# wb_write_arbiter

### Placed cells, one color a class, wb_write_arbiter

Fill, decap, tap and diode cells in gray.
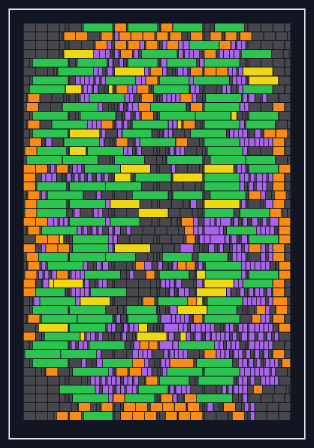

`src/rtl/wb_write_arbiter_pkg.sv`:
```
// Shared widths and constants for the register file writeback arbiter.
package wb_write_arbiter_pkg;

    localparam int REG_IDX_W = 5;
    localparam int DATA_W    = 32;

    localparam logic [REG_IDX_W-1:0] REG_ZERO = 5'd0;

endpackage : wb_write_arbiter_pkg

```
`src/rtl/wb_pending_fifo.sv`:
```
// Small circular FIFO holding mult/div results until the write port is free.
// Exposes per-entry valid/reg vectors so hazard logic can see pending targets.
module wb_pending_fifo
    import wb_write_arbiter_pkg::*;
#(
    parameter int DEPTH = 2
) (
    input  logic                                clock,
    input  logic                                ctrl_reset,
    input  logic                                push,
    input  logic [REG_IDX_W-1:0]                push_reg,
    input  logic [DATA_W-1:0]                   push_data,
    input  logic                                pop,
    output logic                                full,
    output logic                                empty,
    output logic [REG_IDX_W-1:0]                head_reg,
    output logic [DATA_W-1:0]                   head_data,
    output logic [DEPTH-1:0]                    entry_valid,
    output logic [DEPTH-1:0][REG_IDX_W-1:0]     entry_reg
);

    localparam int PTR_W = (DEPTH > 1) ? $clog2(DEPTH) : 1;
    localparam int CNT_W = PTR_W + 1;

    logic [PTR_W-1:0]     wr_ptr;
    logic [PTR_W-1:0]     rd_ptr;
    logic [CNT_W-1:0]     count;
    logic [REG_IDX_W-1:0] mem_reg  [DEPTH];
    logic [DATA_W-1:0]    mem_data [DEPTH];
    logic                 do_push;
    logic                 do_pop;

    assign full      = (count == CNT_W'(DEPTH));
    assign empty     = (count == '0);
    assign do_push   = push && !full;
    assign do_pop    = pop && !empty;
    assign head_reg  = mem_reg[rd_ptr];
    assign head_data = mem_data[rd_ptr];

    // Pointer and occupancy bookkeeping; pointers wrap naturally at DEPTH.
    always_ff @(posedge clock or posedge ctrl_reset) begin
        if (ctrl_reset) begin
            wr_ptr <= '0;
            rd_ptr <= '0;
            count  <= '0;
        end else begin
            if (do_push) wr_ptr <= wr_ptr + PTR_W'(1);
            if (do_pop)  rd_ptr <= rd_ptr + PTR_W'(1);
            case ({do_push, do_pop})
                2'b10:   count <= count + CNT_W'(1);
                2'b01:   count <= count - CNT_W'(1);
                default: count <= count;
            endcase
        end
    end

    // Entry storage; contents are qualified by entry_valid, so no reset needed.
    always_ff @(posedge clock) begin
        if (do_push) begin
            mem_reg[wr_ptr]  <= push_reg;
            mem_data[wr_ptr] <= push_data;
        end
    end

    // An entry is live when its distance from the read pointer is below count.
    always_comb begin
        entry_valid = '0;
        entry_reg   = '0;
        for (int i = 0; i < DEPTH; i++) begin
            logic [PTR_W-1:0] offset;
            offset         = PTR_W'(i) - rd_ptr;
            entry_valid[i] = ({1'b0, offset} < count);
            entry_reg[i]   = mem_reg[i];
        end
    end

endmodule : wb_pending_fifo

```
`src/rtl/wb_write_arbiter.sv`:
```
// Merges pipeline writeback with buffered mult/div results onto the single
// register file write port. Pipeline always wins; mult/div waits in a FIFO.
module wb_write_arbiter
    import wb_write_arbiter_pkg::*;
#(
    parameter int DEPTH      = 2,
    parameter int STARVE_MAX = 4
) (
    input  logic                 clock,
    input  logic                 ctrl_reset,
    input  logic                 wb_valid,
    input  logic [REG_IDX_W-1:0] wb_reg,
    input  logic [DATA_W-1:0]    wb_data,
    input  logic                 md_valid,
    output logic                 md_ready,
    input  logic [REG_IDX_W-1:0] md_reg,
    input  logic [DATA_W-1:0]    md_data,
    input  logic [REG_IDX_W-1:0] query_reg,
    output logic                 query_pending,
    output logic                 wb_stall,
    output logic                 ctrl_writeEnable,
    output logic [REG_IDX_W-1:0] ctrl_writeReg,
    output logic [DATA_W-1:0]    data_writeReg
);

    localparam int SW = $clog2(STARVE_MAX + 1);

    logic                            wb_sel_p0;
    logic                            md_push_p0;
    logic                            md_pop_p0;
    logic                            fifo_full;
    logic                            fifo_empty;
    logic [REG_IDX_W-1:0]            head_reg;
    logic [DATA_W-1:0]               head_data;
    logic [DEPTH-1:0]                entry_valid;
    logic [DEPTH-1:0][REG_IDX_W-1:0] entry_reg;
    logic [SW-1:0]                   starve_cnt;

    // A zero destination is not a request: pipeline $0 lets the FIFO drain,
    // and a mult/div $0 result completes its handshake but is never stored.
    assign wb_sel_p0  = wb_valid && (wb_reg != REG_ZERO);
    assign md_ready   = !fifo_full;
    assign md_push_p0 = md_valid && md_ready && (md_reg != REG_ZERO);
    assign md_pop_p0  = !wb_sel_p0 && !fifo_empty;
    assign wb_stall   = (starve_cnt == SW'(STARVE_MAX));

    wb_pending_fifo #(
        .DEPTH (DEPTH)
    ) u_fifo (
        .clock       (clock),
        .ctrl_reset  (ctrl_reset),
        .push        (md_push_p0),
        .push_reg    (md_reg),
        .push_data   (md_data),
        .pop         (md_pop_p0),
        .full        (fifo_full),
        .empty       (fifo_empty),
        .head_reg    (head_reg),
        .head_data   (head_data),
        .entry_valid (entry_valid),
        .entry_reg   (entry_reg)
    );

    // ---- stage p0 -> p1: registered write port; reg/data hold when idle ----
    always_ff @(posedge clock or posedge ctrl_reset) begin
        if (ctrl_reset) begin
            ctrl_writeEnable <= 1'b0;
            ctrl_writeReg    <= REG_ZERO;
            data_writeReg    <= '0;
        end else begin
            ctrl_writeEnable <= wb_sel_p0 || md_pop_p0;
            if (wb_sel_p0) begin
                ctrl_writeReg <= wb_reg;
                data_writeReg <= wb_data;
            end else if (md_pop_p0) begin
                ctrl_writeReg <= head_reg;
                data_writeReg <= head_data;
            end
        end
    end

    // Count consecutive cycles the FIFO head loses to the pipeline, saturating.
    always_ff @(posedge clock or posedge ctrl_reset) begin
        if (ctrl_reset) begin
            starve_cnt <= '0;
        end else if (fifo_empty || md_pop_p0) begin
            starve_cnt <= '0;
        end else if (starve_cnt != SW'(STARVE_MAX)) begin
            starve_cnt <= starve_cnt + SW'(1);
        end
    end

    // Hazard probe: any live FIFO entry or the uncommitted output stage.
    always_comb begin
        query_pending = 1'b0;
        if (query_reg != REG_ZERO) begin
            if (ctrl_writeEnable && (ctrl_writeReg == query_reg)) begin
                query_pending = 1'b1;
            end
            for (int i = 0; i < DEPTH; i++) begin
                if (entry_valid[i] && (entry_reg[i] == query_reg)) begin
                    query_pending = 1'b1;
                end
            end
        end
    end

endmodule : wb_write_arbiter

```
`config.mk`:
```
export PLATFORM = sky130hd
export DESIGN_NAME = wb_write_arbiter
export DESIGN_NICKNAME = d
export VERILOG_FILES = /design/src/rtl/wb_write_arbiter_pkg.sv /design/src/rtl/wb_pending_fifo.sv /design/src/rtl/wb_write_arbiter.sv
export SDC_FILE = /design/constraint.sdc
export NUM_CORES = 1
export LEC_CHECK = 0
export ABC_AREA = 1
export CORE_ASPECT_RATIO = 1.5
export CORE_MARGIN = 4
export CORE_UTILIZATION = 50
export CTS_CLUSTER_SIZE = 16
export DETAILED_ROUTE_END_ITERATION = 10
export HOLD_SLACK_MARGIN = 0.05
export PLACE_DENSITY = 0.92
export SYNTH_ARGS = -nofsm -noshare
export SYNTH_HDL_FRONTEND = slang
export SYNTH_HIERARCHICAL = 1
export SYNTH_SLANG_ARGS = --single-unit
```
`constraint.sdc`:
```
create_clock -name clock -period 3.1 [get_ports clock]
set_input_delay 0.775 -clock clock [delete_from_list [all_inputs] [get_ports clock]]
set_output_delay 0.775 -clock clock [all_outputs]
set_load 0.02 [all_outputs]
```
# sprite_layer

$ cat config.mk
export PLATFORM = sky130hd
export DESIGN_NAME = sprite_layer
export DESIGN_NICKNAME = d
export VERILOG_FILES = /design/src/rtl/sprite_layer.sv
export SDC_FILE = /design/constraint.sdc
export NUM_CORES = 1
export LEC_CHECK = 0
export CAP_MARGIN = 30
export CORE_UTILIZATION = 25
export CTS_BUF_LIST = sky130_fd_sc_hd__clkbuf_4
export CTS_CLUSTER_DIAMETER = 50
export DETAILED_ROUTE_END_ITERATION = 10
export GPL_ROUTABILITY_DRIVEN = 0
export MAX_ROUTING_LAYER = met4
export SYNTH_ARGS = -nofsm -noshare
export SYNTH_HDL_FRONTEND = slang
export SYNTH_SLANG_ARGS = --single-unit
export TNS_END_PERCENT = 1
$ cat constraint.sdc
create_clock -name clk -period 2.3 [get_ports clk]
set_input_delay 0.46 -clock clk [delete_from_list [all_inputs] [get_ports clk]]
set_output_delay 0.46 -clock clk [all_outputs]
set_load 0.03 [all_outputs]
$ cat src/rtl/sprite_layer.sv
// Single animated sprite layer: latches position once per frame, addresses a
// synchronous sprite ROM and emits a registered {R,G,B,A} pixel 3 cycles later.
module sprite_layer #(
  parameter int DEPTH    = 4,
  parameter int SPRITE_W = 32,
  parameter int SPRITE_H = 32,
  parameter int FRAMES   = 4,
  parameter int ANIM_DIV = 8
) (
  input  logic                                           clk,
  input  logic                                           rst_n,
  input  logic [9:0]                                     hcount,
  input  logic [9:0]                                     vcount,
  input  logic                                           active,
  input  logic                                           frame_start,
  input  logic [9:0]                                     pos_x,
  input  logic [9:0]                                     pos_y,
  input  logic                                           visible,
  input  logic                                           anim_en,
  output logic [$clog2(FRAMES*SPRITE_W*SPRITE_H)-1:0]   rom_addr,
  input  logic [3*DEPTH:0]                               rom_data,
  output logic [DEPTH-1:0]                               R,
  output logic [DEPTH-1:0]                               G,
  output logic [DEPTH-1:0]                               B,
  output logic                                           A
);

  localparam int XW = $clog2(SPRITE_W);
  localparam int YW = $clog2(SPRITE_H);
  localparam int FW = (FRAMES > 1) ? $clog2(FRAMES) : 1;
  localparam int DW = (ANIM_DIV > 1) ? $clog2(ANIM_DIV) : 1;
  localparam int AW = $clog2(FRAMES*SPRITE_W*SPRITE_H);

  localparam logic [DW-1:0] DIV_LAST   = DW'(ANIM_DIV - 1);
  localparam logic [FW-1:0] FRAME_LAST = FW'(FRAMES - 1);
  localparam logic [10:0]   W_LIMIT    = 11'(SPRITE_W);
  localparam logic [10:0]   H_LIMIT    = 11'(SPRITE_H);

  logic [9:0]          lx;
  logic [9:0]          ly;
  logic                lvis;
  logic [DW-1:0]       anim_div_cnt;
  logic [FW-1:0]       anim_frame;
  logic [10:0]         dx;
  logic [10:0]         dy;
  logic                hit;
  logic [1:0]          hit_d;
  logic [FW+YW+XW-1:0] addr_full;

  // Offsets are 11 bits so a pixel left of / above the sprite becomes a huge
  // unsigned value and fails the bound check instead of wrapping.
  always_comb begin
    dx        = {1'b0, hcount} - {1'b0, lx};
    dy        = {1'b0, vcount} - {1'b0, ly};
    hit       = lvis & active & (dx < W_LIMIT) & (dy < H_LIMIT);
    addr_full = {anim_frame, dy[YW-1:0], dx[XW-1:0]};
  end

  always_ff @(posedge clk) begin
    if (!rst_n) begin
      lx   <= '0;
      ly   <= '0;
      lvis <= 1'b0;
    end else if (frame_start) begin
      lx   <= pos_x;
      ly   <= pos_y;
      lvis <= visible;
    end
  end

  always_ff @(posedge clk) begin
    if (!rst_n) begin
      anim_div_cnt <= '0;
      anim_frame   <= '0;
    end else if (frame_start && anim_en) begin
      if (anim_div_cnt == DIV_LAST) begin
        anim_div_cnt <= '0;
        anim_frame   <= (anim_frame == FRAME_LAST) ? '0 : anim_frame + 1'b1;
      end else begin
        anim_div_cnt <= anim_div_cnt + 1'b1;
      end
    end
  end

  // hit is delayed two stages to line up with the ROM's one-cycle read data.
  always_ff @(posedge clk) begin
    if (!rst_n) begin
      rom_addr <= '0;
      hit_d    <= '0;
      R        <= '0;
      G        <= '0;
      B        <= '0;
      A        <= 1'b0;
    end else begin
      rom_addr <= addr_full[AW-1:0];
      hit_d    <= {hit_d[0], hit};
      if (hit_d[1]) begin
        {R, G, B, A} <= rom_data;
      end else begin
        {R, G, B, A} <= '0;
      end
    end
  end

endmodule

# add_arb

File: config.mk
export PLATFORM = sky130hd
export DESIGN_NAME = add_arb
export DESIGN_NICKNAME = d
export VERILOG_FILES = /design/src/rtl/add_arb_pkg.sv /design/src/rtl/add_1p.sv /design/src/rtl/add_arb_rr_arb.sv /design/src/rtl/add_arb.sv
export SDC_FILE = /design/constraint.sdc
export NUM_CORES = 1
export LEC_CHECK = 0
export CAP_MARGIN = 0
export CORE_UTILIZATION = 40
export CTS_CLUSTER_DIAMETER = 60
export DETAILED_ROUTE_END_ITERATION = 6
export GPL_TIMING_DRIVEN = 0
export PLACE_DENSITY = 0.81
export SYNTH_ARGS = -nofsm -noshare
export SYNTH_HDL_FRONTEND = slang
export SYNTH_HIERARCHICAL = 1
export SYNTH_SLANG_ARGS = --single-unit
File: constraint.sdc
create_clock -name clk -period 6.7 [get_ports clk]
set_input_delay 0.67 -clock clk [delete_from_list [all_inputs] [get_ports clk]]
set_output_delay 0.67 -clock clk [all_outputs]
set_load 0.02 [all_outputs]
File: src/rtl/add_arb_pkg.sv
// rtl/add_arb_pkg.sv - shared constants and index-width helper for the add_arb scheduler
package add_arb_pkg;

  localparam int W_DEF     = 15;
  localparam int N_REQ_MAX = 8;
  localparam int CNT_W     = 16;

  // Width of a requester index; never less than one bit.
  function automatic int idx_w(input int n);
    int w;
    w = 1;
    for (int k = 1; k < 32; k++) begin
      if ((1 << w) < n) w = w + 1;
    end
    return w;
  endfunction

endpackage

File: src/rtl/add_1p.sv
// rtl/add_1p.sv - pipelined W-bit adder without reset, carry-out discarded
module add_1p #(
  parameter int W   = 15,
  parameter int LAT = 1
) (
  input  logic         clk,
  input  logic [W-1:0] x,
  input  logic [W-1:0] y,
  output logic [W-1:0] sum
);

  logic [W-1:0] stg [LAT];

  always_ff @(posedge clk) begin
    stg[0] <= x + y;
    for (int i = 1; i < LAT; i++) begin
      stg[i] <= stg[i-1];
    end
  end

  assign sum = stg[LAT-1];

endmodule

File: src/rtl/add_arb_rr_arb.sv
// rtl/add_arb_rr_arb.sv - combinational round-robin grant starting at ptr
module rr_arb #(
  parameter int N_REQ = 4,
  parameter int IW    = 2
) (
  input  logic [N_REQ-1:0] valid,
  input  logic [IW-1:0]    ptr,
  input  logic             hold,
  output logic [N_REQ-1:0] grant,
  output logic [IW-1:0]    gidx,
  output logic             gvld
);

  int   j;
  logic found;

  // First valid requester at or after ptr, wrapping modulo N_REQ.
  always_comb begin
    grant = '0;
    gidx  = '0;
    found = 1'b0;
    j     = 0;
    if (!hold) begin
      for (int k = 0; k < N_REQ; k++) begin
        j = (int'(ptr) + k) % N_REQ;
        if (!found && valid[j]) begin
          found    = 1'b1;
          grant[j] = 1'b1;
          gidx     = IW'(j);
        end
      end
    end
  end

  assign gvld = found;

endmodule

File: src/rtl/add_arb.sv
// rtl/add_arb.sv - round-robin sharing of one pipelined adder across N_REQ requesters
module add_arb
  import add_arb_pkg::*;
#(
  parameter int N_REQ   = 4,
  parameter int W       = W_DEF,
  parameter int ADD_LAT = 1,
  localparam int IW     = idx_w(N_REQ)
) (
  input  logic               clk,
  input  logic               rst,
  input  logic               hold,
  input  logic [N_REQ-1:0]   req_valid,
  input  logic [N_REQ*W-1:0] req_x,
  input  logic [N_REQ*W-1:0] req_y,
  output logic [N_REQ-1:0]   req_ready,
  output logic               res_valid,
  output logic [IW-1:0]      res_id,
  output logic [W-1:0]       res_sum,
  output logic               idle,
  output logic [CNT_W-1:0]   n_issued
);

  logic [IW-1:0] ptr;
  logic [IW-1:0] gidx;
  logic          accept;
  logic [W-1:0]  x_sel, y_sel;

  logic          iss_v;
  logic [IW-1:0] iss_id;
  logic [W-1:0]  iss_x, iss_y;

  logic [ADD_LAT-1:0] tag_v;
  logic [IW-1:0]      tag_id [ADD_LAT];
  logic [W-1:0]       add_sum;

  // Reset gates grants the same way hold does, so nothing is accepted during reset.
  rr_arb #(
    .N_REQ (N_REQ),
    .IW    (IW)
  ) u_rr_arb (
    .valid (req_valid),
    .ptr   (ptr),
    .hold  (hold | rst),
    .grant (req_ready),
    .gidx  (gidx),
    .gvld  (accept)
  );

  assign x_sel = req_x[int'(gidx)*W +: W];
  assign y_sel = req_y[int'(gidx)*W +: W];

  always_ff @(posedge clk) begin
    if (rst) begin
      ptr      <= '0;
      n_issued <= '0;
    end else if (accept) begin
      ptr      <= (gidx == IW'(N_REQ-1)) ? '0 : gidx + 1'b1;
      n_issued <= n_issued + 1'b1;
    end
  end

  always_ff @(posedge clk) begin
    if (rst) begin
      iss_v  <= 1'b0;
      iss_id <= '0;
      iss_x  <= '0;
      iss_y  <= '0;
    end else begin
      iss_v <= accept;
      if (accept) begin
        iss_id <= gidx;
        iss_x  <= x_sel;
        iss_y  <= y_sel;
      end
    end
  end

  add_1p #(
    .W   (W),
    .LAT (ADD_LAT)
  ) u_add (
    .clk (clk),
    .x   (iss_x),
    .y   (iss_y),
    .sum (add_sum)
  );

  // Tag pipeline tracks the adder stage by stage; only its valid bits qualify results.
  always_ff @(posedge clk) begin
    if (rst) begin
      tag_v <= '0;
      for (int i = 0; i < ADD_LAT; i++) tag_id[i] <= '0;
    end else begin
      tag_v[0]  <= iss_v;
      tag_id[0] <= iss_id;
      for (int i = 1; i < ADD_LAT; i++) begin
        tag_v[i]  <= tag_v[i-1];
        tag_id[i] <= tag_id[i-1];
      end
    end
  end

  always_ff @(posedge clk) begin
    if (rst) begin
      res_valid <= 1'b0;
      res_id    <= '0;
      res_sum   <= '0;
    end else begin
      res_valid <= tag_v[ADD_LAT-1];
      if (tag_v[ADD_LAT-1]) begin
        res_id  <= tag_id[ADD_LAT-1];
        res_sum <= add_sum;
      end
    end
  end

  assign idle = !(iss_v || (|tag_v) || res_valid);

endmodule

# gcd_ctrl

===== src/rtl/gcd_ctrl.sv =====
// Control FSM for the subtract-and-compare GCD datapath: start/ready/done
// handshake, zero-operand rejection, iteration watchdog and abort.
module gcd_ctrl #(
  parameter int WIDTH    = 4,
  parameter int MAX_ITER = 15,
  parameter int CW       = 8
) (
  input  logic             clk,
  input  logic             clr,
  input  logic             start,
  input  logic             abort,
  input  logic [WIDTH-1:0] xin,
  input  logic [WIDTH-1:0] yin,
  input  logic             eqflg,
  input  logic             ltflg,
  output logic             xmsel,
  output logic             ymsel,
  output logic             xld,
  output logic             yld,
  output logic             gld,
  output logic             dp_clr,
  output logic             ready,
  output logic             done,
  output logic             err,
  output logic [CW-1:0]    iter_cnt
);

  typedef enum logic [1:0] {
    IDLE = 2'd0,
    CMP  = 2'd1,
    DONE = 2'd2
  } state_t;

  state_t          state, state_nxt;
  logic [CW-1:0]   iter_nxt;
  logic            err_nxt;
  logic            abort_taken;

  // NOTE: sequential state uses non-blocking assignments so every register
  // samples the pre-edge values regardless of statement order.
  always_ff @(posedge clk) begin
    if (!clr) begin
      state    <= IDLE;
      iter_cnt <= '0;
      err      <= 1'b0;
    end else begin
      state    <= state_nxt;
      iter_cnt <= iter_nxt;
      err      <= err_nxt;
    end
  end

  // NOTE: every output of this block gets a default first, so no path can
  // leave a signal unassigned and infer a latch.
  always_comb begin
    state_nxt   = state;
    iter_nxt    = iter_cnt;
    err_nxt     = err;
    xmsel       = 1'b0;
    ymsel       = 1'b0;
    xld         = 1'b0;
    yld         = 1'b0;
    gld         = 1'b0;
    abort_taken = 1'b0;

    unique case (state)
      IDLE: begin
        if (start) begin
          iter_nxt = '0;
          if (xin == '0 || yin == '0) begin
            err_nxt   = 1'b1;
            state_nxt = DONE;
          end else begin
            xmsel     = 1'b1;
            ymsel     = 1'b1;
            xld       = 1'b1;
            yld       = 1'b1;
            err_nxt   = 1'b0;
            state_nxt = CMP;
          end
        end
      end

      // Priority: abort, then equality, then watchdog, then one subtract step.
      CMP: begin
        if (abort) begin
          abort_taken = 1'b1;
          state_nxt   = IDLE;
        end else if (eqflg) begin
          gld       = 1'b1;
          state_nxt = DONE;
        end else if (iter_cnt == CW'(MAX_ITER)) begin
          err_nxt   = 1'b1;
          state_nxt = DONE;
        end else if (ltflg) begin
          yld      = 1'b1;
          iter_nxt = iter_cnt + 1'b1;
        end else begin
          xld      = 1'b1;
          iter_nxt = iter_cnt + 1'b1;
        end
      end

      DONE: state_nxt = IDLE;

      default: state_nxt = IDLE;
    endcase

    dp_clr = !clr || abort_taken;
  end

  assign ready = (state == IDLE);
  assign done  = (state == DONE);

endmodule


===== config.mk =====
export PLATFORM = sky130hd
export DESIGN_NAME = gcd_ctrl
export DESIGN_NICKNAME = d
export VERILOG_FILES = /design/src/rtl/gcd_ctrl.sv
export SDC_FILE = /design/constraint.sdc
export NUM_CORES = 1
export LEC_CHECK = 0
export ABC_AREA = 1
export ABC_CLOCK_PERIOD_IN_PS = 2100
export CORE_MARGIN = 2
export CORE_UTILIZATION = 30
export DETAILED_ROUTE_END_ITERATION = 12
export SLEW_MARGIN = 20
export SYNTH_ARGS = -nofsm -noshare
export SYNTH_HDL_FRONTEND = slang
export SYNTH_SLANG_ARGS = --single-unit

===== constraint.sdc =====
create_clock -name clk -period 2.1 [get_ports clk]
set_clock_uncertainty 0.05 [all_clocks]
set_input_delay 0.42 -clock clk [delete_from_list [all_inputs] [get_ports clk]]
set_output_delay 0.42 -clock clk [all_outputs]
set_load 0.02 [all_outputs]

# add_sub_pipe

**config.mk**
```make
export PLATFORM = sky130hd
export DESIGN_NAME = add_sub_pipe
export DESIGN_NICKNAME = d
export VERILOG_FILES = /design/src/rtl/add_sub_pipe.sv
export SDC_FILE = /design/constraint.sdc
export NUM_CORES = 1
export LEC_CHECK = 0
export CORE_MARGIN = 2
export CORE_UTILIZATION = 30
export CTS_BUF_LIST = sky130_fd_sc_hd__clkbuf_16
export CTS_CLUSTER_DIAMETER = 30
export CTS_CLUSTER_SIZE = 14
export DETAILED_ROUTE_END_ITERATION = 7
export GPL_TIMING_DRIVEN = 0
export PLACE_DENSITY_LB_ADDON = 0.05
export SLEW_MARGIN = 10
export SYNTH_ARGS = -nofsm -noshare
export SYNTH_HDL_FRONTEND = slang
export SYNTH_SLANG_ARGS = --single-unit
```
**constraint.sdc**
```tcl
create_clock -name clk -period 2.75 [get_ports clk]
set_input_delay 0.6875 -clock clk [delete_from_list [all_inputs] [get_ports clk]]
set_output_delay 0.6875 -clock clk [all_outputs]
set_load 0.01 [all_outputs]
```
**src/rtl/add_sub_pipe.sv**
```systemverilog
// add_sub_pipe: elastic valid/ready add/sub/accumulate pipeline with a STAGES-deep result queue.
// Define ADD_SUB_SAT_EN for the saturating build of ADD, SUB and ACC.
module add_sub_pipe #(
    parameter int WIDTH  = 8,
    parameter int STAGES = 2
) (
    input  logic             clk,
    input  logic             rst,
    input  logic             in_valid,
    output logic             in_ready,
    input  logic [1:0]       op,
    input  logic [WIDTH-1:0] a,
    input  logic [WIDTH-1:0] b,
    output logic             out_valid,
    input  logic             out_ready,
    output logic [WIDTH:0]   res,
    output logic [WIDTH-1:0] acc
);
    logic [STAGES-1:0] v;
    logic [STAGES-1:0] adv;
    logic [WIDTH:0]    d [STAGES];
    logic [WIDTH:0]    sum_ab, diff, sum_acc, r;

    assign sum_ab  = {1'b0, a} + {1'b0, b};
    assign diff    = {1'b0, a} - {1'b0, b};
    assign sum_acc = {1'b0, acc} + {1'b0, a};

`ifdef ADD_SUB_SAT_EN
    always_comb
        r = op == 2'b00 ? (sum_ab[WIDTH]  ? {1'b1, {WIDTH{1'b1}}} : sum_ab)  :
            op == 2'b01 ? (diff[WIDTH]    ? {1'b1, {WIDTH{1'b0}}} : diff)    :
            op == 2'b10 ? (sum_acc[WIDTH] ? {1'b1, {WIDTH{1'b1}}} : sum_acc) :
                          {1'b0, acc};
`else
    always_comb
        r = op == 2'b00 ? sum_ab  :
            op == 2'b01 ? diff    :
            op == 2'b10 ? sum_acc :
                          {1'b0, acc};
`endif

    // A stage moves unless it and every stage after it are full with the consumer stalled.
    for (genvar k = 0; k < STAGES; k++) begin : g_adv
        assign adv[k] = out_ready || !(&v[STAGES-1:k]);
    end

    assign in_ready  = adv[0];
    assign out_valid = v[STAGES-1];
    assign res       = d[STAGES-1];

    always_ff @(posedge clk or negedge rst) begin
        if (!rst) begin
            v   <= '0;
            acc <= '0;
            for (int k = 0; k < STAGES; k++) d[k] <= '0;
        end else begin
            if (adv[0]) begin
                v[0] <= in_valid;
                if (in_valid) d[0] <= r;
            end
            for (int k = 1; k < STAGES; k++) begin
                if (adv[k]) begin
                    v[k] <= v[k-1];
                    d[k] <= d[k-1];
                end
            end
            if (in_valid && in_ready && op[1]) acc <= op[0] ? '0 : r[WIDTH-1:0];
        end
    end
endmodule

```

==> layout pictures side by side <==
The metal 3 layer.
The bar under the picture is 20 um long.
shot_01.png
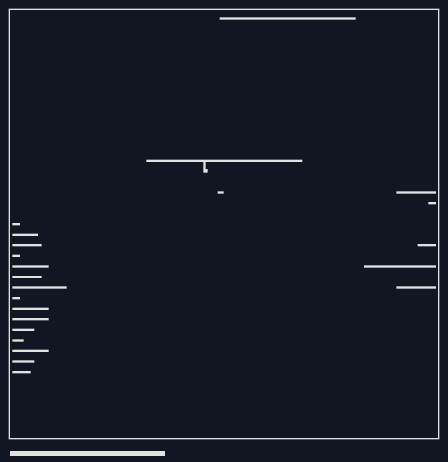
shot_02.png
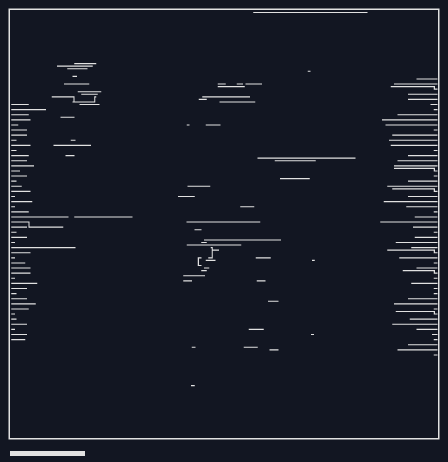
shot_03.png
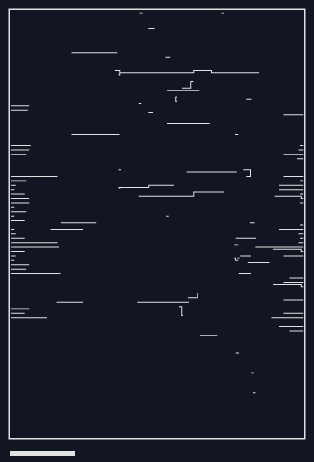
shot_04.png
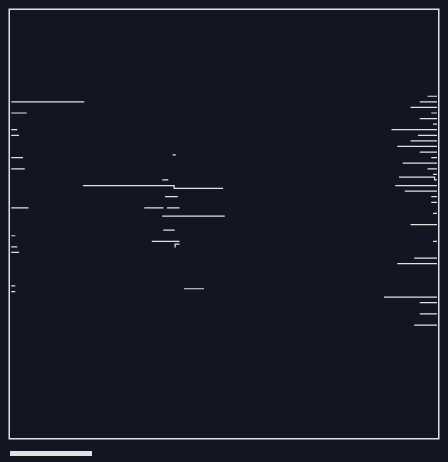
shot_05.png
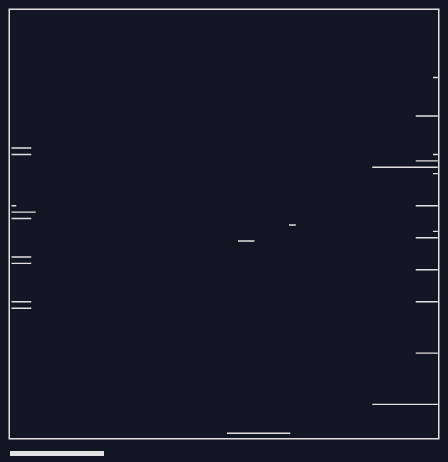
Of these, smallest die: shot_01.png
gcd_ctrl: shot_01.png
add_sub_pipe: shot_05.png
sprite_layer: shot_04.png
add_arb: shot_02.png
wb_write_arbiter: shot_03.png

### Placed cells, one color a class, add_arb

Fill, decap, tap and diode cells in gray.
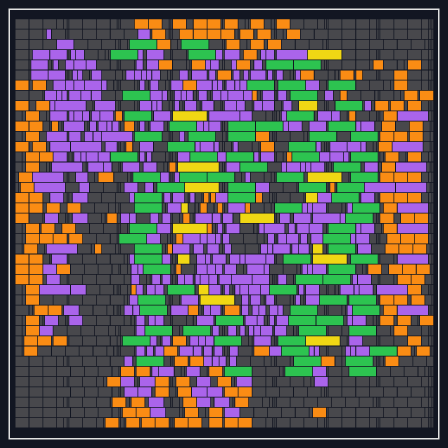
| class | color | cells |
|---|---|---|
| registers | green | 87 |
| remaining buffers and delay cells | orange | 195 |
| remaining logic cells | purple | 383 |
| clock drivers and dummy loads | yellow | 16 |

==> run summary, add_arb <==
Outcome - finished, final reports clean
Ys flop type - dfxtp_1
Clock buffers - 10
Area Overhead vs Synth - 43.3%
Non-CTS buffers - 195
CP Buf/Inv Count - 4
Final Cell Area - 7180 um2
Worst endpoint data arrival time - 3.50 ns
GR Util met2 - 0.393
Signal buf overhead - 0.253
Root buffer cell - clkbuf_16
Routed Antenna Nets - 0
Combinational gate area - 3060 um2
Top logic family - multiplexers
Full die area - 13000 um2
CTS tree - done
Top sig layer - met4
Dominant cell type by area after synthesis - dfxtp_1
[add_arb: worst min path at each step]
stage / start / endpoint / slack (ns) / cells after the start
after detailed placement: iss_id[1] / tag_id[0][1] / 0.45 / 1
after global placement: u_add/stg[0][3] / res_sum[3] / 0.45 / 2
after CTS: iss_id[0] / tag_id[0][0] / 0.47 / 1
after global routing: u_add/stg[0][11] / res_sum[11] / 0.49 / 2
final: u_add/stg[0][0] / res_sum[0] / 0.47 / 2
after floorplan: iss_id[0] / tag_id[0][0] / 0.44 / 1
### Placement view, add_sub_pipe

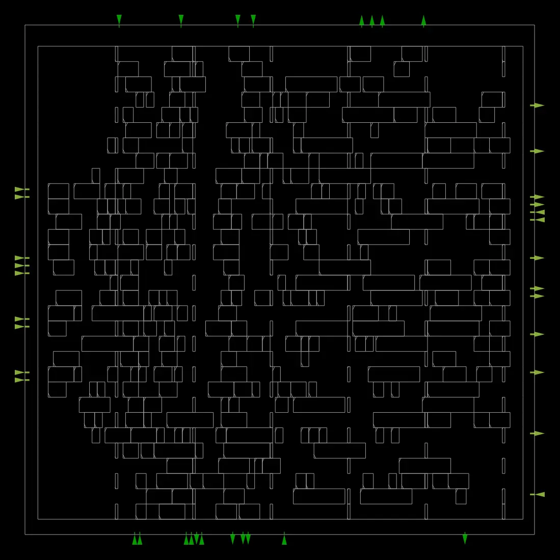
post-layout util: 0.408
n_taps: 99

==> run summary, add_sub_pipe <==
Initial antenna violation count - 0
Routed wire length - 5.48 mm
Post-CTS Hold Buffers - 0
Outcome - finished, final reports clean
Post-DP HPWL - 4.37 mm
GRT Residual Overflow - 0
Crit share post-route - 0.938
Mapped Cells - 259
Fin nets - 360
Worst reg2reg startpoint - acc[0]
Root buffer cell - clkbuf_16
Combinational gate area - 1440 um2
Comb/total area - 0.485
Reg2reg setup slack - 0.53 ns
Pre-CTS setup slack - -0.536 ns
Crit end category - flip-flop
Fin. Hold Viols - 0
Final Power - 1.81 mW
Synth top cell by count - nand2_1
CTS sink cnt - 28
Cell family with most CP delay - AND-OR/OR-AND gates
CP Class - primary input to flip-flop
Placed Area - 2780 um2
Async SR Flop Fraction - 1.00
Signal buf overhead - 0.187
add_sub_pipe: cells by family after synthesis:
group	after synthesis	share of synthesized area
compound gates	69	0.197
xor+xnor	11	0.0426
fa+ha+maj	27	0.159
buf+inv	38	0.0796
flops	28	0.310
mux	11	0.0597
simple gates	75	0.152
add_sub_pipe: report_power, final:
| group | internal (mW) | total (mW) | switching [mW] |
|---|---|---|---|
| clock | 0.195 | 0.323 | 0.128 |
| sequential | 0.523 | 0.609 | 0.0868 |
| combinational | 0.485 | 0.881 | 0.396 |
| total | 1.20 | 1.81 | 0.612 |
### Placement view, wb_write_arbiter

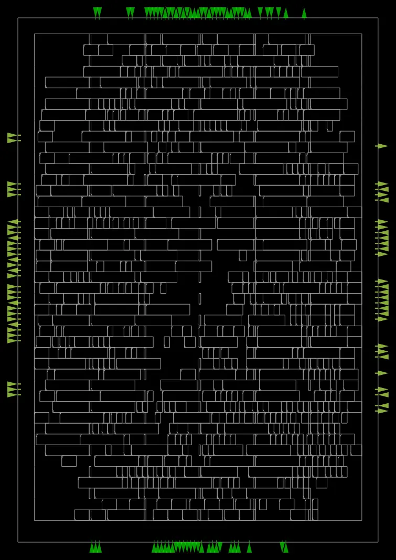
Flop Count: 119
tally of filler cells in the layout: 733
post-layout util: 0.701
Rows: 45
n_taps: 117

### Port wiring, wb_write_arbiter

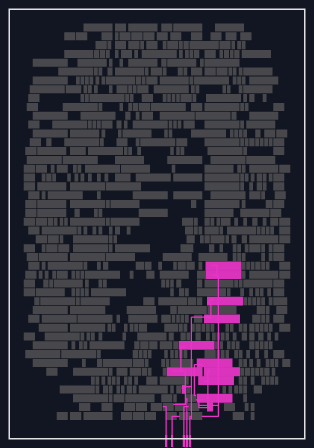
| port | color | bits | direction | edge | end cells | buffers | wire |
|---|---|---|---|---|---|---|---|
| `md_reg` | magenta | 5 | input | bottom | 12 | 5 | 218 um |
PortBufs: 123
num ports: 124

About 'Placed cells, one color a class' of wb_write_arbiter:
| class | color | cells |
|---|---|---|
| registers | green | 119 |
| remaining buffers and delay cells | orange | 138 |
| remaining logic cells | purple | 400 |
| clock drivers and dummy loads | yellow | 32 |

==> run summary, wb_write_arbiter <==
Outcome - finished, final reports clean
Hold Crit Start - data_writeReg[21]
Worst reg2reg startpoint - u_fifo/count[0]
Fa+ha+maj area frac - 0.00734
Combinational gate area - 1490 um2
Fin. Hold Viols - 0
Clock buffers - 22
MUX share of area - 0
Max FO, Critical Path - 5
Min cycle time layout - 2.96 ns
First-pass DRT Iterations - 5
Top logic family - simple AND/OR/NAND/NOR gates
Clock transition at the registers of the reported paths - 0.05 ns
Levels on crit path - 10
Pre-CTS setup slack - -0.165 ns
Maxcap violations - 0
Hold worst-path end - data_writeReg[21]
wb_write_arbiter: per-layer routing:
layer	part of all wire	track usage	vias up
met3	0.045	0.0571	24
met5	0	0	-
met4	0.024	0.0886	0
met2	0.56	0.400	122
met1	0.37	0.209	1904
li1	-	-	1991
wb_write_arbiter: power by group:
part / leakage [nW] / switching, mW / total [mW] / internal [mW]
clock network: 0.278 / 0.659 / 1.89 / 1.23
registers: 1.23 / 0.233 / 2.43 / 2.19
logic: 1.65 / 1.27 / 2.10 / 0.834
total: 3.16 / 2.16 / 6.42 / 4.26
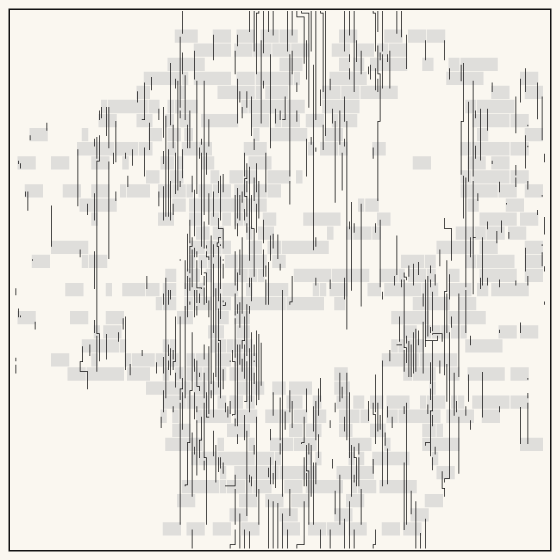
*Signal wires on met2, sprite_layer*
Cells faint in the background.
share of all routed wire: 49%
main direction: vertical
via count: 2349
routed wire length: 6.28 mm

### Placement view, sprite_layer

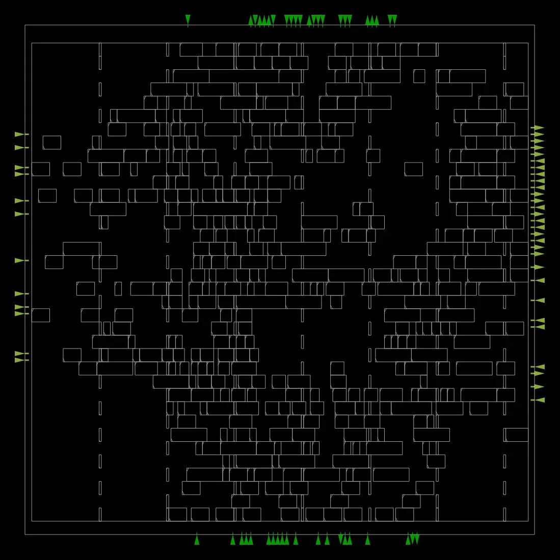
tally of filler cells in the layout: 1013
Flop Count: 53
Rows: 36

==> run summary, sprite_layer <==
Outcome - finished, final reports clean
Ys flop type - dfxtp_1
EDFF count, synth - 0
Worst setup path endpoint - hit_d[0]
Mapped Area - 2620 um2
Crit path launch type - primary input
Yosys synthesis chip area - 2620 um2
DR WL met2 - 3.08 mm
Fin. Hold Viols - 0
Min cycle time layout - 2.21 ns
Cell family with most CP delay - adder cells
Post-CTS setup buffer count - 0
OpenROAD warning count - 26
GRT busiest layer - met2
Fmax - 452 MHz
RSZ-0062 raised after global routing - no
DR WL/cell - 11.7 um
Max Clock Skew - 0.0161 ns
Drt via density - 4.39
[sprite_layer: power by group through the flow]
stage          Sequential, mW  Clock [mW]  Combinational, mW
6_report                0.978       0.544              0.617
5_1_grt                 0.984       0.612              0.686
4_1_cts                 0.979       0.569              0.604
3_5_place_dp            0.999           0              0.598
3_3_place_gp            0.998           0              0.589
2_1_floorplan            1.04           0              0.283
[sprite_layer: sequential cells by signal, indices dropped and copies added, names as in the netlist, 2 cells and up]
register,cells
G,4
B,4
ly,10
R,4
anim_div_cnt,3
rom_addr,12
lx,10
anim_frame,2
hit_d,2
### Signal wires on met2, gcd_ctrl

Cells faint in the background.
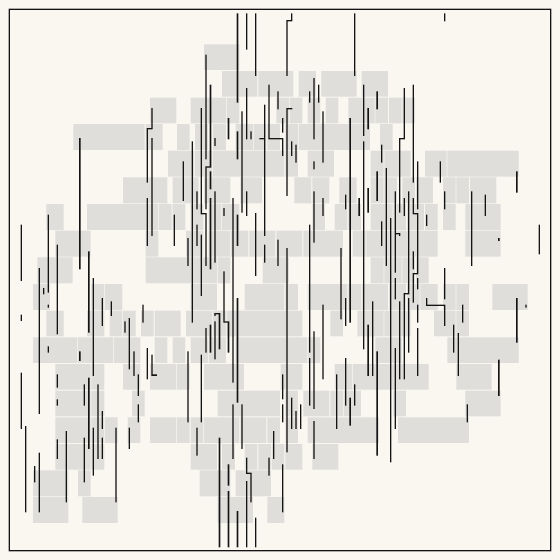
wire length on this layer: 897 um
longest straight run: 24.8 um
share of all routed wire: 46%
routed wire length: 1.94 mm
via count: 886
GR Util met2: 0.260

### Placement view, gcd_ctrl

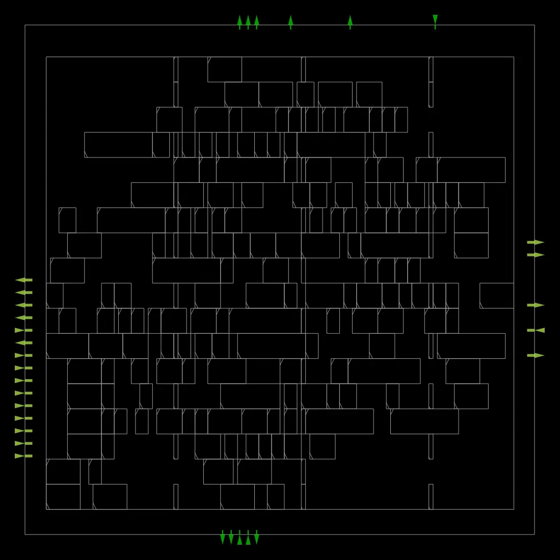
Flop Count: 11
post-route non-filler standard cell count: 206

==> run summary, gcd_ctrl <==
Part of the Yosys area used for sequential elements - 0.281
Reg2reg setup slack - 0.70 ns
Clock Power - 149 uW
Clock transition at the registers of the reported paths - 0.07 ns
Layout cells sized above 1 - 0.256
# Cells Yosys - 123
Non-CTS buffers - 50
Slowest CP cell - dfxtp_1
Dominant kind of cell - combinational gates
Combinational Power Share - 0.293
Die Span X - 55.1 um
Root buffer cell - clkbuf_4
Maxcap violations - 0
Crit end category - primary output
TNS Setup - 0 ns
Fin. Hold Viols - 0
Outcome - finished, final reports clean
Remaining DRCs - 0
Async SR Flop Fraction - 0
GRT busiest layer - met2
Routing usage on met3 - 0.0511
Dpl cells - 202
Met1 WL - 915 um
Reg-to-Reg End - iter_cnt[6]
-- gcd_ctrl: synthesized netlist by cell type (2+ instances only) --
library cell	n	area, um2
nor2_1	16	60.1
inv_1	15	56.3
nor2_4	3	33.8
nand3b_1	2	15.0
o21ai_0	3	15.0
dfxtp_1	11	220
nor2_2	4	25.0
nand3_1	11	55.1
nand2_2	2	12.5
inv_2	3	11.3
a21oi_1	6	30.0
o21ai_1	2	10.0
nand2_1	38	143
-- gcd_ctrl: what timing repair did --
action,CTS,global route
gates resized,13,9
hold buffers,0,0
pin swaps,0,0
setup endpoints to repair,6,7

# stripe_scheduler_flat

### The metal 3 layer, stripe_scheduler_flat

The bar under the picture is 10 um long.
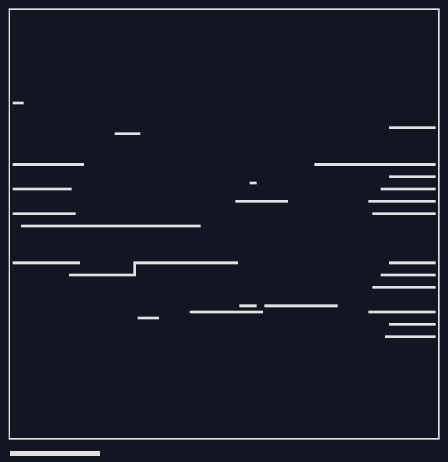

[src/rtl/stripe_scheduler_pkg.sv]
// Shared definitions for the column-block scheduler: state encoding and default sizes.
// CalcLine and Frameblock import the same ID_W default so draw_id widths agree.
package stripe_scheduler_pkg;

  localparam int NUM_BLOCKS_DEFAULT = 80;  // 320 px / 4-px column blocks
  localparam int ID_W_DEFAULT       = 7;

  typedef enum logic [2:0] {
    ST_IDLE,
    ST_RUN,
    ST_DRAIN,
    ST_FLUSH,
    ST_SWAP
  } state_t;

endpackage

[src/rtl/stripe_scheduler_if.sv]
// Handshake bundle between the stripe scheduler and PreCalc, the triangle FIFOs,
// CalcLine and Frameblock. The master modport is the scheduler side.
interface stripe_scheduler_if
  import stripe_scheduler_pkg::*;
#(
  parameter int ID_W = ID_W_DEFAULT
);

  logic            frame_start;
  logic            precalc_done;
  logic            a_empty;
  logic            b_empty;
  logic            a_pull;
  logic            b_pull;
  logic            a_push;
  logic            b_push;
  logic            cl_empty;
  logic            cl_pull;
  logic            cl_push;
  logic            cl_idle;
  logic [ID_W-1:0] draw_id;
  logic            draw_next;
  logic            draw_ready;
  logic            src_sel;
  logic            frame_done;
  logic            err;

  modport master (
    input  frame_start, precalc_done, a_empty, b_empty,
           cl_pull, cl_push, cl_idle, draw_ready,
    output a_pull, b_pull, a_push, b_push, cl_empty,
           draw_id, draw_next, src_sel, frame_done, err
  );

  modport slave (
    output frame_start, precalc_done, a_empty, b_empty,
           cl_pull, cl_push, cl_idle, draw_ready,
    input  a_pull, b_pull, a_push, b_push, cl_empty,
           draw_id, draw_next, src_sel, frame_done, err
  );

endinterface

[src/rtl/stripe_scheduler.sv]
// Walks CalcLine across the column blocks of a frame, ping-ponging the two
// triangle FIFOs and flushing each finished block to Frameblock.
module stripe_scheduler
  import stripe_scheduler_pkg::*;
#(
  parameter int NUM_BLOCKS = NUM_BLOCKS_DEFAULT,
  parameter int ID_W       = ID_W_DEFAULT
) (
  input  logic               clk,
  input  logic               rst,
  stripe_scheduler_if.master bus
);

  localparam logic [ID_W-1:0] LAST_ID = ID_W'(NUM_BLOCKS - 1);

  state_t          state_reg;
  logic [ID_W-1:0] draw_id_reg;
  logic            src_sel_reg;
  logic            err_reg;
  logic            frame_done_reg;

  logic src_empty;
  logic sink_empty;
  logic block_done;

  assign src_empty  = src_sel_reg ? bus.b_empty : bus.a_empty;
  assign sink_empty = src_sel_reg ? bus.a_empty : bus.b_empty;

  // Block 0 must also wait for PreCalc: FIFO A may be empty only momentarily.
  assign block_done = bus.cl_idle & src_empty & ~bus.cl_push &
                      ((draw_id_reg != '0) | bus.precalc_done);

  always_ff @(posedge clk) begin
    if (rst) begin
      state_reg      <= ST_IDLE;
      draw_id_reg    <= '0;
      src_sel_reg    <= 1'b0;
      err_reg        <= 1'b0;
      frame_done_reg <= 1'b0;
    end else begin
      frame_done_reg <= 1'b0;
      case (state_reg)
        ST_IDLE: begin
          if (bus.frame_start) begin
            err_reg   <= 1'b0;
            state_reg <= ST_RUN;
          end
        end
        ST_RUN: begin
          if (block_done) state_reg <= ST_DRAIN;
        end
        // Second look catches CalcLine leaving IDLE for PULL1 right after the first.
        ST_DRAIN: begin
          state_reg <= block_done ? ST_FLUSH : ST_RUN;
        end
        ST_FLUSH: begin
          if (bus.draw_ready) state_reg <= ST_SWAP;
        end
        ST_SWAP: begin
          if (draw_id_reg == LAST_ID) begin
            frame_done_reg <= 1'b1;
            if (!sink_empty) err_reg <= 1'b1;
            draw_id_reg    <= '0;
            src_sel_reg    <= 1'b0;
            state_reg      <= ST_IDLE;
          end else begin
            draw_id_reg <= draw_id_reg + ID_W'(1);
            src_sel_reg <= ~src_sel_reg;
            state_reg   <= ST_RUN;
          end
        end
        default: state_reg <= ST_IDLE;
      endcase
    end
  end

  assign bus.cl_empty   = (state_reg == ST_RUN) ? src_empty : 1'b1;
  assign bus.draw_next  = (state_reg == ST_FLUSH) & bus.draw_ready;

  assign bus.a_pull     = bus.cl_pull & ~src_sel_reg;
  assign bus.b_pull     = bus.cl_pull &  src_sel_reg;
  assign bus.a_push     = bus.cl_push &  src_sel_reg;
  assign bus.b_push     = bus.cl_push & ~src_sel_reg;

  assign bus.draw_id    = draw_id_reg;
  assign bus.src_sel    = src_sel_reg;
  assign bus.err        = err_reg;
  assign bus.frame_done = frame_done_reg;

endmodule

[src/flat_wrapper.sv]
// flat-port wrapper written by rule: the top's interface ports become plain ports
module stripe_scheduler_flat import stripe_scheduler_pkg::*;
#(
  parameter int NUM_BLOCKS = NUM_BLOCKS_DEFAULT,
  parameter int ID_W       = ID_W_DEFAULT
)
  (clk, rst, bus_frame_start, bus_precalc_done, bus_a_empty, bus_b_empty, bus_cl_pull, bus_cl_push, bus_cl_idle, bus_draw_ready, bus_a_pull, bus_b_pull, bus_a_push, bus_b_push, bus_cl_empty, bus_draw_id, bus_draw_next, bus_src_sel, bus_frame_done, bus_err);
  stripe_scheduler_if #(.ID_W(ID_W)) bus_i ();
  input  logic clk;
  input  logic rst;
  input wire logic [$bits(bus_i.frame_start)-1:0] bus_frame_start;
  input wire logic [$bits(bus_i.precalc_done)-1:0] bus_precalc_done;
  input wire logic [$bits(bus_i.a_empty)-1:0] bus_a_empty;
  input wire logic [$bits(bus_i.b_empty)-1:0] bus_b_empty;
  input wire logic [$bits(bus_i.cl_pull)-1:0] bus_cl_pull;
  input wire logic [$bits(bus_i.cl_push)-1:0] bus_cl_push;
  input wire logic [$bits(bus_i.cl_idle)-1:0] bus_cl_idle;
  input wire logic [$bits(bus_i.draw_ready)-1:0] bus_draw_ready;
  output wire logic [$bits(bus_i.a_pull)-1:0] bus_a_pull;
  output wire logic [$bits(bus_i.b_pull)-1:0] bus_b_pull;
  output wire logic [$bits(bus_i.a_push)-1:0] bus_a_push;
  output wire logic [$bits(bus_i.b_push)-1:0] bus_b_push;
  output wire logic [$bits(bus_i.cl_empty)-1:0] bus_cl_empty;
  output wire logic [$bits(bus_i.draw_id)-1:0] bus_draw_id;
  output wire logic [$bits(bus_i.draw_next)-1:0] bus_draw_next;
  output wire logic [$bits(bus_i.src_sel)-1:0] bus_src_sel;
  output wire logic [$bits(bus_i.frame_done)-1:0] bus_frame_done;
  output wire logic [$bits(bus_i.err)-1:0] bus_err;
  assign bus_i.frame_start = bus_frame_start;
  assign bus_i.precalc_done = bus_precalc_done;
  assign bus_i.a_empty = bus_a_empty;
  assign bus_i.b_empty = bus_b_empty;
  assign bus_i.cl_pull = bus_cl_pull;
  assign bus_i.cl_push = bus_cl_push;
  assign bus_i.cl_idle = bus_cl_idle;
  assign bus_i.draw_ready = bus_draw_ready;
  assign bus_a_pull = bus_i.a_pull;
  assign bus_b_pull = bus_i.b_pull;
  assign bus_a_push = bus_i.a_push;
  assign bus_b_push = bus_i.b_push;
  assign bus_cl_empty = bus_i.cl_empty;
  assign bus_draw_id = bus_i.draw_id;
  assign bus_draw_next = bus_i.draw_next;
  assign bus_src_sel = bus_i.src_sel;
  assign bus_frame_done = bus_i.frame_done;
  assign bus_err = bus_i.err;
  stripe_scheduler #(.NUM_BLOCKS(NUM_BLOCKS), .ID_W(ID_W)) u_core (.clk(clk), .rst(rst), .bus(bus_i));
endmodule
[config.mk]
export PLATFORM = sky130hd
export DESIGN_NAME = stripe_scheduler_flat
export DESIGN_NICKNAME = d
export VERILOG_FILES = /design/src/rtl/stripe_scheduler_pkg.sv /design/src/rtl/stripe_scheduler_if.sv /design/src/rtl/stripe_scheduler.sv /design/src/flat_wrapper.sv
export SDC_FILE = /design/constraint.sdc
export NUM_CORES = 1
export LEC_CHECK = 0
export CAP_MARGIN = 20
export CORE_MARGIN = 5
export CORE_UTILIZATION = 53
export CTS_CLUSTER_DIAMETER = 200
export DETAILED_ROUTE_END_ITERATION = 6
export DONT_BUFFER_PORTS = 1
export PLACE_DENSITY_LB_ADDON = 0.2
export SYNTH_ARGS = -nofsm -noshare
export SYNTH_HDL_FRONTEND = slang
export SYNTH_SLANG_ARGS = --single-unit
[constraint.sdc]
create_clock -name clk -period 1.6 [get_ports clk]
set_input_delay 0.16 -clock clk [delete_from_list [all_inputs] [get_ports clk]]
set_output_delay 0.16 -clock clk [all_outputs]
set_load 0.01 [all_outputs]
# mc_control_fsm

`src/rtl/mc_control_fsm.sv`:
```
// Multi-cycle CPU control unit: registered IF/ID/EXE/MEM/WB/HLT sequencer with
// combinational control decode and a retired-instruction counter.
module mc_control_fsm #(
  parameter int unsigned CNT_W = 16
) (
  input  logic             clk,
  input  logic             rst_n,
  input  logic [5:0]       opcode,
  input  logic             zero,
  output logic [3:0]       ALUOp,
  output logic             PCWre,
  output logic             IRWre,
  output logic             RegWre,
  output logic             mRD,
  output logic             mWR,
  output logic             RegDst,
  output logic             DBDataSrc,
  output logic             ExtSel,
  output logic [1:0]       PCSrc,
  output logic [2:0]       state,
  output logic [CNT_W-1:0] retired
);

  localparam logic [2:0] StIf  = 3'b000;
  localparam logic [2:0] StId  = 3'b001;
  localparam logic [2:0] StExe = 3'b010;
  localparam logic [2:0] StMem = 3'b011;
  localparam logic [2:0] StWb  = 3'b100;
  localparam logic [2:0] StHlt = 3'b111;

  logic [2:0]       state_q, state_d;
  logic [CNT_W-1:0] retired_q, retired_d;

  logic op_r, op_addi, op_addiu, op_andi, op_ori, op_slti;
  logic op_lw, op_sw, op_beq, op_bne, op_j, op_halt;
  logic op_imm, op_br, op_ill, in_instr;
  logic [3:0] alu_dec;

  always_comb begin
    op_r     = (opcode == 6'b000000);
    op_addi  = (opcode == 6'b001000);
    op_addiu = (opcode == 6'b001001);
    op_andi  = (opcode == 6'b001100);
    op_ori   = (opcode == 6'b001101);
    op_slti  = (opcode == 6'b001010);
    op_lw    = (opcode == 6'b100011);
    op_sw    = (opcode == 6'b101011);
    op_beq   = (opcode == 6'b000100);
    op_bne   = (opcode == 6'b000101);
    op_j     = (opcode == 6'b000010);
    op_halt  = (opcode == 6'b111111);
    op_imm   = op_addi | op_addiu | op_andi | op_ori | op_slti;
    op_br    = op_beq | op_bne;
    op_ill   = ~(op_r | op_imm | op_lw | op_sw | op_br | op_j | op_halt);
  end

  always_comb begin
    alu_dec = 4'b0000;
    if (op_r)         alu_dec = 4'b1000;
    else if (op_andi) alu_dec = 4'b0010;
    else if (op_ori)  alu_dec = 4'b0011;
    else if (op_slti) alu_dec = 4'b0101;
    else if (op_br)   alu_dec = 4'b0001;
  end

  always_comb begin
    state_d = StIf;
    case (state_q)
      StIf:  state_d = StId;
      StId: begin
        if (op_j || op_ill) state_d = StIf;
        else if (op_halt)   state_d = StHlt;
        else                state_d = StExe;
      end
      StExe: begin
        if (op_lw || op_sw)      state_d = StMem;
        else if (op_r || op_imm) state_d = StWb;
        else                     state_d = StIf;
      end
      StMem: state_d = op_lw ? StWb : StIf;
      StWb:  state_d = StIf;
      StHlt: state_d = StHlt;
      default: state_d = StIf;
    endcase
  end

  // PCWre marks the last cycle of a real instruction; IF itself never qualifies.
  assign in_instr = (state_q == StId) || (state_q == StExe) ||
                    (state_q == StMem) || (state_q == StWb);

  // Enables are gated with rst_n so they drop the instant reset asserts.
  always_comb begin
    PCWre     = rst_n & in_instr & (state_d == StIf);
    IRWre     = rst_n & (state_q == StIf);
    RegWre    = rst_n & (state_q == StWb);
    mRD       = rst_n & (state_q == StMem) & op_lw;
    mWR       = rst_n & (state_q == StMem) & op_sw;
    RegDst    = op_r;
    DBDataSrc = op_lw;
    ExtSel    = ~(op_andi | op_ori);
    ALUOp     = ((state_q == StIf) || (state_q == StHlt)) ? 4'b0000 : alu_dec;
    PCSrc     = 2'b00;
    if (rst_n && (state_q == StId) && op_j) begin
      PCSrc = 2'b10;
    end else if (rst_n && (state_q == StExe) && ((op_beq && zero) || (op_bne && !zero))) begin
      PCSrc = 2'b01;
    end
  end

  assign retired_d = PCWre ? retired_q + CNT_W'(1) : retired_q;

  always_ff @(posedge clk or negedge rst_n) begin
    if (!rst_n) begin
      state_q   <= StIf;
      retired_q <= '0;
    end else begin
      state_q   <= state_d;
      retired_q <= retired_d;
    end
  end

  assign state   = state_q;
  assign retired = retired_q;

endmodule

```
`config.mk`:
```
export PLATFORM = sky130hd
export DESIGN_NAME = mc_control_fsm
export DESIGN_NICKNAME = d
export VERILOG_FILES = /design/src/rtl/mc_control_fsm.sv
export SDC_FILE = /design/constraint.sdc
export NUM_CORES = 1
export LEC_CHECK = 0
export ABC_AREA = 1
export CORE_MARGIN = 4
export CORE_UTILIZATION = 48
export CTS_CLUSTER_SIZE = 12
export DETAILED_ROUTE_END_ITERATION = 7
export GPL_TIMING_DRIVEN = 0
export PLACE_DENSITY_LB_ADDON = 0.2
export SYNTH_ARGS = -nofsm -noshare
export SYNTH_HDL_FRONTEND = slang
export SYNTH_SLANG_ARGS = --single-unit
export TNS_END_PERCENT = 1
```
`constraint.sdc`:
```
create_clock -name clk -period 2.4 [get_ports clk]
set_input_delay 0.48 -clock clk [delete_from_list [all_inputs] [get_ports clk]]
set_output_delay 0.48 -clock clk [all_outputs]
set_load 0.02 [all_outputs]
```
# nrzi_tx_framer

--- src/rtl/nrzi_tx_framer.sv ---
`default_nettype none
// ============================================================================
// Module   : nrzi_tx_framer
// Purpose  : Accepts a fixed-length frame of bytes over a valid/ready
//            handshake and serializes each byte LSB-first, one bit per
//            cycle. It drives the raw bit and enable for a downstream serial
//            CRC stage, plus the NRZI line level of the same bit stream
//            (a 0 toggles the line, a 1 holds it).
// Ports    : clk_i, rst_i        - clock, synchronous active-high reset
//            start_i             - begin a frame (sampled in IDLE only)
//            byte_i/byte_valid_i - frame byte and its valid flag
//            byte_ready_o        - combinational ready for byte_i
//            bit_o, bit_en_o     - registered serial bit and its strobe
//            nrzi_o              - registered NRZI line level
//            busy_o              - frame in progress (through done_o cycle)
//            done_o              - one-cycle end-of-frame pulse
// Revision : 1.0 - initial release
// ============================================================================
module nrzi_tx_framer #(
    parameter int   NUM_BYTES  = 4,
    parameter logic IDLE_LEVEL = 1'b1
) (
    input  logic       clk_i,
    input  logic       rst_i,
    input  logic       start_i,
    input  logic [7:0] byte_i,
    input  logic       byte_valid_i,
    output logic       byte_ready_o,
    output logic       bit_o,
    output logic       bit_en_o,
    output logic       nrzi_o,
    output logic       busy_o,
    output logic       done_o
);

    typedef enum logic [1:0] {
        S_IDLE  = 2'd0,
        S_LOAD  = 2'd1,
        S_SHIFT = 2'd2,
        S_DONE  = 2'd3
    } state_t;

    localparam logic [3:0] C_LAST_BYTE = 4'(NUM_BYTES - 1);

    state_t     r_state;
    logic [3:0] r_byte_cnt;
    logic [2:0] r_bit_cnt;
    logic [7:0] r_shreg;
    logic       r_bit;
    logic       r_bit_en;
    logic       r_nrzi;
    logic       r_done;

    logic w_end_of_byte;
    logic w_last_byte;
    logic w_accept;

    assign w_end_of_byte = (r_state == S_SHIFT) && (r_bit_cnt == 3'd7);
    assign w_last_byte   = (r_byte_cnt == C_LAST_BYTE);

    // Ready in LOAD, and also on the final bit of a non-final byte so the
    // next byte can follow with no gap cycle.
    assign byte_ready_o = (r_state == S_LOAD) || (w_end_of_byte && !w_last_byte);
    assign w_accept     = byte_valid_i && byte_ready_o;

    always_ff @(posedge clk_i) begin
        if (rst_i) begin
            r_state    <= S_IDLE;
            r_byte_cnt <= 4'd0;
            r_bit_cnt  <= 3'd0;
            r_shreg    <= 8'd0;
            r_bit      <= 1'b0;
            r_bit_en   <= 1'b0;
            r_nrzi     <= IDLE_LEVEL;
            r_done     <= 1'b0;
        end else begin
            r_done <= 1'b0;
            case (r_state)
                S_IDLE: begin
                    r_bit_en <= 1'b0;
                    if (start_i) begin
                        r_nrzi     <= IDLE_LEVEL;
                        r_byte_cnt <= 4'd0;
                        r_state    <= S_LOAD;
                    end
                end
                S_LOAD: begin
                    r_bit_en <= 1'b0;
                    if (w_accept) begin
                        r_shreg   <= byte_i;
                        r_bit_cnt <= 3'd0;
                        r_state   <= S_SHIFT;
                    end
                end
                S_SHIFT: begin
                    r_bit     <= r_shreg[0];
                    r_bit_en  <= 1'b1;
                    if (!r_shreg[0]) begin
                        r_nrzi <= ~r_nrzi;
                    end
                    r_shreg   <= {1'b0, r_shreg[7:1]};
                    r_bit_cnt <= r_bit_cnt + 3'd1;
                    if (w_end_of_byte) begin
                        if (w_last_byte) begin
                            r_state <= S_DONE;
                        end else begin
                            r_byte_cnt <= r_byte_cnt + 4'd1;
                            if (w_accept) begin
                                // Back-to-back byte: reload and keep shifting.
                                r_shreg   <= byte_i;
                                r_bit_cnt <= 3'd0;
                            end else begin
                                r_state <= S_LOAD;
                            end
                        end
                    end
                end
                S_DONE: begin
                    r_done   <= 1'b1;
                    r_bit_en <= 1'b0;
                    r_state  <= S_IDLE;
                end
                default: begin
                    r_state <= S_IDLE;
                end
            endcase
        end
    end

    assign bit_o    = r_bit;
    assign bit_en_o = r_bit_en;
    assign nrzi_o   = r_nrzi;
    assign done_o   = r_done;
    // The done pulse lands after the state has returned to IDLE; keep busy
    // asserted through it so the frame window covers the done cycle.
    assign busy_o   = (r_state != S_IDLE) || r_done;

endmodule
`default_nettype wire

--- config.mk ---
export PLATFORM = sky130hd
export DESIGN_NAME = nrzi_tx_framer
export DESIGN_NICKNAME = d
export VERILOG_FILES = /design/src/rtl/nrzi_tx_framer.sv
export SDC_FILE = /design/constraint.sdc
export NUM_CORES = 1
export LEC_CHECK = 0
export CORE_ASPECT_RATIO = 0.75
export CORE_UTILIZATION = 25
export DETAILED_ROUTE_END_ITERATION = 12
export PLACE_DENSITY_LB_ADDON = 0.15
export SLEW_MARGIN = 15
export SYNTH_ARGS = -nofsm -noshare
export SYNTH_HDL_FRONTEND = slang
export SYNTH_SLANG_ARGS = --single-unit
--- constraint.sdc ---
create_clock -name clk_i -period 2.1 [get_ports clk_i]
set_clock_uncertainty 0.2 [all_clocks]
set_input_delay 0.21 -clock clk_i [delete_from_list [all_inputs] [get_ports clk_i]]
set_output_delay 0.21 -clock clk_i [all_outputs]
set_load 0.05 [all_outputs]
# usb_dbg_tx_arbiter

==> src/rtl/usb_dbg_pkg.sv <==
// Shared encodings for the USB debug TX arbiter: FSM states, bus-owner codes
// and the bytes that terminate status and event frames.
package usb_dbg_pkg;

   typedef enum logic [2:0] {
      IDLE,
      S_REQ,
      S_WAIT,
      S_REL,
      E_POP,
      TX_GO,
      TX_WAIT
   } state_t;

   localparam logic [1:0] OWN_NONE = 2'b00;
   localparam logic [1:0] OWN_STAT = 2'b01;
   localparam logic [1:0] OWN_EV   = 2'b10;

   localparam logic [7:0] STAT_EOF = 8'h0C;
   localparam logic [7:0] EV_EOF   = 8'h0A;

endpackage

==> src/rtl/usb_dbg_tx_arbiter.sv <==
// Shares one UART transmitter between a periodic status source and an event
// source; a granted source keeps the UART for a whole frame, up to its EOF byte.
module usb_dbg_tx_arbiter #(
   parameter logic [23:0] STATUS_PERIOD = 24'd4800000,
   parameter logic [2:0]  DV_TIMEOUT    = 3'd4,
   parameter logic [7:0]  STAT_EOF      = usb_dbg_pkg::STAT_EOF,
   parameter logic [7:0]  EV_EOF        = usb_dbg_pkg::EV_EOF
) (
   input  logic       clk48,
   input  logic       rst,
   output logic       stat_inc,
   input  logic       stat_dv,
   input  logic [7:0] stat_q,
   input  logic       ev_valid,
   input  logic [7:0] ev_data,
   output logic       ev_ready,
   output logic [7:0] tx_data,
   output logic       tx_start,
   input  logic       tx_busy,
   output logic [1:0] owner,
   output logic [7:0] dv_timeouts
);
   import usb_dbg_pkg::*;

   localparam logic [23:0] PERIOD_LAST = STATUS_PERIOD - 24'd1;
   localparam logic [2:0]  WAIT_LAST   = DV_TIMEOUT - 3'd1;

   state_t      state;
   logic [23:0] period_cnt;
   logic        stat_due;
   logic        stat_again;
   logic [2:0]  wait_cnt;
   logic        tw_first;
   logic [1:0]  last_owner;
   logic        tx_start_q;

   logic period_hit;
   logic grant_stat;
   logic stat_tmo;
   logic tx_done;
   logic frame_end;
   logic stat_eof_done;

   assign period_hit    = (period_cnt == 24'd0);
   // Status wins a collision unless it was the last frame sent.
   assign grant_stat    = (state == IDLE) && stat_due && (!ev_valid || last_owner == OWN_EV);
   assign stat_tmo      = (state == S_WAIT) && !stat_dv && (wait_cnt == WAIT_LAST);
   assign tx_done       = (state == TX_WAIT) && !tw_first && !tx_busy;
   assign frame_end     = ((owner == OWN_STAT) && (tx_data == STAT_EOF)) ||
                          ((owner == OWN_EV)   && (tx_data == EV_EOF));
   assign stat_eof_done = tx_done && (owner == OWN_STAT) && (tx_data == STAT_EOF);

   // Period expiries during a status frame are remembered so that the next
   // frame follows instead of being swallowed by the frame-complete clear.
   always_ff @(posedge clk48) begin
      if (rst) begin
         period_cnt <= PERIOD_LAST;
         stat_due   <= 1'b0;
         stat_again <= 1'b0;
      end else begin
         period_cnt <= period_hit ? PERIOD_LAST : period_cnt - 24'd1;
         if (stat_tmo) begin
            stat_due   <= period_hit;
            stat_again <= 1'b0;
         end else if (stat_eof_done) begin
            stat_due   <= period_hit | stat_again;
            stat_again <= 1'b0;
         end else if (period_hit) begin
            stat_due <= 1'b1;
            if (owner == OWN_STAT || grant_stat)
               stat_again <= 1'b1;
         end
      end
   end

   always_ff @(posedge clk48) begin
      if (rst) begin
         state       <= IDLE;
         stat_inc    <= 1'b0;
         ev_ready    <= 1'b0;
         tx_start_q  <= 1'b0;
         tx_data     <= 8'h00;
         owner       <= OWN_NONE;
         dv_timeouts <= 8'h00;
         wait_cnt    <= 3'd0;
         tw_first    <= 1'b0;
         last_owner  <= OWN_EV;
      end else begin
         tx_start_q <= 1'b0;
         ev_ready   <= 1'b0;
         case (state)
            IDLE: begin
               if (grant_stat) begin
                  owner    <= OWN_STAT;
                  stat_inc <= 1'b1;
                  state    <= S_REQ;
               end else if (ev_valid) begin
                  owner <= OWN_EV;
                  state <= E_POP;
               end
            end
            S_REQ: begin
               wait_cnt <= 3'd0;
               state    <= S_WAIT;
            end
            S_WAIT: begin
               if (stat_dv) begin
                  tx_data  <= stat_q;
                  stat_inc <= 1'b0;
                  state    <= S_REL;
               end else if (stat_tmo) begin
                  stat_inc <= 1'b0;
                  owner    <= OWN_NONE;
                  if (dv_timeouts != 8'hFF)
                     dv_timeouts <= dv_timeouts + 8'd1;
                  state    <= IDLE;
               end else begin
                  wait_cnt <= wait_cnt + 3'd1;
               end
            end
            S_REL: state <= TX_GO;
            E_POP: begin
               tx_data  <= ev_data;
               ev_ready <= 1'b1;
               state    <= TX_GO;
            end
            TX_GO: begin
               if (!tx_busy) begin
                  tx_start_q <= 1'b1;
                  tw_first   <= 1'b1;
                  state      <= TX_WAIT;
               end
            end
            TX_WAIT: begin
               // tx_busy may lag tx_start by a cycle, so the first cycle is skipped.
               if (tw_first) begin
                  tw_first <= 1'b0;
               end else if (!tx_busy) begin
                  if (frame_end) begin
                     last_owner <= owner;
                     owner      <= OWN_NONE;
                     state      <= IDLE;
                  end else if (owner == OWN_STAT) begin
                     stat_inc <= 1'b1;
                     state    <= S_REQ;
                  end else if (ev_valid) begin
                     state <= E_POP;
                  end
               end
            end
            default: state <= IDLE;
         endcase
      end
   end

   // A start pending from the previous edge must not escape while rst is high.
   assign tx_start = tx_start_q & ~rst;

endmodule

==> config.mk <==
export PLATFORM = sky130hd
export DESIGN_NAME = usb_dbg_tx_arbiter
export DESIGN_NICKNAME = d
export VERILOG_FILES = /design/src/rtl/usb_dbg_pkg.sv /design/src/rtl/usb_dbg_tx_arbiter.sv
export SDC_FILE = /design/constraint.sdc
export NUM_CORES = 1
export LEC_CHECK = 0
export ABC_AREA = 1
export CAP_MARGIN = 20
export CORE_MARGIN = 3
export CORE_UTILIZATION = 59
export DETAILED_ROUTE_END_ITERATION = 7
export PLACE_DENSITY = 0.85
export SYNTH_ARGS = -nofsm -noshare
export SYNTH_HDL_FRONTEND = slang
export SYNTH_SLANG_ARGS = --single-unit
==> constraint.sdc <==
create_clock -name clk48 -period 2.4 [get_ports clk48]
set_clock_uncertainty 0.2 [all_clocks]
set_input_delay 0.24 -clock clk48 [delete_from_list [all_inputs] [get_ports clk48]]
set_output_delay 0.24 -clock clk48 [all_outputs]
set_load 0.1 [all_outputs]

==> layout pictures side by side <==
Placement view.
image #1
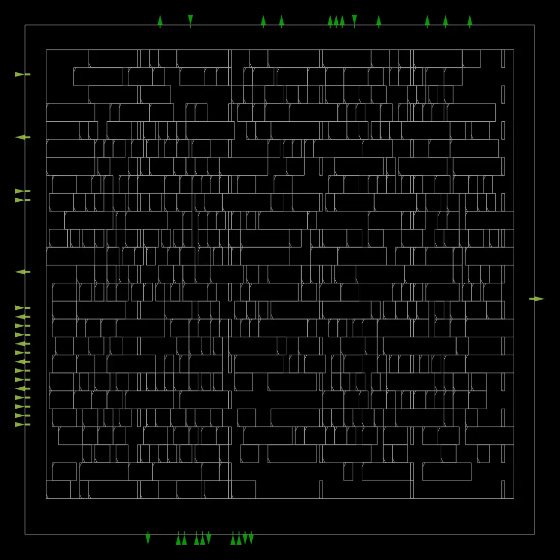
image #2
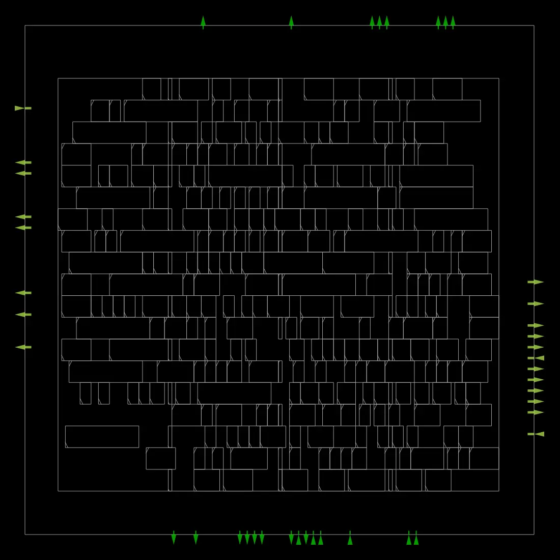
image #3
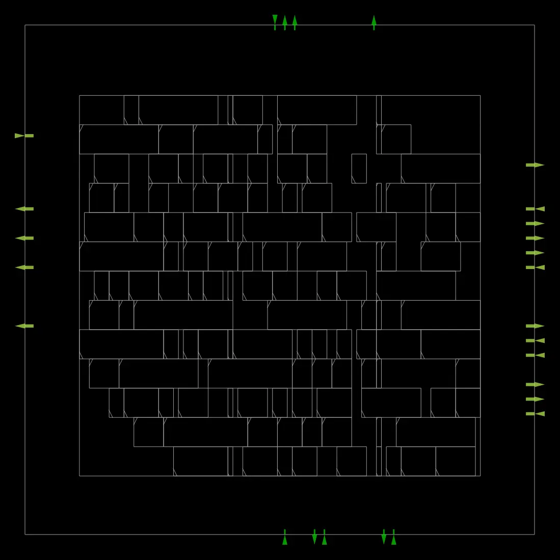
image #4
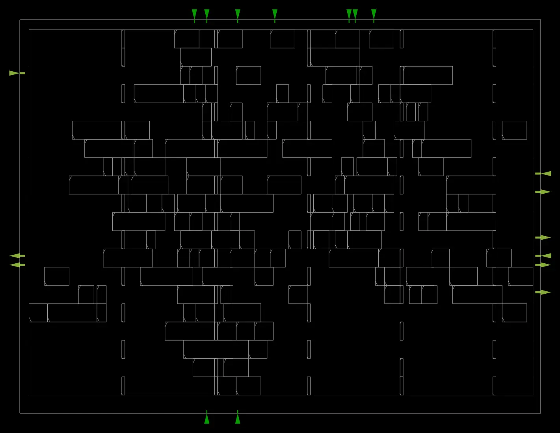
The one with the most cells is image #1.
mc_control_fsm is image #2.
stripe_scheduler_flat is image #3.
usb_dbg_tx_arbiter is image #1.
nrzi_tx_framer is image #4.

### Port wiring, stripe_scheduler_flat

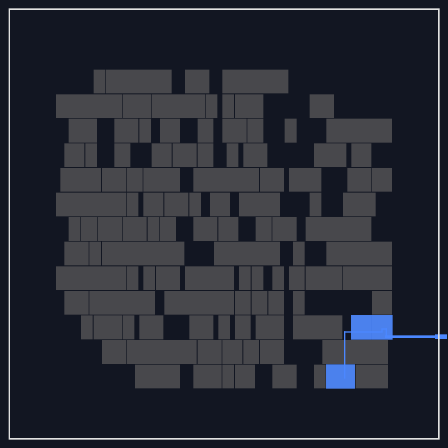
| port | color | bits | direction | edge | end cells | buffers | wire |
|---|---|---|---|---|---|---|---|
| `bus_cl_push` | blue | 1 | input | right | 3 | 0 | 16.2 um |

About 'The metal 3 layer' of stripe_scheduler_flat:
main direction: horizontal
nets with wire on the layer: 22
longest straight run: 19.5 um
share of all routed wire: 9.0%
routed wire length: 1.93 mm
via count: 712
routing usage on met3: 0.103

==> run summary, stripe_scheduler_flat <==
Outcome - finished, violations left
Failing checks - negative setup slack
Final setup fails - 2
Setup ws final - -0.0633 ns
Pre-CTS setup slack - -0.0674 ns
Yosys warning tally - 0
CP startpoint - u_core.bus.draw_id[0]
Register Area - 264 um2
Ys flop type - dfxtp_1
Full die area - 2240 um2
# Cells Yosys - 90
Pwr top - registers
1st-iter DRT viols - 12
GPL Wtd Cong - 0.748
Min cycle time layout - 1.66 ns
Met1 usage - 0.214
Met1 WL - 742 um
DR WL met2 - 964 um
Clock share of power - 0.354
stripe_scheduler_flat: final cells by class:
type                    count  area share
well taps                  15      0.0193
repair buffers             20       0.160
inverters                   5      0.0193
clock buffers               4      0.0271
multi-input cells          68       0.503
flip-flops and latches     13       0.272
stripe_scheduler_flat: cell usage in the layout, fill, tap and decap left out, drive strengths merged, types with 3 or more instances in the layout:
cell type	instances
a21oi	5
buf	18
clkbuf	4
dfxtp	13
inv	5
nand2	5
nand3	4
nor2	15
nor2b	4
nor4	4
o21ai	3
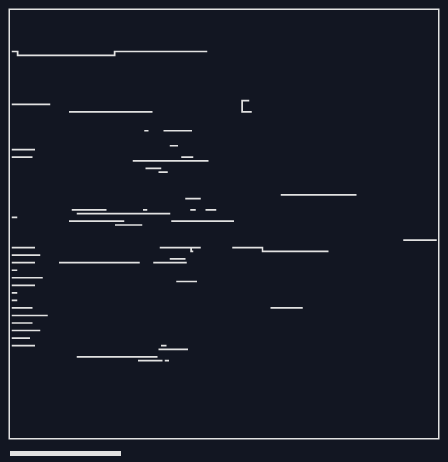
*The metal 3 layer, usb_dbg_tx_arbiter*
The bar under the picture is 20 um long.
share of all routed wire: 4.7%
nets with wire on the layer: 41
wire length on this layer: 298 um
main direction: horizontal
longest straight run: 17.5 um

==> run summary, usb_dbg_tx_arbiter <==
Outcome - finished, final reports clean
Inverters - 56
Post-layout util - 0.733
Reg-to-Reg End - dv_timeouts[6]
Rows - 25
#FFs+latches synth - 56
Most frequent logic cell in the layout - nand2_1
CP Class - flip-flop to flip-flop
Comb/total area - 0.453
VDD IR max - 0.000721 V
Final Power - 3.20 mW
Full die area - 5960 um2
Diodes inserted - 0
Clock Path Buffers - 2
Post-CTS Hold Buffers - 0
Final Cell Area - 3530 um2
CP required - 2.40 ns
Metal3 WL - 298 um
Hold worst-path end - period_cnt[0]
[usb_dbg_tx_arbiter: sequential cells by signal (all words and copies together) (netlist names), 2 cells and up]
name         cells
period_cnt      24
tx_data          8
last_owner       2
state            3
wait_cnt         3
owner            2
dv_timeouts      8
[usb_dbg_tx_arbiter: critical path, cell delays in order (launching register included)]
cell      delay (ns)
dfxtp_2         0.38
ha_1            0.19
nand3_1         0.09
nor2_2          0.15
nand3_1         0.10
nand2_2         0.17
clkinv_1        0.18
a21oi_1         0.20
nor3_2          0.06
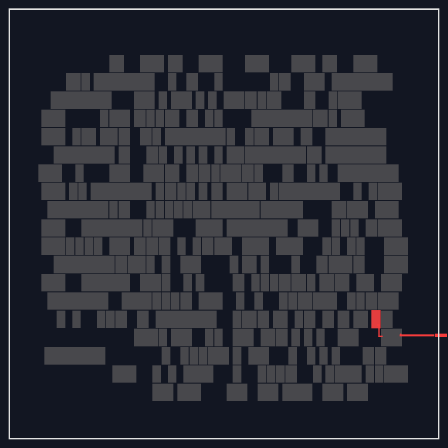
*Port wiring, mc_control_fsm*
| port | color | bits | direction | edge | end cells | buffers | wire |
|---|---|---|---|---|---|---|---|
| `DBDataSrc` | red | 1 | output | right | 1 | 1 | 7.40 um |

### The metal 3 layer, mc_control_fsm

The bar under the picture is 20 um long.
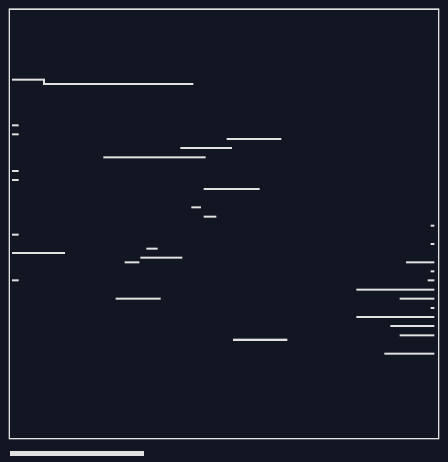
nets with wire on the layer: 28
main direction: horizontal
share of all routed wire: 4.3%
wire length on this layer: 155 um
longest straight run: 22.1 um
routing usage on met3: 0.0420
routed wire length: 3.63 mm

==> run summary, mc_control_fsm <==
Met1 usage - 0.275
Outcome - finished, final reports clean
Inverters - 28
Worst setup path endpoint - PCWre
DR WL met2 - 1.66 mm
Fmax - 437 MHz
Dominant cell type by area after synthesis - dfrtp_1
Largest net degree at the start of global routing - 22
Part of the Yosys area used for sequential elements - 0.319
Final Power - 1.19 mW
CTS sink cnt - 19
Crit path launch type - flip-flop
CTS buffer count - 3
Flop Count - 19
Diodes inserted - 0
GRT Residual Overflow - 0
Flop share of the area - 0.241
mc_control_fsm: cells by family after synthesis:
kind of cell | count (synthesis)
AND-OR/OR-AND | 8
adder cells (fa/ha/maj) | 1
buffers and inverters | 31
flip-flops | 19
XOR/XNOR | 14
AND/OR/NAND/NOR | 144
mc_control_fsm: registers in the layout, indices dropped and copies added (netlist names):
register	cells
retired	16
state	3
mc_control_fsm: critical path, stage by stage (launching register included):
cell     delay (ns)
dfrtp_1        0.46
nand2_1        0.13
nand2_2        0.08
o21a_2         0.17
nor2_4         0.14
nand3_4        0.10
nor2_8         0.16
nand2_8        0.06
inv_1          0.04
buf_2          0.15
### Placed cells, one color a class, nrzi_tx_framer

Fill, decap, tap and diode cells in gray.
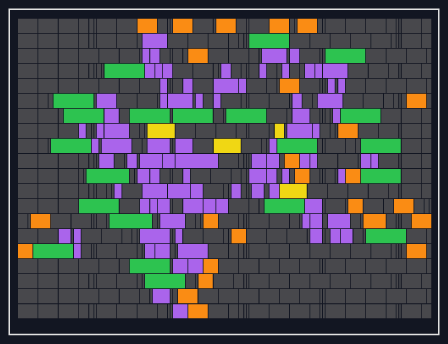
| class | color | cells |
|---|---|---|
| remaining buffers and delay cells | orange | 25 |
| remaining logic cells | purple | 91 |
| clock drivers and dummy loads | yellow | 4 |
| registers | green | 21 |

### Port wiring, nrzi_tx_framer

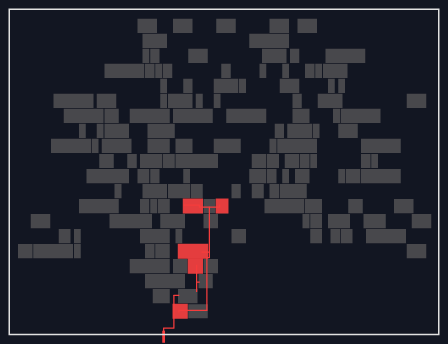
| port | color | bits | direction | edge | end cells | buffers | wire |
|---|---|---|---|---|---|---|---|
| `start_i` | red | 1 | input | bottom | 5 | 2 | 47.7 um |
PortBufs: 17
num ports: 18

==> run summary, nrzi_tx_framer <==
Outcome - finished, final reports clean
Part of the Yosys area used for sequential elements - 0.393
Initial antenna violation count - 0
Async SR Flop Fraction - 0
Post-CTS setup buffer count - 0
Worst reg2reg startpoint - r_byte_cnt[0]
H-Tree Depth - 1
Largest Register - r_shreg
First-pass DRT Iterations - 4
Max-area cell share - 0.393
Top cells excl fill/tap - nor2_1 (21), dfxtp_1 (19), clkdlybuf4s50_1 (15)
Fp util - 0.262
EDFF count, synth - 0
Critical-path cell list - ha_1 > or3b_4 > nand2_4 > o21ai_2 > buf_6
R2R cell count - 5
Net Count, Synth - 134
Dominant cell type by area after synthesis - dfxtp_1
Routed wire length - 2.41 mm
Worst endpoint data arrival time - 1.57 ns
-- nrzi_tx_framer: layer usage --
metal  up-vias  share of wire
li1        469              -
met1       420           0.52
met2        13           0.44
met3         2          0.036
met4         0         0.0066
met5         -              0
-- nrzi_tx_framer: kinds of logic (layout without fill, tap and decap cells) --
logic type | after synthesis | in the layout | share of synthesized area
mux | 3 | 3 | 0.0293
compound gates | 22 | 22 | 0.162
buf+inv | 7 | 29 | 0.0351
fa+ha+maj | 3 | 3 | 0.0351
flops | 21 | 21 | 0.393
xor+xnor | 1 | 1 | 0.00820
simple gates | 62 | 62 | 0.337

# regfile_write_arbiter

### Signal wires on met2, regfile_write_arbiter

Cells faint in the background.
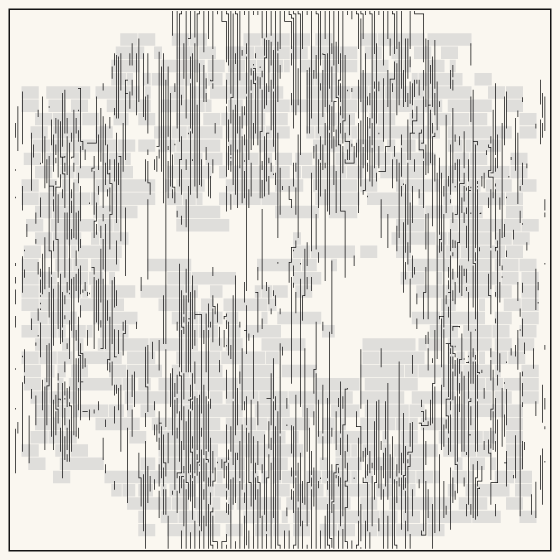

===== config.mk =====
export PLATFORM = sky130hd
export DESIGN_NAME = regfile_write_arbiter
export DESIGN_NICKNAME = d
export VERILOG_FILES = /design/src/rtl/regfile_write_arbiter.sv
export SDC_FILE = /design/constraint.sdc
export NUM_CORES = 1
export LEC_CHECK = 0
export CORE_MARGIN = 2
export CORE_UTILIZATION = 43
export DETAILED_ROUTE_END_ITERATION = 7
export PLACE_DENSITY = 0.94
export SYNTH_ARGS = -nofsm -noshare
export SYNTH_HDL_FRONTEND = slang
export SYNTH_SLANG_ARGS = --single-unit

===== constraint.sdc =====
create_clock -name clk -period 1.99 [get_ports clk]
set_input_delay 0.398 -clock clk [delete_from_list [all_inputs] [get_ports clk]]
set_output_delay 0.398 -clock clk [all_outputs]
set_load 0.05 [all_outputs]

===== src/rtl/regfile_write_arbiter.sv =====
// regfile_write_arbiter
// Shares the register file's single write port between the ALU writeback
// path and the memory (load) writeback path. Memory has fixed priority, but
// an ALU request that has been refused MAX_WAIT consecutive cycles takes
// priority on the next cycle. The winning write is registered and presented
// to the register file one cycle after the handshake.
//
// Handshake: a requester transfers in a cycle where its valid and ready are
// both high. Ready is combinational and may be high while valid is low. A
// requester holding valid with ready low must keep rd/data stable. At most
// one transfer happens per cycle. Both readies are low while reset is held.
module regfile_write_arbiter #(
    parameter int DATA_W   = 64,
    parameter int MAX_WAIT = 3
) (
    input  logic              clk,
    input  logic              reset,
    input  logic              alu_valid,
    input  logic [4:0]        alu_rd,
    input  logic [DATA_W-1:0] alu_data,
    output logic              alu_ready,
    input  logic              mem_valid,
    input  logic [4:0]        mem_rd,
    input  logic [DATA_W-1:0] mem_data,
    output logic              mem_ready,
    output logic              Reg_Write,
    output logic [4:0]        rd,
    output logic [DATA_W-1:0] Write_Data,
    output logic              alu_starved
);

    localparam logic [3:0] LP_MAX_WAIT = 4'(MAX_WAIT);

    logic [3:0]        r_wait_cnt;
    logic              r_reg_write;
    logic [4:0]        r_rd;
    logic [DATA_W-1:0] r_write_data;

    logic              w_boost;
    logic              w_mem_xfer;
    logic              w_alu_xfer;

    // Priority decision: memory wins unless the ALU has hit its wait limit.
    always_comb begin
        w_boost    = alu_valid && (r_wait_cnt == LP_MAX_WAIT);
        mem_ready  = reset && !w_boost;
        alu_ready  = reset && (!mem_valid || w_boost);
        w_mem_xfer = mem_valid && mem_ready;
        w_alu_xfer = alu_valid && alu_ready;
    end

    // Output register: capture the winning write; x0 completes but never enables.
    always_ff @(posedge clk or negedge reset) begin
        if (!reset) begin
            r_reg_write  <= 1'b0;
            r_rd         <= 5'd0;
            r_write_data <= '0;
        end else if (w_mem_xfer) begin
            r_reg_write  <= (mem_rd != 5'd0);
            r_rd         <= mem_rd;
            r_write_data <= mem_data;
        end else if (w_alu_xfer) begin
            r_reg_write  <= (alu_rd != 5'd0);
            r_rd         <= alu_rd;
            r_write_data <= alu_data;
        end else begin
            r_reg_write  <= 1'b0;
        end
    end

    // Anti-starvation counter: counts consecutive refused ALU cycles, saturating.
    always_ff @(posedge clk or negedge reset) begin
        if (!reset) begin
            r_wait_cnt <= 4'd0;
        end else if (!alu_valid || w_alu_xfer) begin
            r_wait_cnt <= 4'd0;
        end else if (r_wait_cnt != LP_MAX_WAIT) begin
            r_wait_cnt <= r_wait_cnt + 4'd1;
        end
    end

    assign Reg_Write   = r_reg_write;
    assign rd          = r_rd;
    assign Write_Data  = r_write_data;
    assign alu_starved = (r_wait_cnt == LP_MAX_WAIT);

endmodule


# hex_scan_ctrl_flat

<file path="src/rtl/hex_scan_ctrl_if.sv">
// Bundles the display-data inputs and the scan outputs of hex_scan_ctrl.
// The datapath side uses the master modport and the scan controller uses the slave modport.
interface hex_scan_ctrl_if #(
    parameter int DIGITS = 4
);
    // Display data produced by the datapath; digit 0 is the rightmost nibble.
    logic [4*DIGITS-1:0] value;
    logic [DIGITS-1:0]   dp_in;
    logic [DIGITS-1:0]   digit_en;
    logic                lz;
    logic                hold;

    // Pins toward the board, plus the frame-boundary strobe.
    logic [DIGITS-1:0]   digit_sel;
    logic [6:0]          segments;
    logic                dp;
    logic                frame_done;

    modport master (
        output value,
        output dp_in,
        output digit_en,
        output lz,
        output hold,
        input  digit_sel,
        input  segments,
        input  dp,
        input  frame_done
    );

    modport slave (
        input  value,
        input  dp_in,
        input  digit_en,
        input  lz,
        input  hold,
        output digit_sel,
        output segments,
        output dp,
        output frame_done
    );
endinterface

</file>
<file path="src/rtl/hex_scan_ctrl.sv">
// Time-multiplexed 7-segment scan controller.
// One hex decoder is shared by all digit positions. The controller cycles through the positions
// and blanks the display briefly at the start of each slot to stop ghosting. Display data is
// double-buffered and reloaded only at frame boundaries, so a frame never mixes old and new values.
module hex_scan_ctrl #(
    parameter int DIGITS = 4,
    parameter int DIV    = 50000,
    parameter int BLANK  = 500
) (
    input  logic           clk,
    input  logic           rst,
    hex_scan_ctrl_if.slave bus
);

    localparam int CW = (DIV > 1) ? $clog2(DIV) : 1;
    localparam int IW = $clog2(DIGITS);

    localparam logic [CW-1:0] CNT_LAST = CW'(DIV - 1);
    localparam logic [CW-1:0] CNT_ONE  = CW'(1);
    localparam logic [CW-1:0] BLANK_C  = CW'(BLANK);
    localparam logic [IW-1:0] IDX_LAST = IW'(DIGITS - 1);
    localparam logic [IW-1:0] IDX_ONE  = IW'(1);

    // The slot phase is either dark (anti-ghost blanking) or showing the digit.
    localparam logic [0:0] ST_BLANK = 1'b0;
    localparam logic [0:0] ST_SHOW  = 1'b1;
    // With no blanking configured, a slot opens directly in the show phase.
    localparam logic [0:0] ST_SLOT_START = (BLANK == 0) ? ST_SHOW : ST_BLANK;

    logic [CW-1:0]       cnt_q, cnt_d;
    logic [IW-1:0]       idx_q, idx_d;
    logic [0:0]          state_q, state_d;
    logic [4*DIGITS-1:0] sh_value_q, sh_value_d;
    logic [DIGITS-1:0]   sh_dp_q, sh_dp_d;
    logic [DIGITS-1:0]   sh_en_q, sh_en_d;
    logic                sh_lz_q, sh_lz_d;
    logic                frame_done_q, frame_done_d;

    logic                slot_end;
    logic                frame_end;
    logic [DIGITS-1:0]   suppress;
    logic                zero_run;
    logic [3:0]          nibble;
    logic                show;

    // Map a hex nibble to segments a..g, with a in bit 6 and g in bit 0.
    function automatic logic [6:0] hex_table(input logic [3:0] n);
        logic [6:0] s;
        case (n)
            4'h0:    s = 7'b1111110;
            4'h1:    s = 7'b0110000;
            4'h2:    s = 7'b1101101;
            4'h3:    s = 7'b1111001;
            4'h4:    s = 7'b0110011;
            4'h5:    s = 7'b1011011;
            4'h6:    s = 7'b1011111;
            4'h7:    s = 7'b1110000;
            4'h8:    s = 7'b1111111;
            4'h9:    s = 7'b1111011;
            4'hA:    s = 7'b1110111;
            4'hB:    s = 7'b0011111;
            4'hC:    s = 7'b1001110;
            4'hD:    s = 7'b0111101;
            4'hE:    s = 7'b1001111;
            default: s = 7'b1000111;
        endcase
        return s;
    endfunction

    // Advance the cycle counter within a slot, and step to the next digit position when the slot ends.
    always_comb begin
        slot_end  = (cnt_q == CNT_LAST);
        frame_end = slot_end && (idx_q == IDX_LAST);
        cnt_d     = cnt_q + CNT_ONE;
        idx_d     = idx_q;
        if (slot_end) begin
            cnt_d = '0;
            idx_d = (idx_q == IDX_LAST) ? '0 : idx_q + IDX_ONE;
        end
    end

    // Move from the blanking phase to the show phase when the counter reaches BLANK.
    always_comb begin
        state_d = state_q;
        if (slot_end) begin
            state_d = ST_SLOT_START;
        end else if (cnt_d == BLANK_C) begin
            state_d = ST_SHOW;
        end
    end

    // Sample live inputs into the shadow registers at a frame boundary, unless hold freezes them.
    always_comb begin
        sh_value_d   = sh_value_q;
        sh_dp_d      = sh_dp_q;
        sh_en_d      = sh_en_q;
        sh_lz_d      = sh_lz_q;
        frame_done_d = frame_end;
        if (frame_end && !bus.hold) begin
            sh_value_d = bus.value;
            sh_dp_d    = bus.dp_in;
            sh_en_d    = bus.digit_en;
            sh_lz_d    = bus.lz;
        end
    end

    // Registered scan state. Reset aborts the scan and darkens the display immediately.
    always_ff @(posedge clk or posedge rst) begin
        if (rst) begin
            cnt_q        <= '0;
            idx_q        <= '0;
            state_q      <= ST_SLOT_START;
            sh_value_q   <= '0;
            sh_dp_q      <= '0;
            sh_en_q      <= '0;
            sh_lz_q      <= 1'b0;
            frame_done_q <= 1'b0;
        end else begin
            cnt_q        <= cnt_d;
            idx_q        <= idx_d;
            state_q      <= state_d;
            sh_value_q   <= sh_value_d;
            sh_dp_q      <= sh_dp_d;
            sh_en_q      <= sh_en_d;
            sh_lz_q      <= sh_lz_d;
            frame_done_q <= frame_done_d;
        end
    end

    // Leading-zero suppression: a digit above 0 is dark when it and every digit to its left are zero.
    always_comb begin
        zero_run = 1'b1;
        suppress = '0;
        for (int i = DIGITS - 1; i >= 0; i--) begin
            zero_run = zero_run && (sh_value_q[4*i +: 4] == 4'h0);
            if (i > 0) begin
                suppress[i] = sh_lz_q && zero_run;
            end
        end
    end

    // Drive the pins from registered state only: the selected digit, or all dark while blanking or hidden.
    always_comb begin
        nibble         = sh_value_q[{idx_q, 2'b00} +: 4];
        show           = (state_q == ST_SHOW) && sh_en_q[idx_q] && !suppress[idx_q];
        bus.digit_sel  = show ? (DIGITS'(1) << idx_q) : '0;
        bus.segments   = show ? hex_table(nibble) : 7'b0000000;
        bus.dp         = show && sh_dp_q[idx_q];
        bus.frame_done = frame_done_q;
    end

endmodule

</file>
<file path="src/flat_wrapper.sv">
// flat-port wrapper written by rule: the top's interface ports become plain ports
module hex_scan_ctrl_flat 
#(
    parameter int DIGITS = 4,
    parameter int DIV    = 50000,
    parameter int BLANK  = 500
)
  (clk, rst, bus_value, bus_dp_in, bus_digit_en, bus_lz, bus_hold, bus_digit_sel, bus_segments, bus_dp, bus_frame_done);
  hex_scan_ctrl_if #(.DIGITS(DIGITS)) bus_i ();
  input  logic clk;
  input  logic rst;
  input wire logic [$bits(bus_i.value)-1:0] bus_value;
  input wire logic [$bits(bus_i.dp_in)-1:0] bus_dp_in;
  input wire logic [$bits(bus_i.digit_en)-1:0] bus_digit_en;
  input wire logic [$bits(bus_i.lz)-1:0] bus_lz;
  input wire logic [$bits(bus_i.hold)-1:0] bus_hold;
  output wire logic [$bits(bus_i.digit_sel)-1:0] bus_digit_sel;
  output wire logic [$bits(bus_i.segments)-1:0] bus_segments;
  output wire logic [$bits(bus_i.dp)-1:0] bus_dp;
  output wire logic [$bits(bus_i.frame_done)-1:0] bus_frame_done;
  assign bus_i.value = bus_value;
  assign bus_i.dp_in = bus_dp_in;
  assign bus_i.digit_en = bus_digit_en;
  assign bus_i.lz = bus_lz;
  assign bus_i.hold = bus_hold;
  assign bus_digit_sel = bus_i.digit_sel;
  assign bus_segments = bus_i.segments;
  assign bus_dp = bus_i.dp;
  assign bus_frame_done = bus_i.frame_done;
  hex_scan_ctrl #(.DIGITS(DIGITS), .DIV(DIV), .BLANK(BLANK)) u_core (.clk(clk), .rst(rst), .bus(bus_i));
endmodule
</file>
<file path="config.mk">
export PLATFORM = sky130hd
export DESIGN_NAME = hex_scan_ctrl_flat
export DESIGN_NICKNAME = d
export VERILOG_FILES = /design/src/rtl/hex_scan_ctrl_if.sv /design/src/rtl/hex_scan_ctrl.sv /design/src/flat_wrapper.sv
export SDC_FILE = /design/constraint.sdc
export NUM_CORES = 1
export LEC_CHECK = 0
export CAP_MARGIN = 0
export CORE_MARGIN = 5
export CORE_UTILIZATION = 40
export CTS_CLUSTER_DIAMETER = 80
export DETAILED_ROUTE_END_ITERATION = 10
export PLACE_DENSITY = 0.76
export SETUP_SLACK_MARGIN = 0.1
export SYNTH_ARGS = -nofsm -noshare
export SYNTH_HDL_FRONTEND = slang
export SYNTH_SLANG_ARGS = --single-unit
</file>
<file path="constraint.sdc">
create_clock -name clk -period 2.5 [get_ports clk]
set_input_delay 0.5 -clock clk [delete_from_list [all_inputs] [get_ports clk]]
set_output_delay 0.5 -clock clk [all_outputs]
set_load 0.005 [all_outputs]
</file>
# dmem_access_ctrl

===== src/rtl/dmem_access_ctrl.sv =====
// Data-memory access controller: stalls the single-cycle core while a req/ack SRAM access is in flight.
// Optional one-entry posted-write buffer enabled by defining DMEM_POSTED_WRITE_EN.
module dmem_access_ctrl #(
    parameter int AW      = 7,
    parameter int DW      = 32,
    parameter int TIMEOUT = 16
) (
    input  logic          clk,
    input  logic          rst_n,
    input  logic          CEN,
    input  logic          WEN,
    input  logic          OEN,
    input  logic [AW-1:0] A,
    input  logic [DW-1:0] D,
    output logic [DW-1:0] ReadDataMem,
    output logic          stall,
    output logic          err,
    output logic          mem_req,
    output logic          mem_we,
    output logic [AW-1:0] mem_addr,
    output logic [DW-1:0] mem_wdata,
    input  logic [DW-1:0] mem_rdata,
    input  logic          mem_ack
);

    localparam int TCW = (TIMEOUT > 1) ? $clog2(TIMEOUT) : 1;
    localparam logic [TCW-1:0] TLAST    = TCW'(TIMEOUT - 1);
    localparam logic [DW-1:0]  ABORT_RD = DW'(32'hDEADBEEF);

`ifdef DMEM_POSTED_WRITE_EN
    typedef enum logic [1:0] {IDLE, REQ, DONE, DRAIN} state_t;
`else
    typedef enum logic [1:0] {IDLE, REQ, DONE} state_t;
`endif

    state_t         state_q, state_d;
    logic [DW-1:0]  rdata_q;
    logic [TCW-1:0] tcnt_q;
    logic           start, in_flight, ack_hit, timeout_hit, finish;

    always_ff @(posedge clk or negedge rst_n) begin
        if (!rst_n) state_q <= IDLE;
        else        state_q <= state_d;
    end

    always_comb begin
        state_d   = state_q;
        stall     = 1'b0;
        start     = 1'b0;
        in_flight = (state_q == REQ);
`ifdef DMEM_POSTED_WRITE_EN
        in_flight = in_flight || (state_q == DRAIN);
`endif
        // An ack arriving together with the last timeout cycle wins.
        ack_hit     = in_flight && mem_ack;
        timeout_hit = in_flight && (TIMEOUT != 0) && (tcnt_q == TLAST) && !mem_ack;
        finish      = ack_hit || timeout_hit;
        case (state_q)
            IDLE: begin
                if (!CEN) begin
                    start = 1'b1;
`ifdef DMEM_POSTED_WRITE_EN
                    if (!WEN) begin
                        state_d = DRAIN;
                    end else begin
                        stall   = 1'b1;
                        state_d = REQ;
                    end
`else
                    stall   = 1'b1;
                    state_d = REQ;
`endif
                end
            end
            REQ: begin
                stall = 1'b1;
                if (finish) state_d = DONE;
            end
            DONE: state_d = IDLE;
`ifdef DMEM_POSTED_WRITE_EN
            DRAIN: begin
                // A new access waits here until the buffered write has left.
                stall = !CEN;
                if (finish) state_d = IDLE;
            end
`endif
            default: state_d = IDLE;
        endcase
        if (!rst_n) stall = 1'b0;
    end

    always_ff @(posedge clk or negedge rst_n) begin
        if (!rst_n) begin
            mem_req   <= 1'b0;
            mem_we    <= 1'b0;
            mem_addr  <= '0;
            mem_wdata <= '0;
            rdata_q   <= '0;
            err       <= 1'b0;
            tcnt_q    <= '0;
        end else begin
            if (start) begin
                mem_addr  <= A;
                mem_wdata <= D;
                mem_we    <= ~WEN;
                mem_req   <= 1'b1;
            end else if (finish) begin
                mem_req <= 1'b0;
            end
            if (ack_hit && !mem_we) rdata_q <= mem_rdata;
            else if (timeout_hit)   rdata_q <= ABORT_RD;
            if (timeout_hit) err <= 1'b1;
            if (in_flight && !finish) tcnt_q <= tcnt_q + 1'b1;
            else                      tcnt_q <= '0;
        end
    end

    assign ReadDataMem = (!OEN && state_q == DONE) ? rdata_q : '0;

endmodule


===== config.mk =====
export PLATFORM = sky130hd
export DESIGN_NAME = dmem_access_ctrl
export DESIGN_NICKNAME = d
export VERILOG_FILES = /design/src/rtl/dmem_access_ctrl.sv
export SDC_FILE = /design/constraint.sdc
export NUM_CORES = 1
export LEC_CHECK = 0
export ABC_AREA = 1
export CAP_MARGIN = 20
export CORE_MARGIN = 3
export CORE_UTILIZATION = 47
export DETAILED_ROUTE_END_ITERATION = 7
export PLACE_DENSITY = 0.83
export SLEW_MARGIN = 15
export SYNTH_ARGS = -nofsm -noshare
export SYNTH_HDL_FRONTEND = slang
export SYNTH_SLANG_ARGS = --single-unit

===== constraint.sdc =====
create_clock -name clk -period 2.05 [get_ports clk]
set_clock_uncertainty 0.1 [all_clocks]
set_input_delay 0.205 -clock clk [delete_from_list [all_inputs] [get_ports clk]]
set_output_delay 0.205 -clock clk [all_outputs]
set_load 0.02 [all_outputs]


## Gallery

Port wiring.
panel A
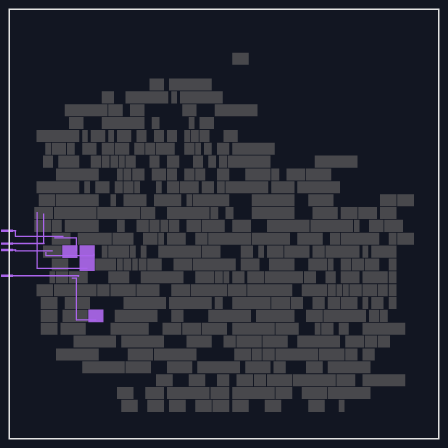
panel B
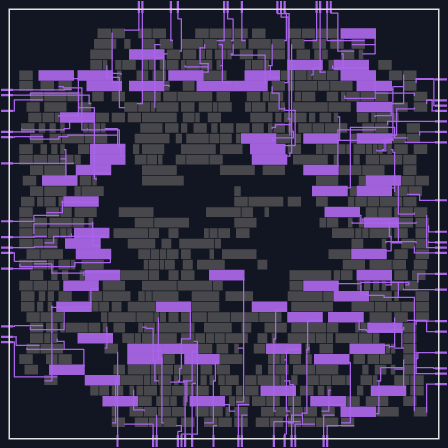
panel C
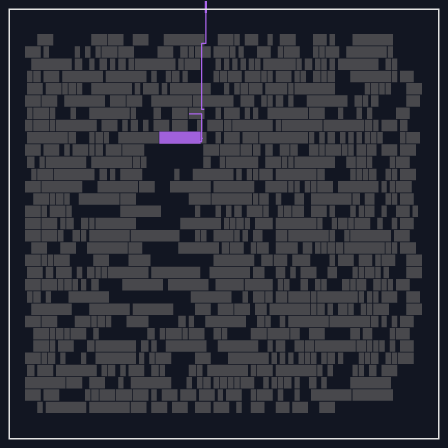
For dmem_access_ctrl, see panel C.
For hex_scan_ctrl_flat, see panel A.
For regfile_write_arbiter, see panel B.

### Placement view, regfile_write_arbiter

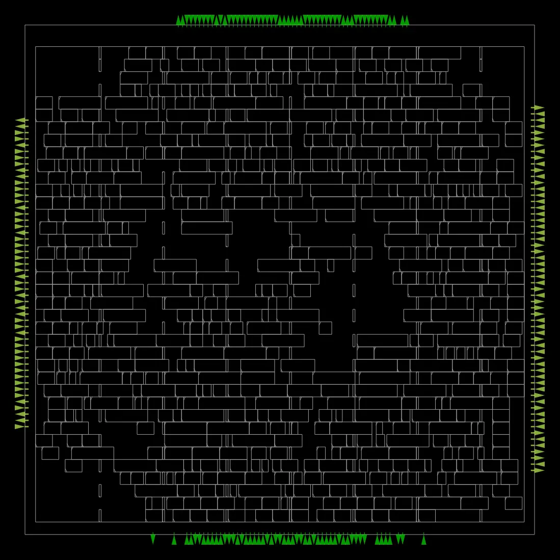
tally of filler cells in the layout: 803
flop share of the area: 0.250

### The metal 3 layer, regfile_write_arbiter

The bar under the picture is 20 um long.
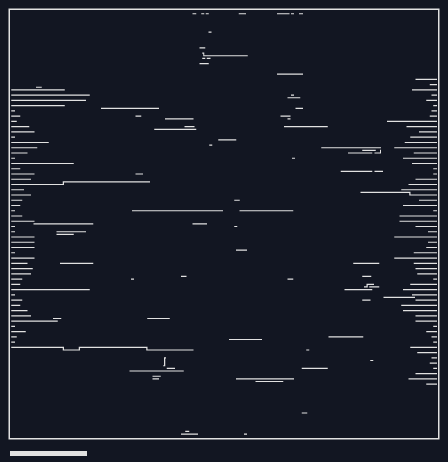
longest straight run: 23.2 um
nets with wire on the layer: 152
wire length on this layer: 963 um
main direction: horizontal
share of all routed wire: 6.3%
routed wire length: 15.3 mm
routing usage on met3: 0.0432

About 'Signal wires on met2' of regfile_write_arbiter:
wire length on this layer: 7800 um
longest straight run: 54.1 um
share of all routed wire: 51%
main direction: vertical
via count: 4496
GR Util met2: 0.428

==> run summary, regfile_write_arbiter <==
Outcome - finished, final reports clean
CP required - 1.59 ns
DR WL/cell - 19.7 um
Drt via density - 5.81
Met1 usage - 0.290
Fmax - 521 MHz
Flop Count - 74
Pre-CTS setup slack - -0.0686 ns
CTS sink cnt - 74
Proportion of power drawn by flip-flops and latches - 0.310
Signal buf overhead - 0.332
Post-Synth XOR/XNOR Area - 0.00179
First-pass DRT Iterations - 5
Placed Area - 7030 um2
#FFs+latches synth - 74
Slowest CP cell - clkdlybuf4s50_1
EDFF count, synth - 0
Late-Pin Clk Latency - 0.33 ns
[regfile_write_arbiter: state kept, by name, indices dropped and copies added (netlist names)]
| name | count |
|---|---|
| Reg_Write | 1 |
| rd | 5 |
| Write_Data | 64 |
| r_wait_cnt | 4 |
[regfile_write_arbiter: placed cells by master (no fill, tap or decap), types with 4 or more instances in the layout]
master           netlist  routed
dfrtp_1               74      74
clkbuf_16              0       9
o21ai_1               11      11
a41oi_2               67      67
o21ai_0               59      59
clkdlybuf4s50_1        0     207
nand3b_1               4       4
a21oi_2               67      67
nor2_1                70      70
buf_4                  4      17
buf_12                 7      12
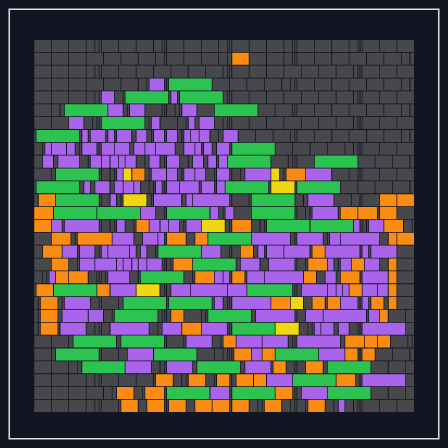
*Placed cells, one color a class, hex_scan_ctrl_flat*
Fill, decap, tap and diode cells in gray.
| class | color | cells |
|---|---|---|
| clock drivers and dummy loads | yellow | 8 |
| remaining buffers and delay cells | orange | 77 |
| registers | green | 45 |
| remaining logic cells | purple | 166 |
flop share of the area: 0.315
Rows: 29

### Signal wires on met2, hex_scan_ctrl_flat

Cells faint in the background.
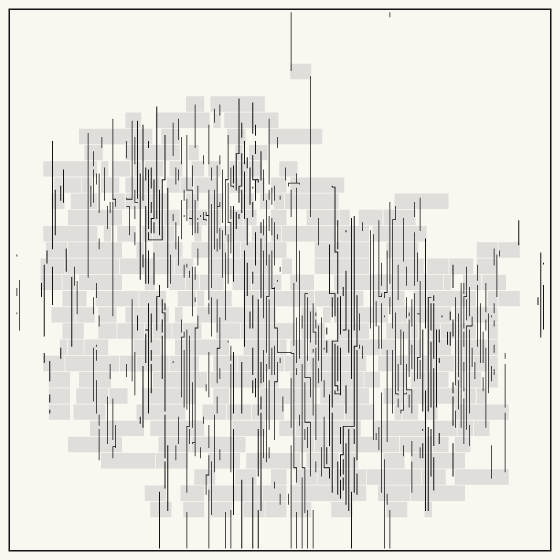
wire length on this layer: 2930 um
main direction: vertical
nets with wire on the layer: 286
routed wire length: 6.14 mm
GR Util met2: 0.237
via count: 2002

==> run summary, hex_scan_ctrl_flat <==
Outcome - finished, violations left
Failing checks - negative setup slack
H-Tree Depth - 2
Post-DP HPWL - 4.27 mm
Top cells excl fill/tap - dfrtp_1 (44), clkdlybuf4s50_1 (28), buf_4 (24)
Max-slew violation count - 0
Max Clock Skew - 0.00368 ns
Syn avg cell area - 11.7 um2
Post-route non-filler standard cell count - 373
AND-OR/OR-AND Cells, Area Fraction - 0.0737
Setup ws final - -0.266 ns
Diodes inserted - 0
Final setup fails - 9
Routing usage on met3 - 0.0317
#FFs+latches synth - 45
Switching power share of the total - 0.226
Most frequent logic cell in the layout - dfrtp_1
Switching power - 280 uW
Top cells by area, synth - dfrtp_1 (43%), mux2_4 (12%), mux4_2 (5.2%)
-- hex_scan_ctrl_flat: layout make-up --
cell class,instances,area [um2],area share
clock buffer,5,68.8,0.0192
clock inverter,3,17.5,0.00490
inverter,9,33.8,0.00944
multi-input combinational,157,1520,0.425
sequential,45,1130,0.315
tap,77,96.3,0.0269
timing repair buffer,77,713,0.199
-- hex_scan_ctrl_flat: worst max-delay path, cell delays in order (launching register included) --
cell,delay (ns)
dfrtp_2,0.41
mux4_2,0.58
buf_6,0.16
ha_4,0.16
mux4_2,0.46
nor2_2,0.09
buf_2,0.11
### Signal wires on met2, dmem_access_ctrl

Cells faint in the background.
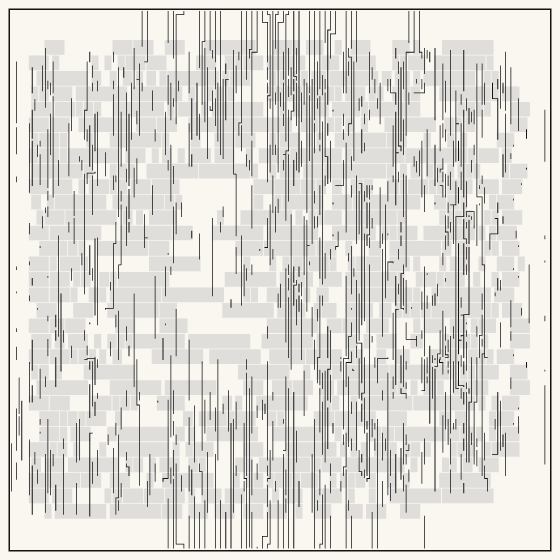
wire length on this layer: 4480 um
nets with wire on the layer: 527
share of all routed wire: 47%
routed wire length: 9.43 mm
via count: 3365
GR Util met2: 0.350

==> run summary, dmem_access_ctrl <==
Outcome - finished, final reports clean
Total GRT Usage - 0.215
Yosys warning tally - 0
VDD IR max - 0.000819 V
Fa+ha+maj area frac - 0.00336
Syn avg cell area - 7.92 um2
Routed Antenna Nets - 0
Most frequent logic cell in the layout - clkdlybuf4s50_1
Diodes inserted - 0
First-pass DRT Iterations - 5
Dpl cells - 702
Final Cell Area - 5530 um2
Placed Area - 5310 um2
Max-slew headroom - 0.353
Largest net degree at the start of global routing - 83
Min cycle time layout - 1.93 ns
First-pass GRT wire length - 15.3 mm
CP Buf/Inv Count - 3
Met1 WL - 3.97 mm
Number of global-route vias before repair - 3194
Initial antenna violation count - 0
# Cells Yosys - 470
GRT busiest layer - met2
Levels on crit path - 6
Dominant cell type by area after synthesis - dfrtp_1
RSZ-0062 raised after global routing - no
Full die area - 9020 um2
Fp util - 0.500
Simple-Gate Area Share - 0.259
==> dmem_access_ctrl: metrics by stage <==
step	setup slack (ns)	hold slack (ns)
finish	0.125	0.0242
global route	0.00190	0.108
CTS	0.0361	0.0719
detailed placement	0.0308	0.360
global placement	0.0756	0.348
floorplan	0.633	-0.191
==> dmem_access_ctrl: area by class of cell <==
type / count / share of cell area
clock buffer: 10 / 0.0249
clock inverter: 6 / 0.0210
inverter: 104 / 0.0706
multi-input combinational: 259 / 0.215
sequential: 80 / 0.362
tap: 99 / 0.0224
timing repair buffer: 160 / 0.284

# seq_pattern_tx

### The metal 3 layer, seq_pattern_tx

The bar under the picture is 20 um long.
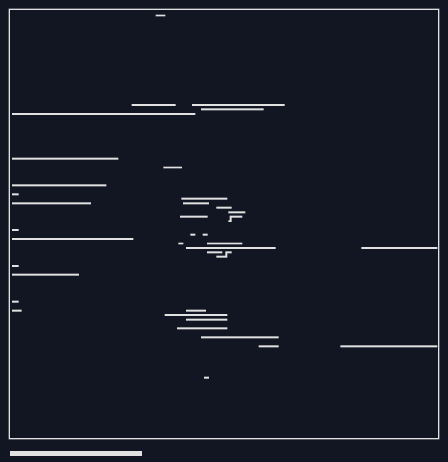
==> src/rtl/seq_pattern_tx.sv <==
// Serial pattern transmitter: sends PATTERN MSB-first, with a programmable repeat
// count and an idle gap between repetitions, using a start/busy/done handshake.
module seq_pattern_tx #(
    parameter int             LEN     = 5,
    parameter logic [LEN-1:0] PATTERN = 5'b11011,
    parameter int             CNT_W   = 4
) (
    input  logic             clk_pulse,
    input  logic             clear_n,
    input  logic             start,
    input  logic [CNT_W-1:0] repeat_cnt,
    input  logic [CNT_W-1:0] gap_len,
    input  logic             hold,
    input  logic             abort,
    output logic             out_bit,
    output logic             out_valid,
    output logic             busy,
    output logic             done,
    output logic [1:0]       present_state
);

    localparam int             IDX_W    = $clog2(LEN);
    localparam logic [IDX_W-1:0] LAST_IDX = IDX_W'(LEN - 1);

    typedef enum logic [1:0] {
        IDLE = 2'b00,
        SEND = 2'b01,
        GAP  = 2'b10,
        DONE = 2'b11
    } state_t;

    state_t           r_state;
    logic [IDX_W-1:0] r_bit_idx;
    logic [CNT_W-1:0] r_rep_left;
    logic [CNT_W-1:0] r_gap_cnt;
    logic [CNT_W-1:0] r_gap_len;

    always_ff @(posedge clk_pulse or negedge clear_n) begin
        if (!clear_n) begin
            r_state    <= IDLE;
            r_bit_idx  <= '0;
            r_rep_left <= '0;
            r_gap_cnt  <= '0;
            r_gap_len  <= '0;
        end else begin
            case (r_state)
                IDLE: begin
                    if (start) begin
                        r_state    <= SEND;
                        r_bit_idx  <= LAST_IDX;
                        r_rep_left <= repeat_cnt;
                        r_gap_len  <= gap_len;
                    end
                end
                SEND: begin
                    if (abort) begin
                        r_state <= IDLE;
                    end else if (!hold) begin
                        if (r_bit_idx != '0) begin
                            r_bit_idx <= r_bit_idx - IDX_W'(1);
                        end else if (r_rep_left == '0) begin
                            r_state <= DONE;
                        end else if (r_gap_len == '0) begin
                            // back-to-back repetition, no bubble cycle
                            r_bit_idx  <= LAST_IDX;
                            r_rep_left <= r_rep_left - CNT_W'(1);
                        end else begin
                            r_state    <= GAP;
                            r_gap_cnt  <= r_gap_len - CNT_W'(1);
                            r_rep_left <= r_rep_left - CNT_W'(1);
                        end
                    end
                end
                GAP: begin
                    if (abort) begin
                        r_state <= IDLE;
                    end else if (!hold) begin
                        if (r_gap_cnt != '0) begin
                            r_gap_cnt <= r_gap_cnt - CNT_W'(1);
                        end else begin
                            r_state   <= SEND;
                            r_bit_idx <= LAST_IDX;
                        end
                    end
                end
                default: r_state <= IDLE;
            endcase
        end
    end

    // Moore decode straight off the state registers so a reset clears outputs at once
    logic w_send;
    assign w_send        = (r_state == SEND);
    assign out_valid     = w_send;
    assign out_bit       = w_send & PATTERN[r_bit_idx];
    assign busy          = w_send | (r_state == GAP);
    assign done          = (r_state == DONE);
    assign present_state = r_state;

endmodule

==> config.mk <==
export PLATFORM = sky130hd
export DESIGN_NAME = seq_pattern_tx
export DESIGN_NICKNAME = d
export VERILOG_FILES = /design/src/rtl/seq_pattern_tx.sv
export SDC_FILE = /design/constraint.sdc
export NUM_CORES = 1
export LEC_CHECK = 0
export ABC_AREA = 1
export CAP_MARGIN = 20
export CORE_MARGIN = 8
export CORE_UTILIZATION = 53
export CTS_CLUSTER_SIZE = 25
export DETAILED_ROUTE_END_ITERATION = 10
export PLACE_DENSITY = 0.78
export SYNTH_ARGS = -nofsm -noshare
export SYNTH_HDL_FRONTEND = slang
export SYNTH_SLANG_ARGS = --single-unit
==> constraint.sdc <==
create_clock -name clk_pulse -period 2 [get_ports clk_pulse]
set_input_delay 0.4 -clock clk_pulse [delete_from_list [all_inputs] [get_ports clk_pulse]]
set_output_delay 0.4 -clock clk_pulse [all_outputs]
set_load 0.01 [all_outputs]
==> run summary <==
Outcome - finished, final reports clean
Switching power - 1.33 mW
CP Class - flip-flop to primary output
Pre-CTS setup slack - 0.178 ns
RSZ-0062 raised after global routing - no
Register Area - 427 um2
Maxcap violations - 0
CTS sink cnt - 17
First-pass GRT wire length - 5.14 mm
1st-iter DRT viols - 50
Top cells by count - nand2_1 (61), inv_1 (21), dfrtp_1 (17)
Switching power share of the total - 0.500
Fin. Hold Viols - 0
Pwr top - combinational cells
Async SR Flop Fraction - 1.00
Post-CTS setup buffer count - 3
Clock buffers - 3
Core area - 2250 um2
About 'The metal 3 layer' of seq_pattern_tx:
main direction: horizontal
longest straight run: 27.6 um
wire length on this layer: 245 um
nets with wire on the layer: 31
share of all routed wire: 8.1%

## critical path: stages, from the launching register on
cell,delay (ns)
dfrtp_1,0.39
inv_1,0.11
ha_4,0.17
clkdlybuf4s50_1,0.56
## metal layers
metal / up-vias / part of all wire / global-route usage
met2: 52 / 0.47 / 0.255
met1: 549 / 0.43 / 0.174
met5: - / 0 / 0
met4: 0 / 0.026 / 0.0572
li1: 624 / - / -
met3: 11 / 0.080 / 0.0441
## flip-flops by register name (all words and copies together) (netlist names)
name / count
present_state: 2
r_rep_left: 4
r_bit_idx: 3
r_gap_len: 4
r_gap_cnt: 4


==> layout pictures side by side <==
Signal wires on met2.
Cells faint in the background.
(a)
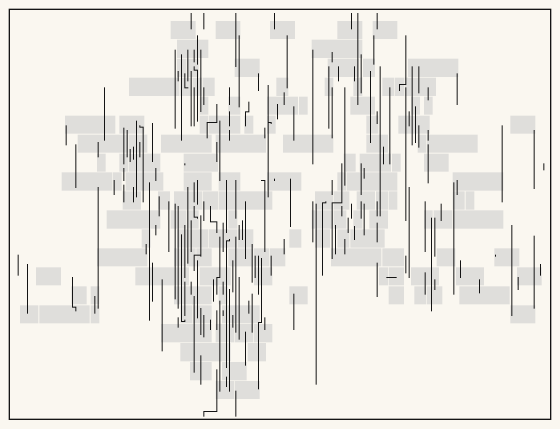
(b)
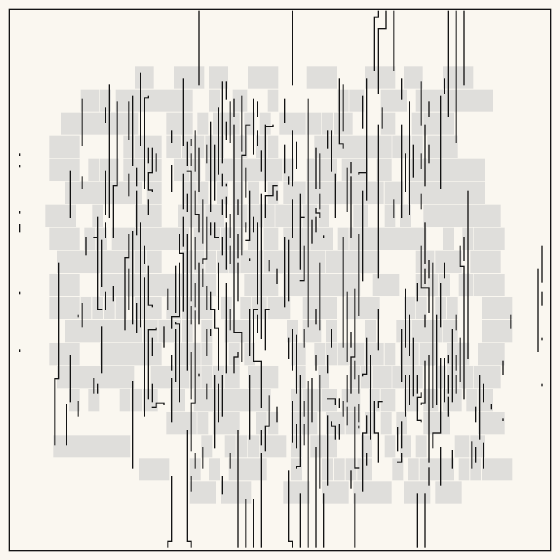
(c)
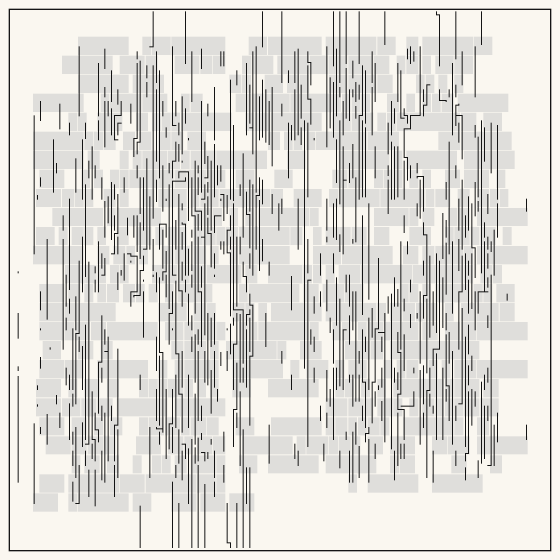
(d)
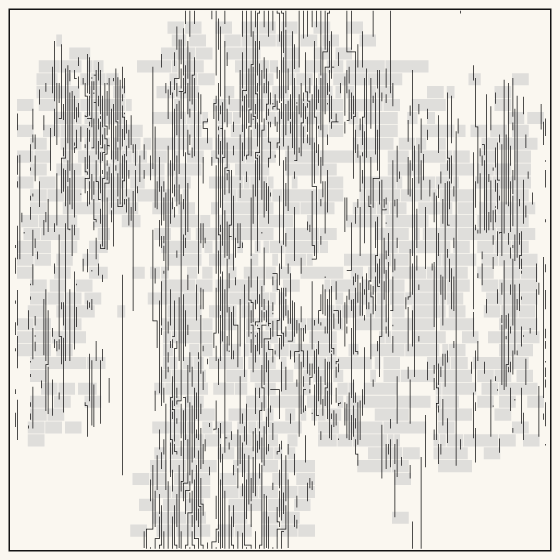
(e)
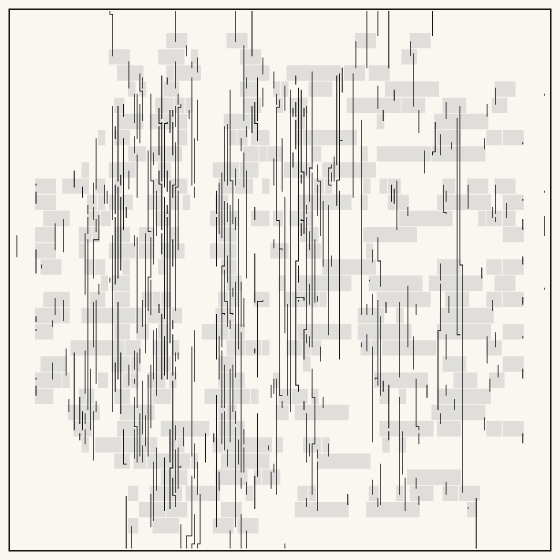
(f)
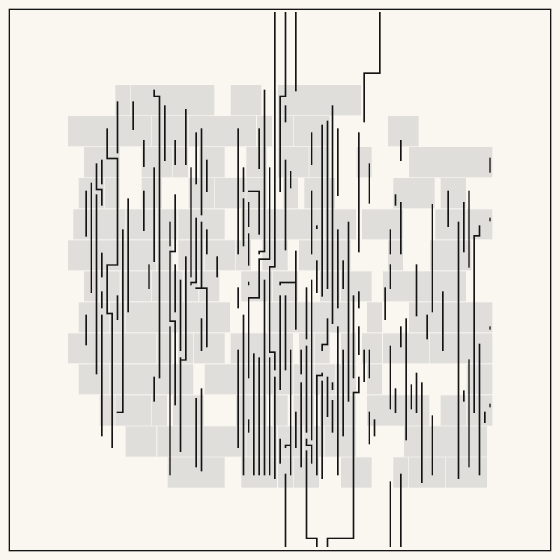
(c): usb_dbg_tx_arbiter
(e): add_sub_pipe
(f): stripe_scheduler_flat
(b): mc_control_fsm
(d): add_arb
(a): nrzi_tx_framer


## Gallery

Placement view.
Plate I
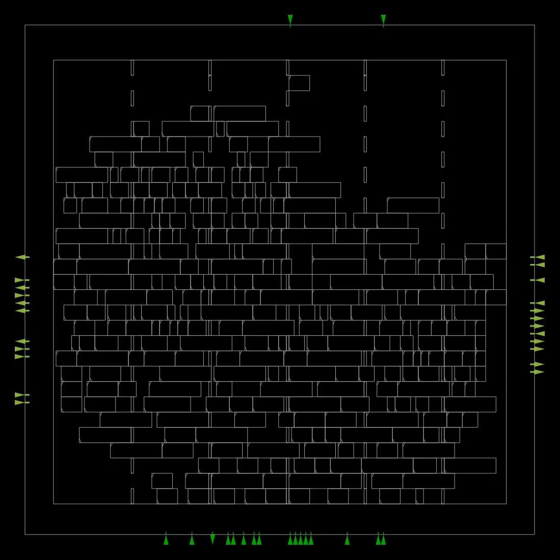
Plate II
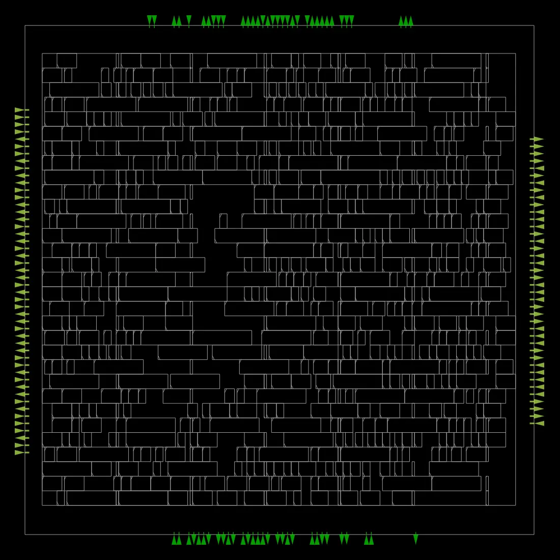
Plate III
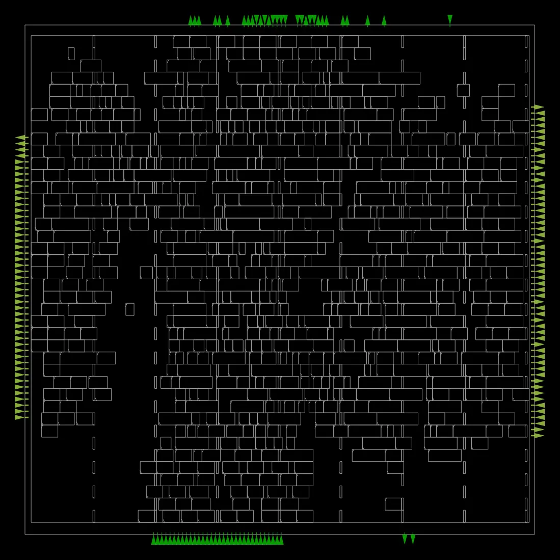
Plate IV
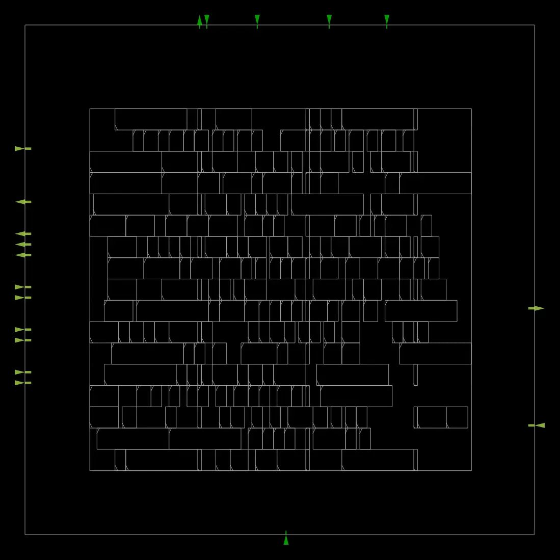
Of these, most cells: Plate III
| picture | from |
|---|---|
| Plate II | dmem_access_ctrl |
| Plate I | hex_scan_ctrl_flat |
| Plate III | add_arb |
| Plate IV | seq_pattern_tx |

Power is estimated from default activity; no workload was simulated.
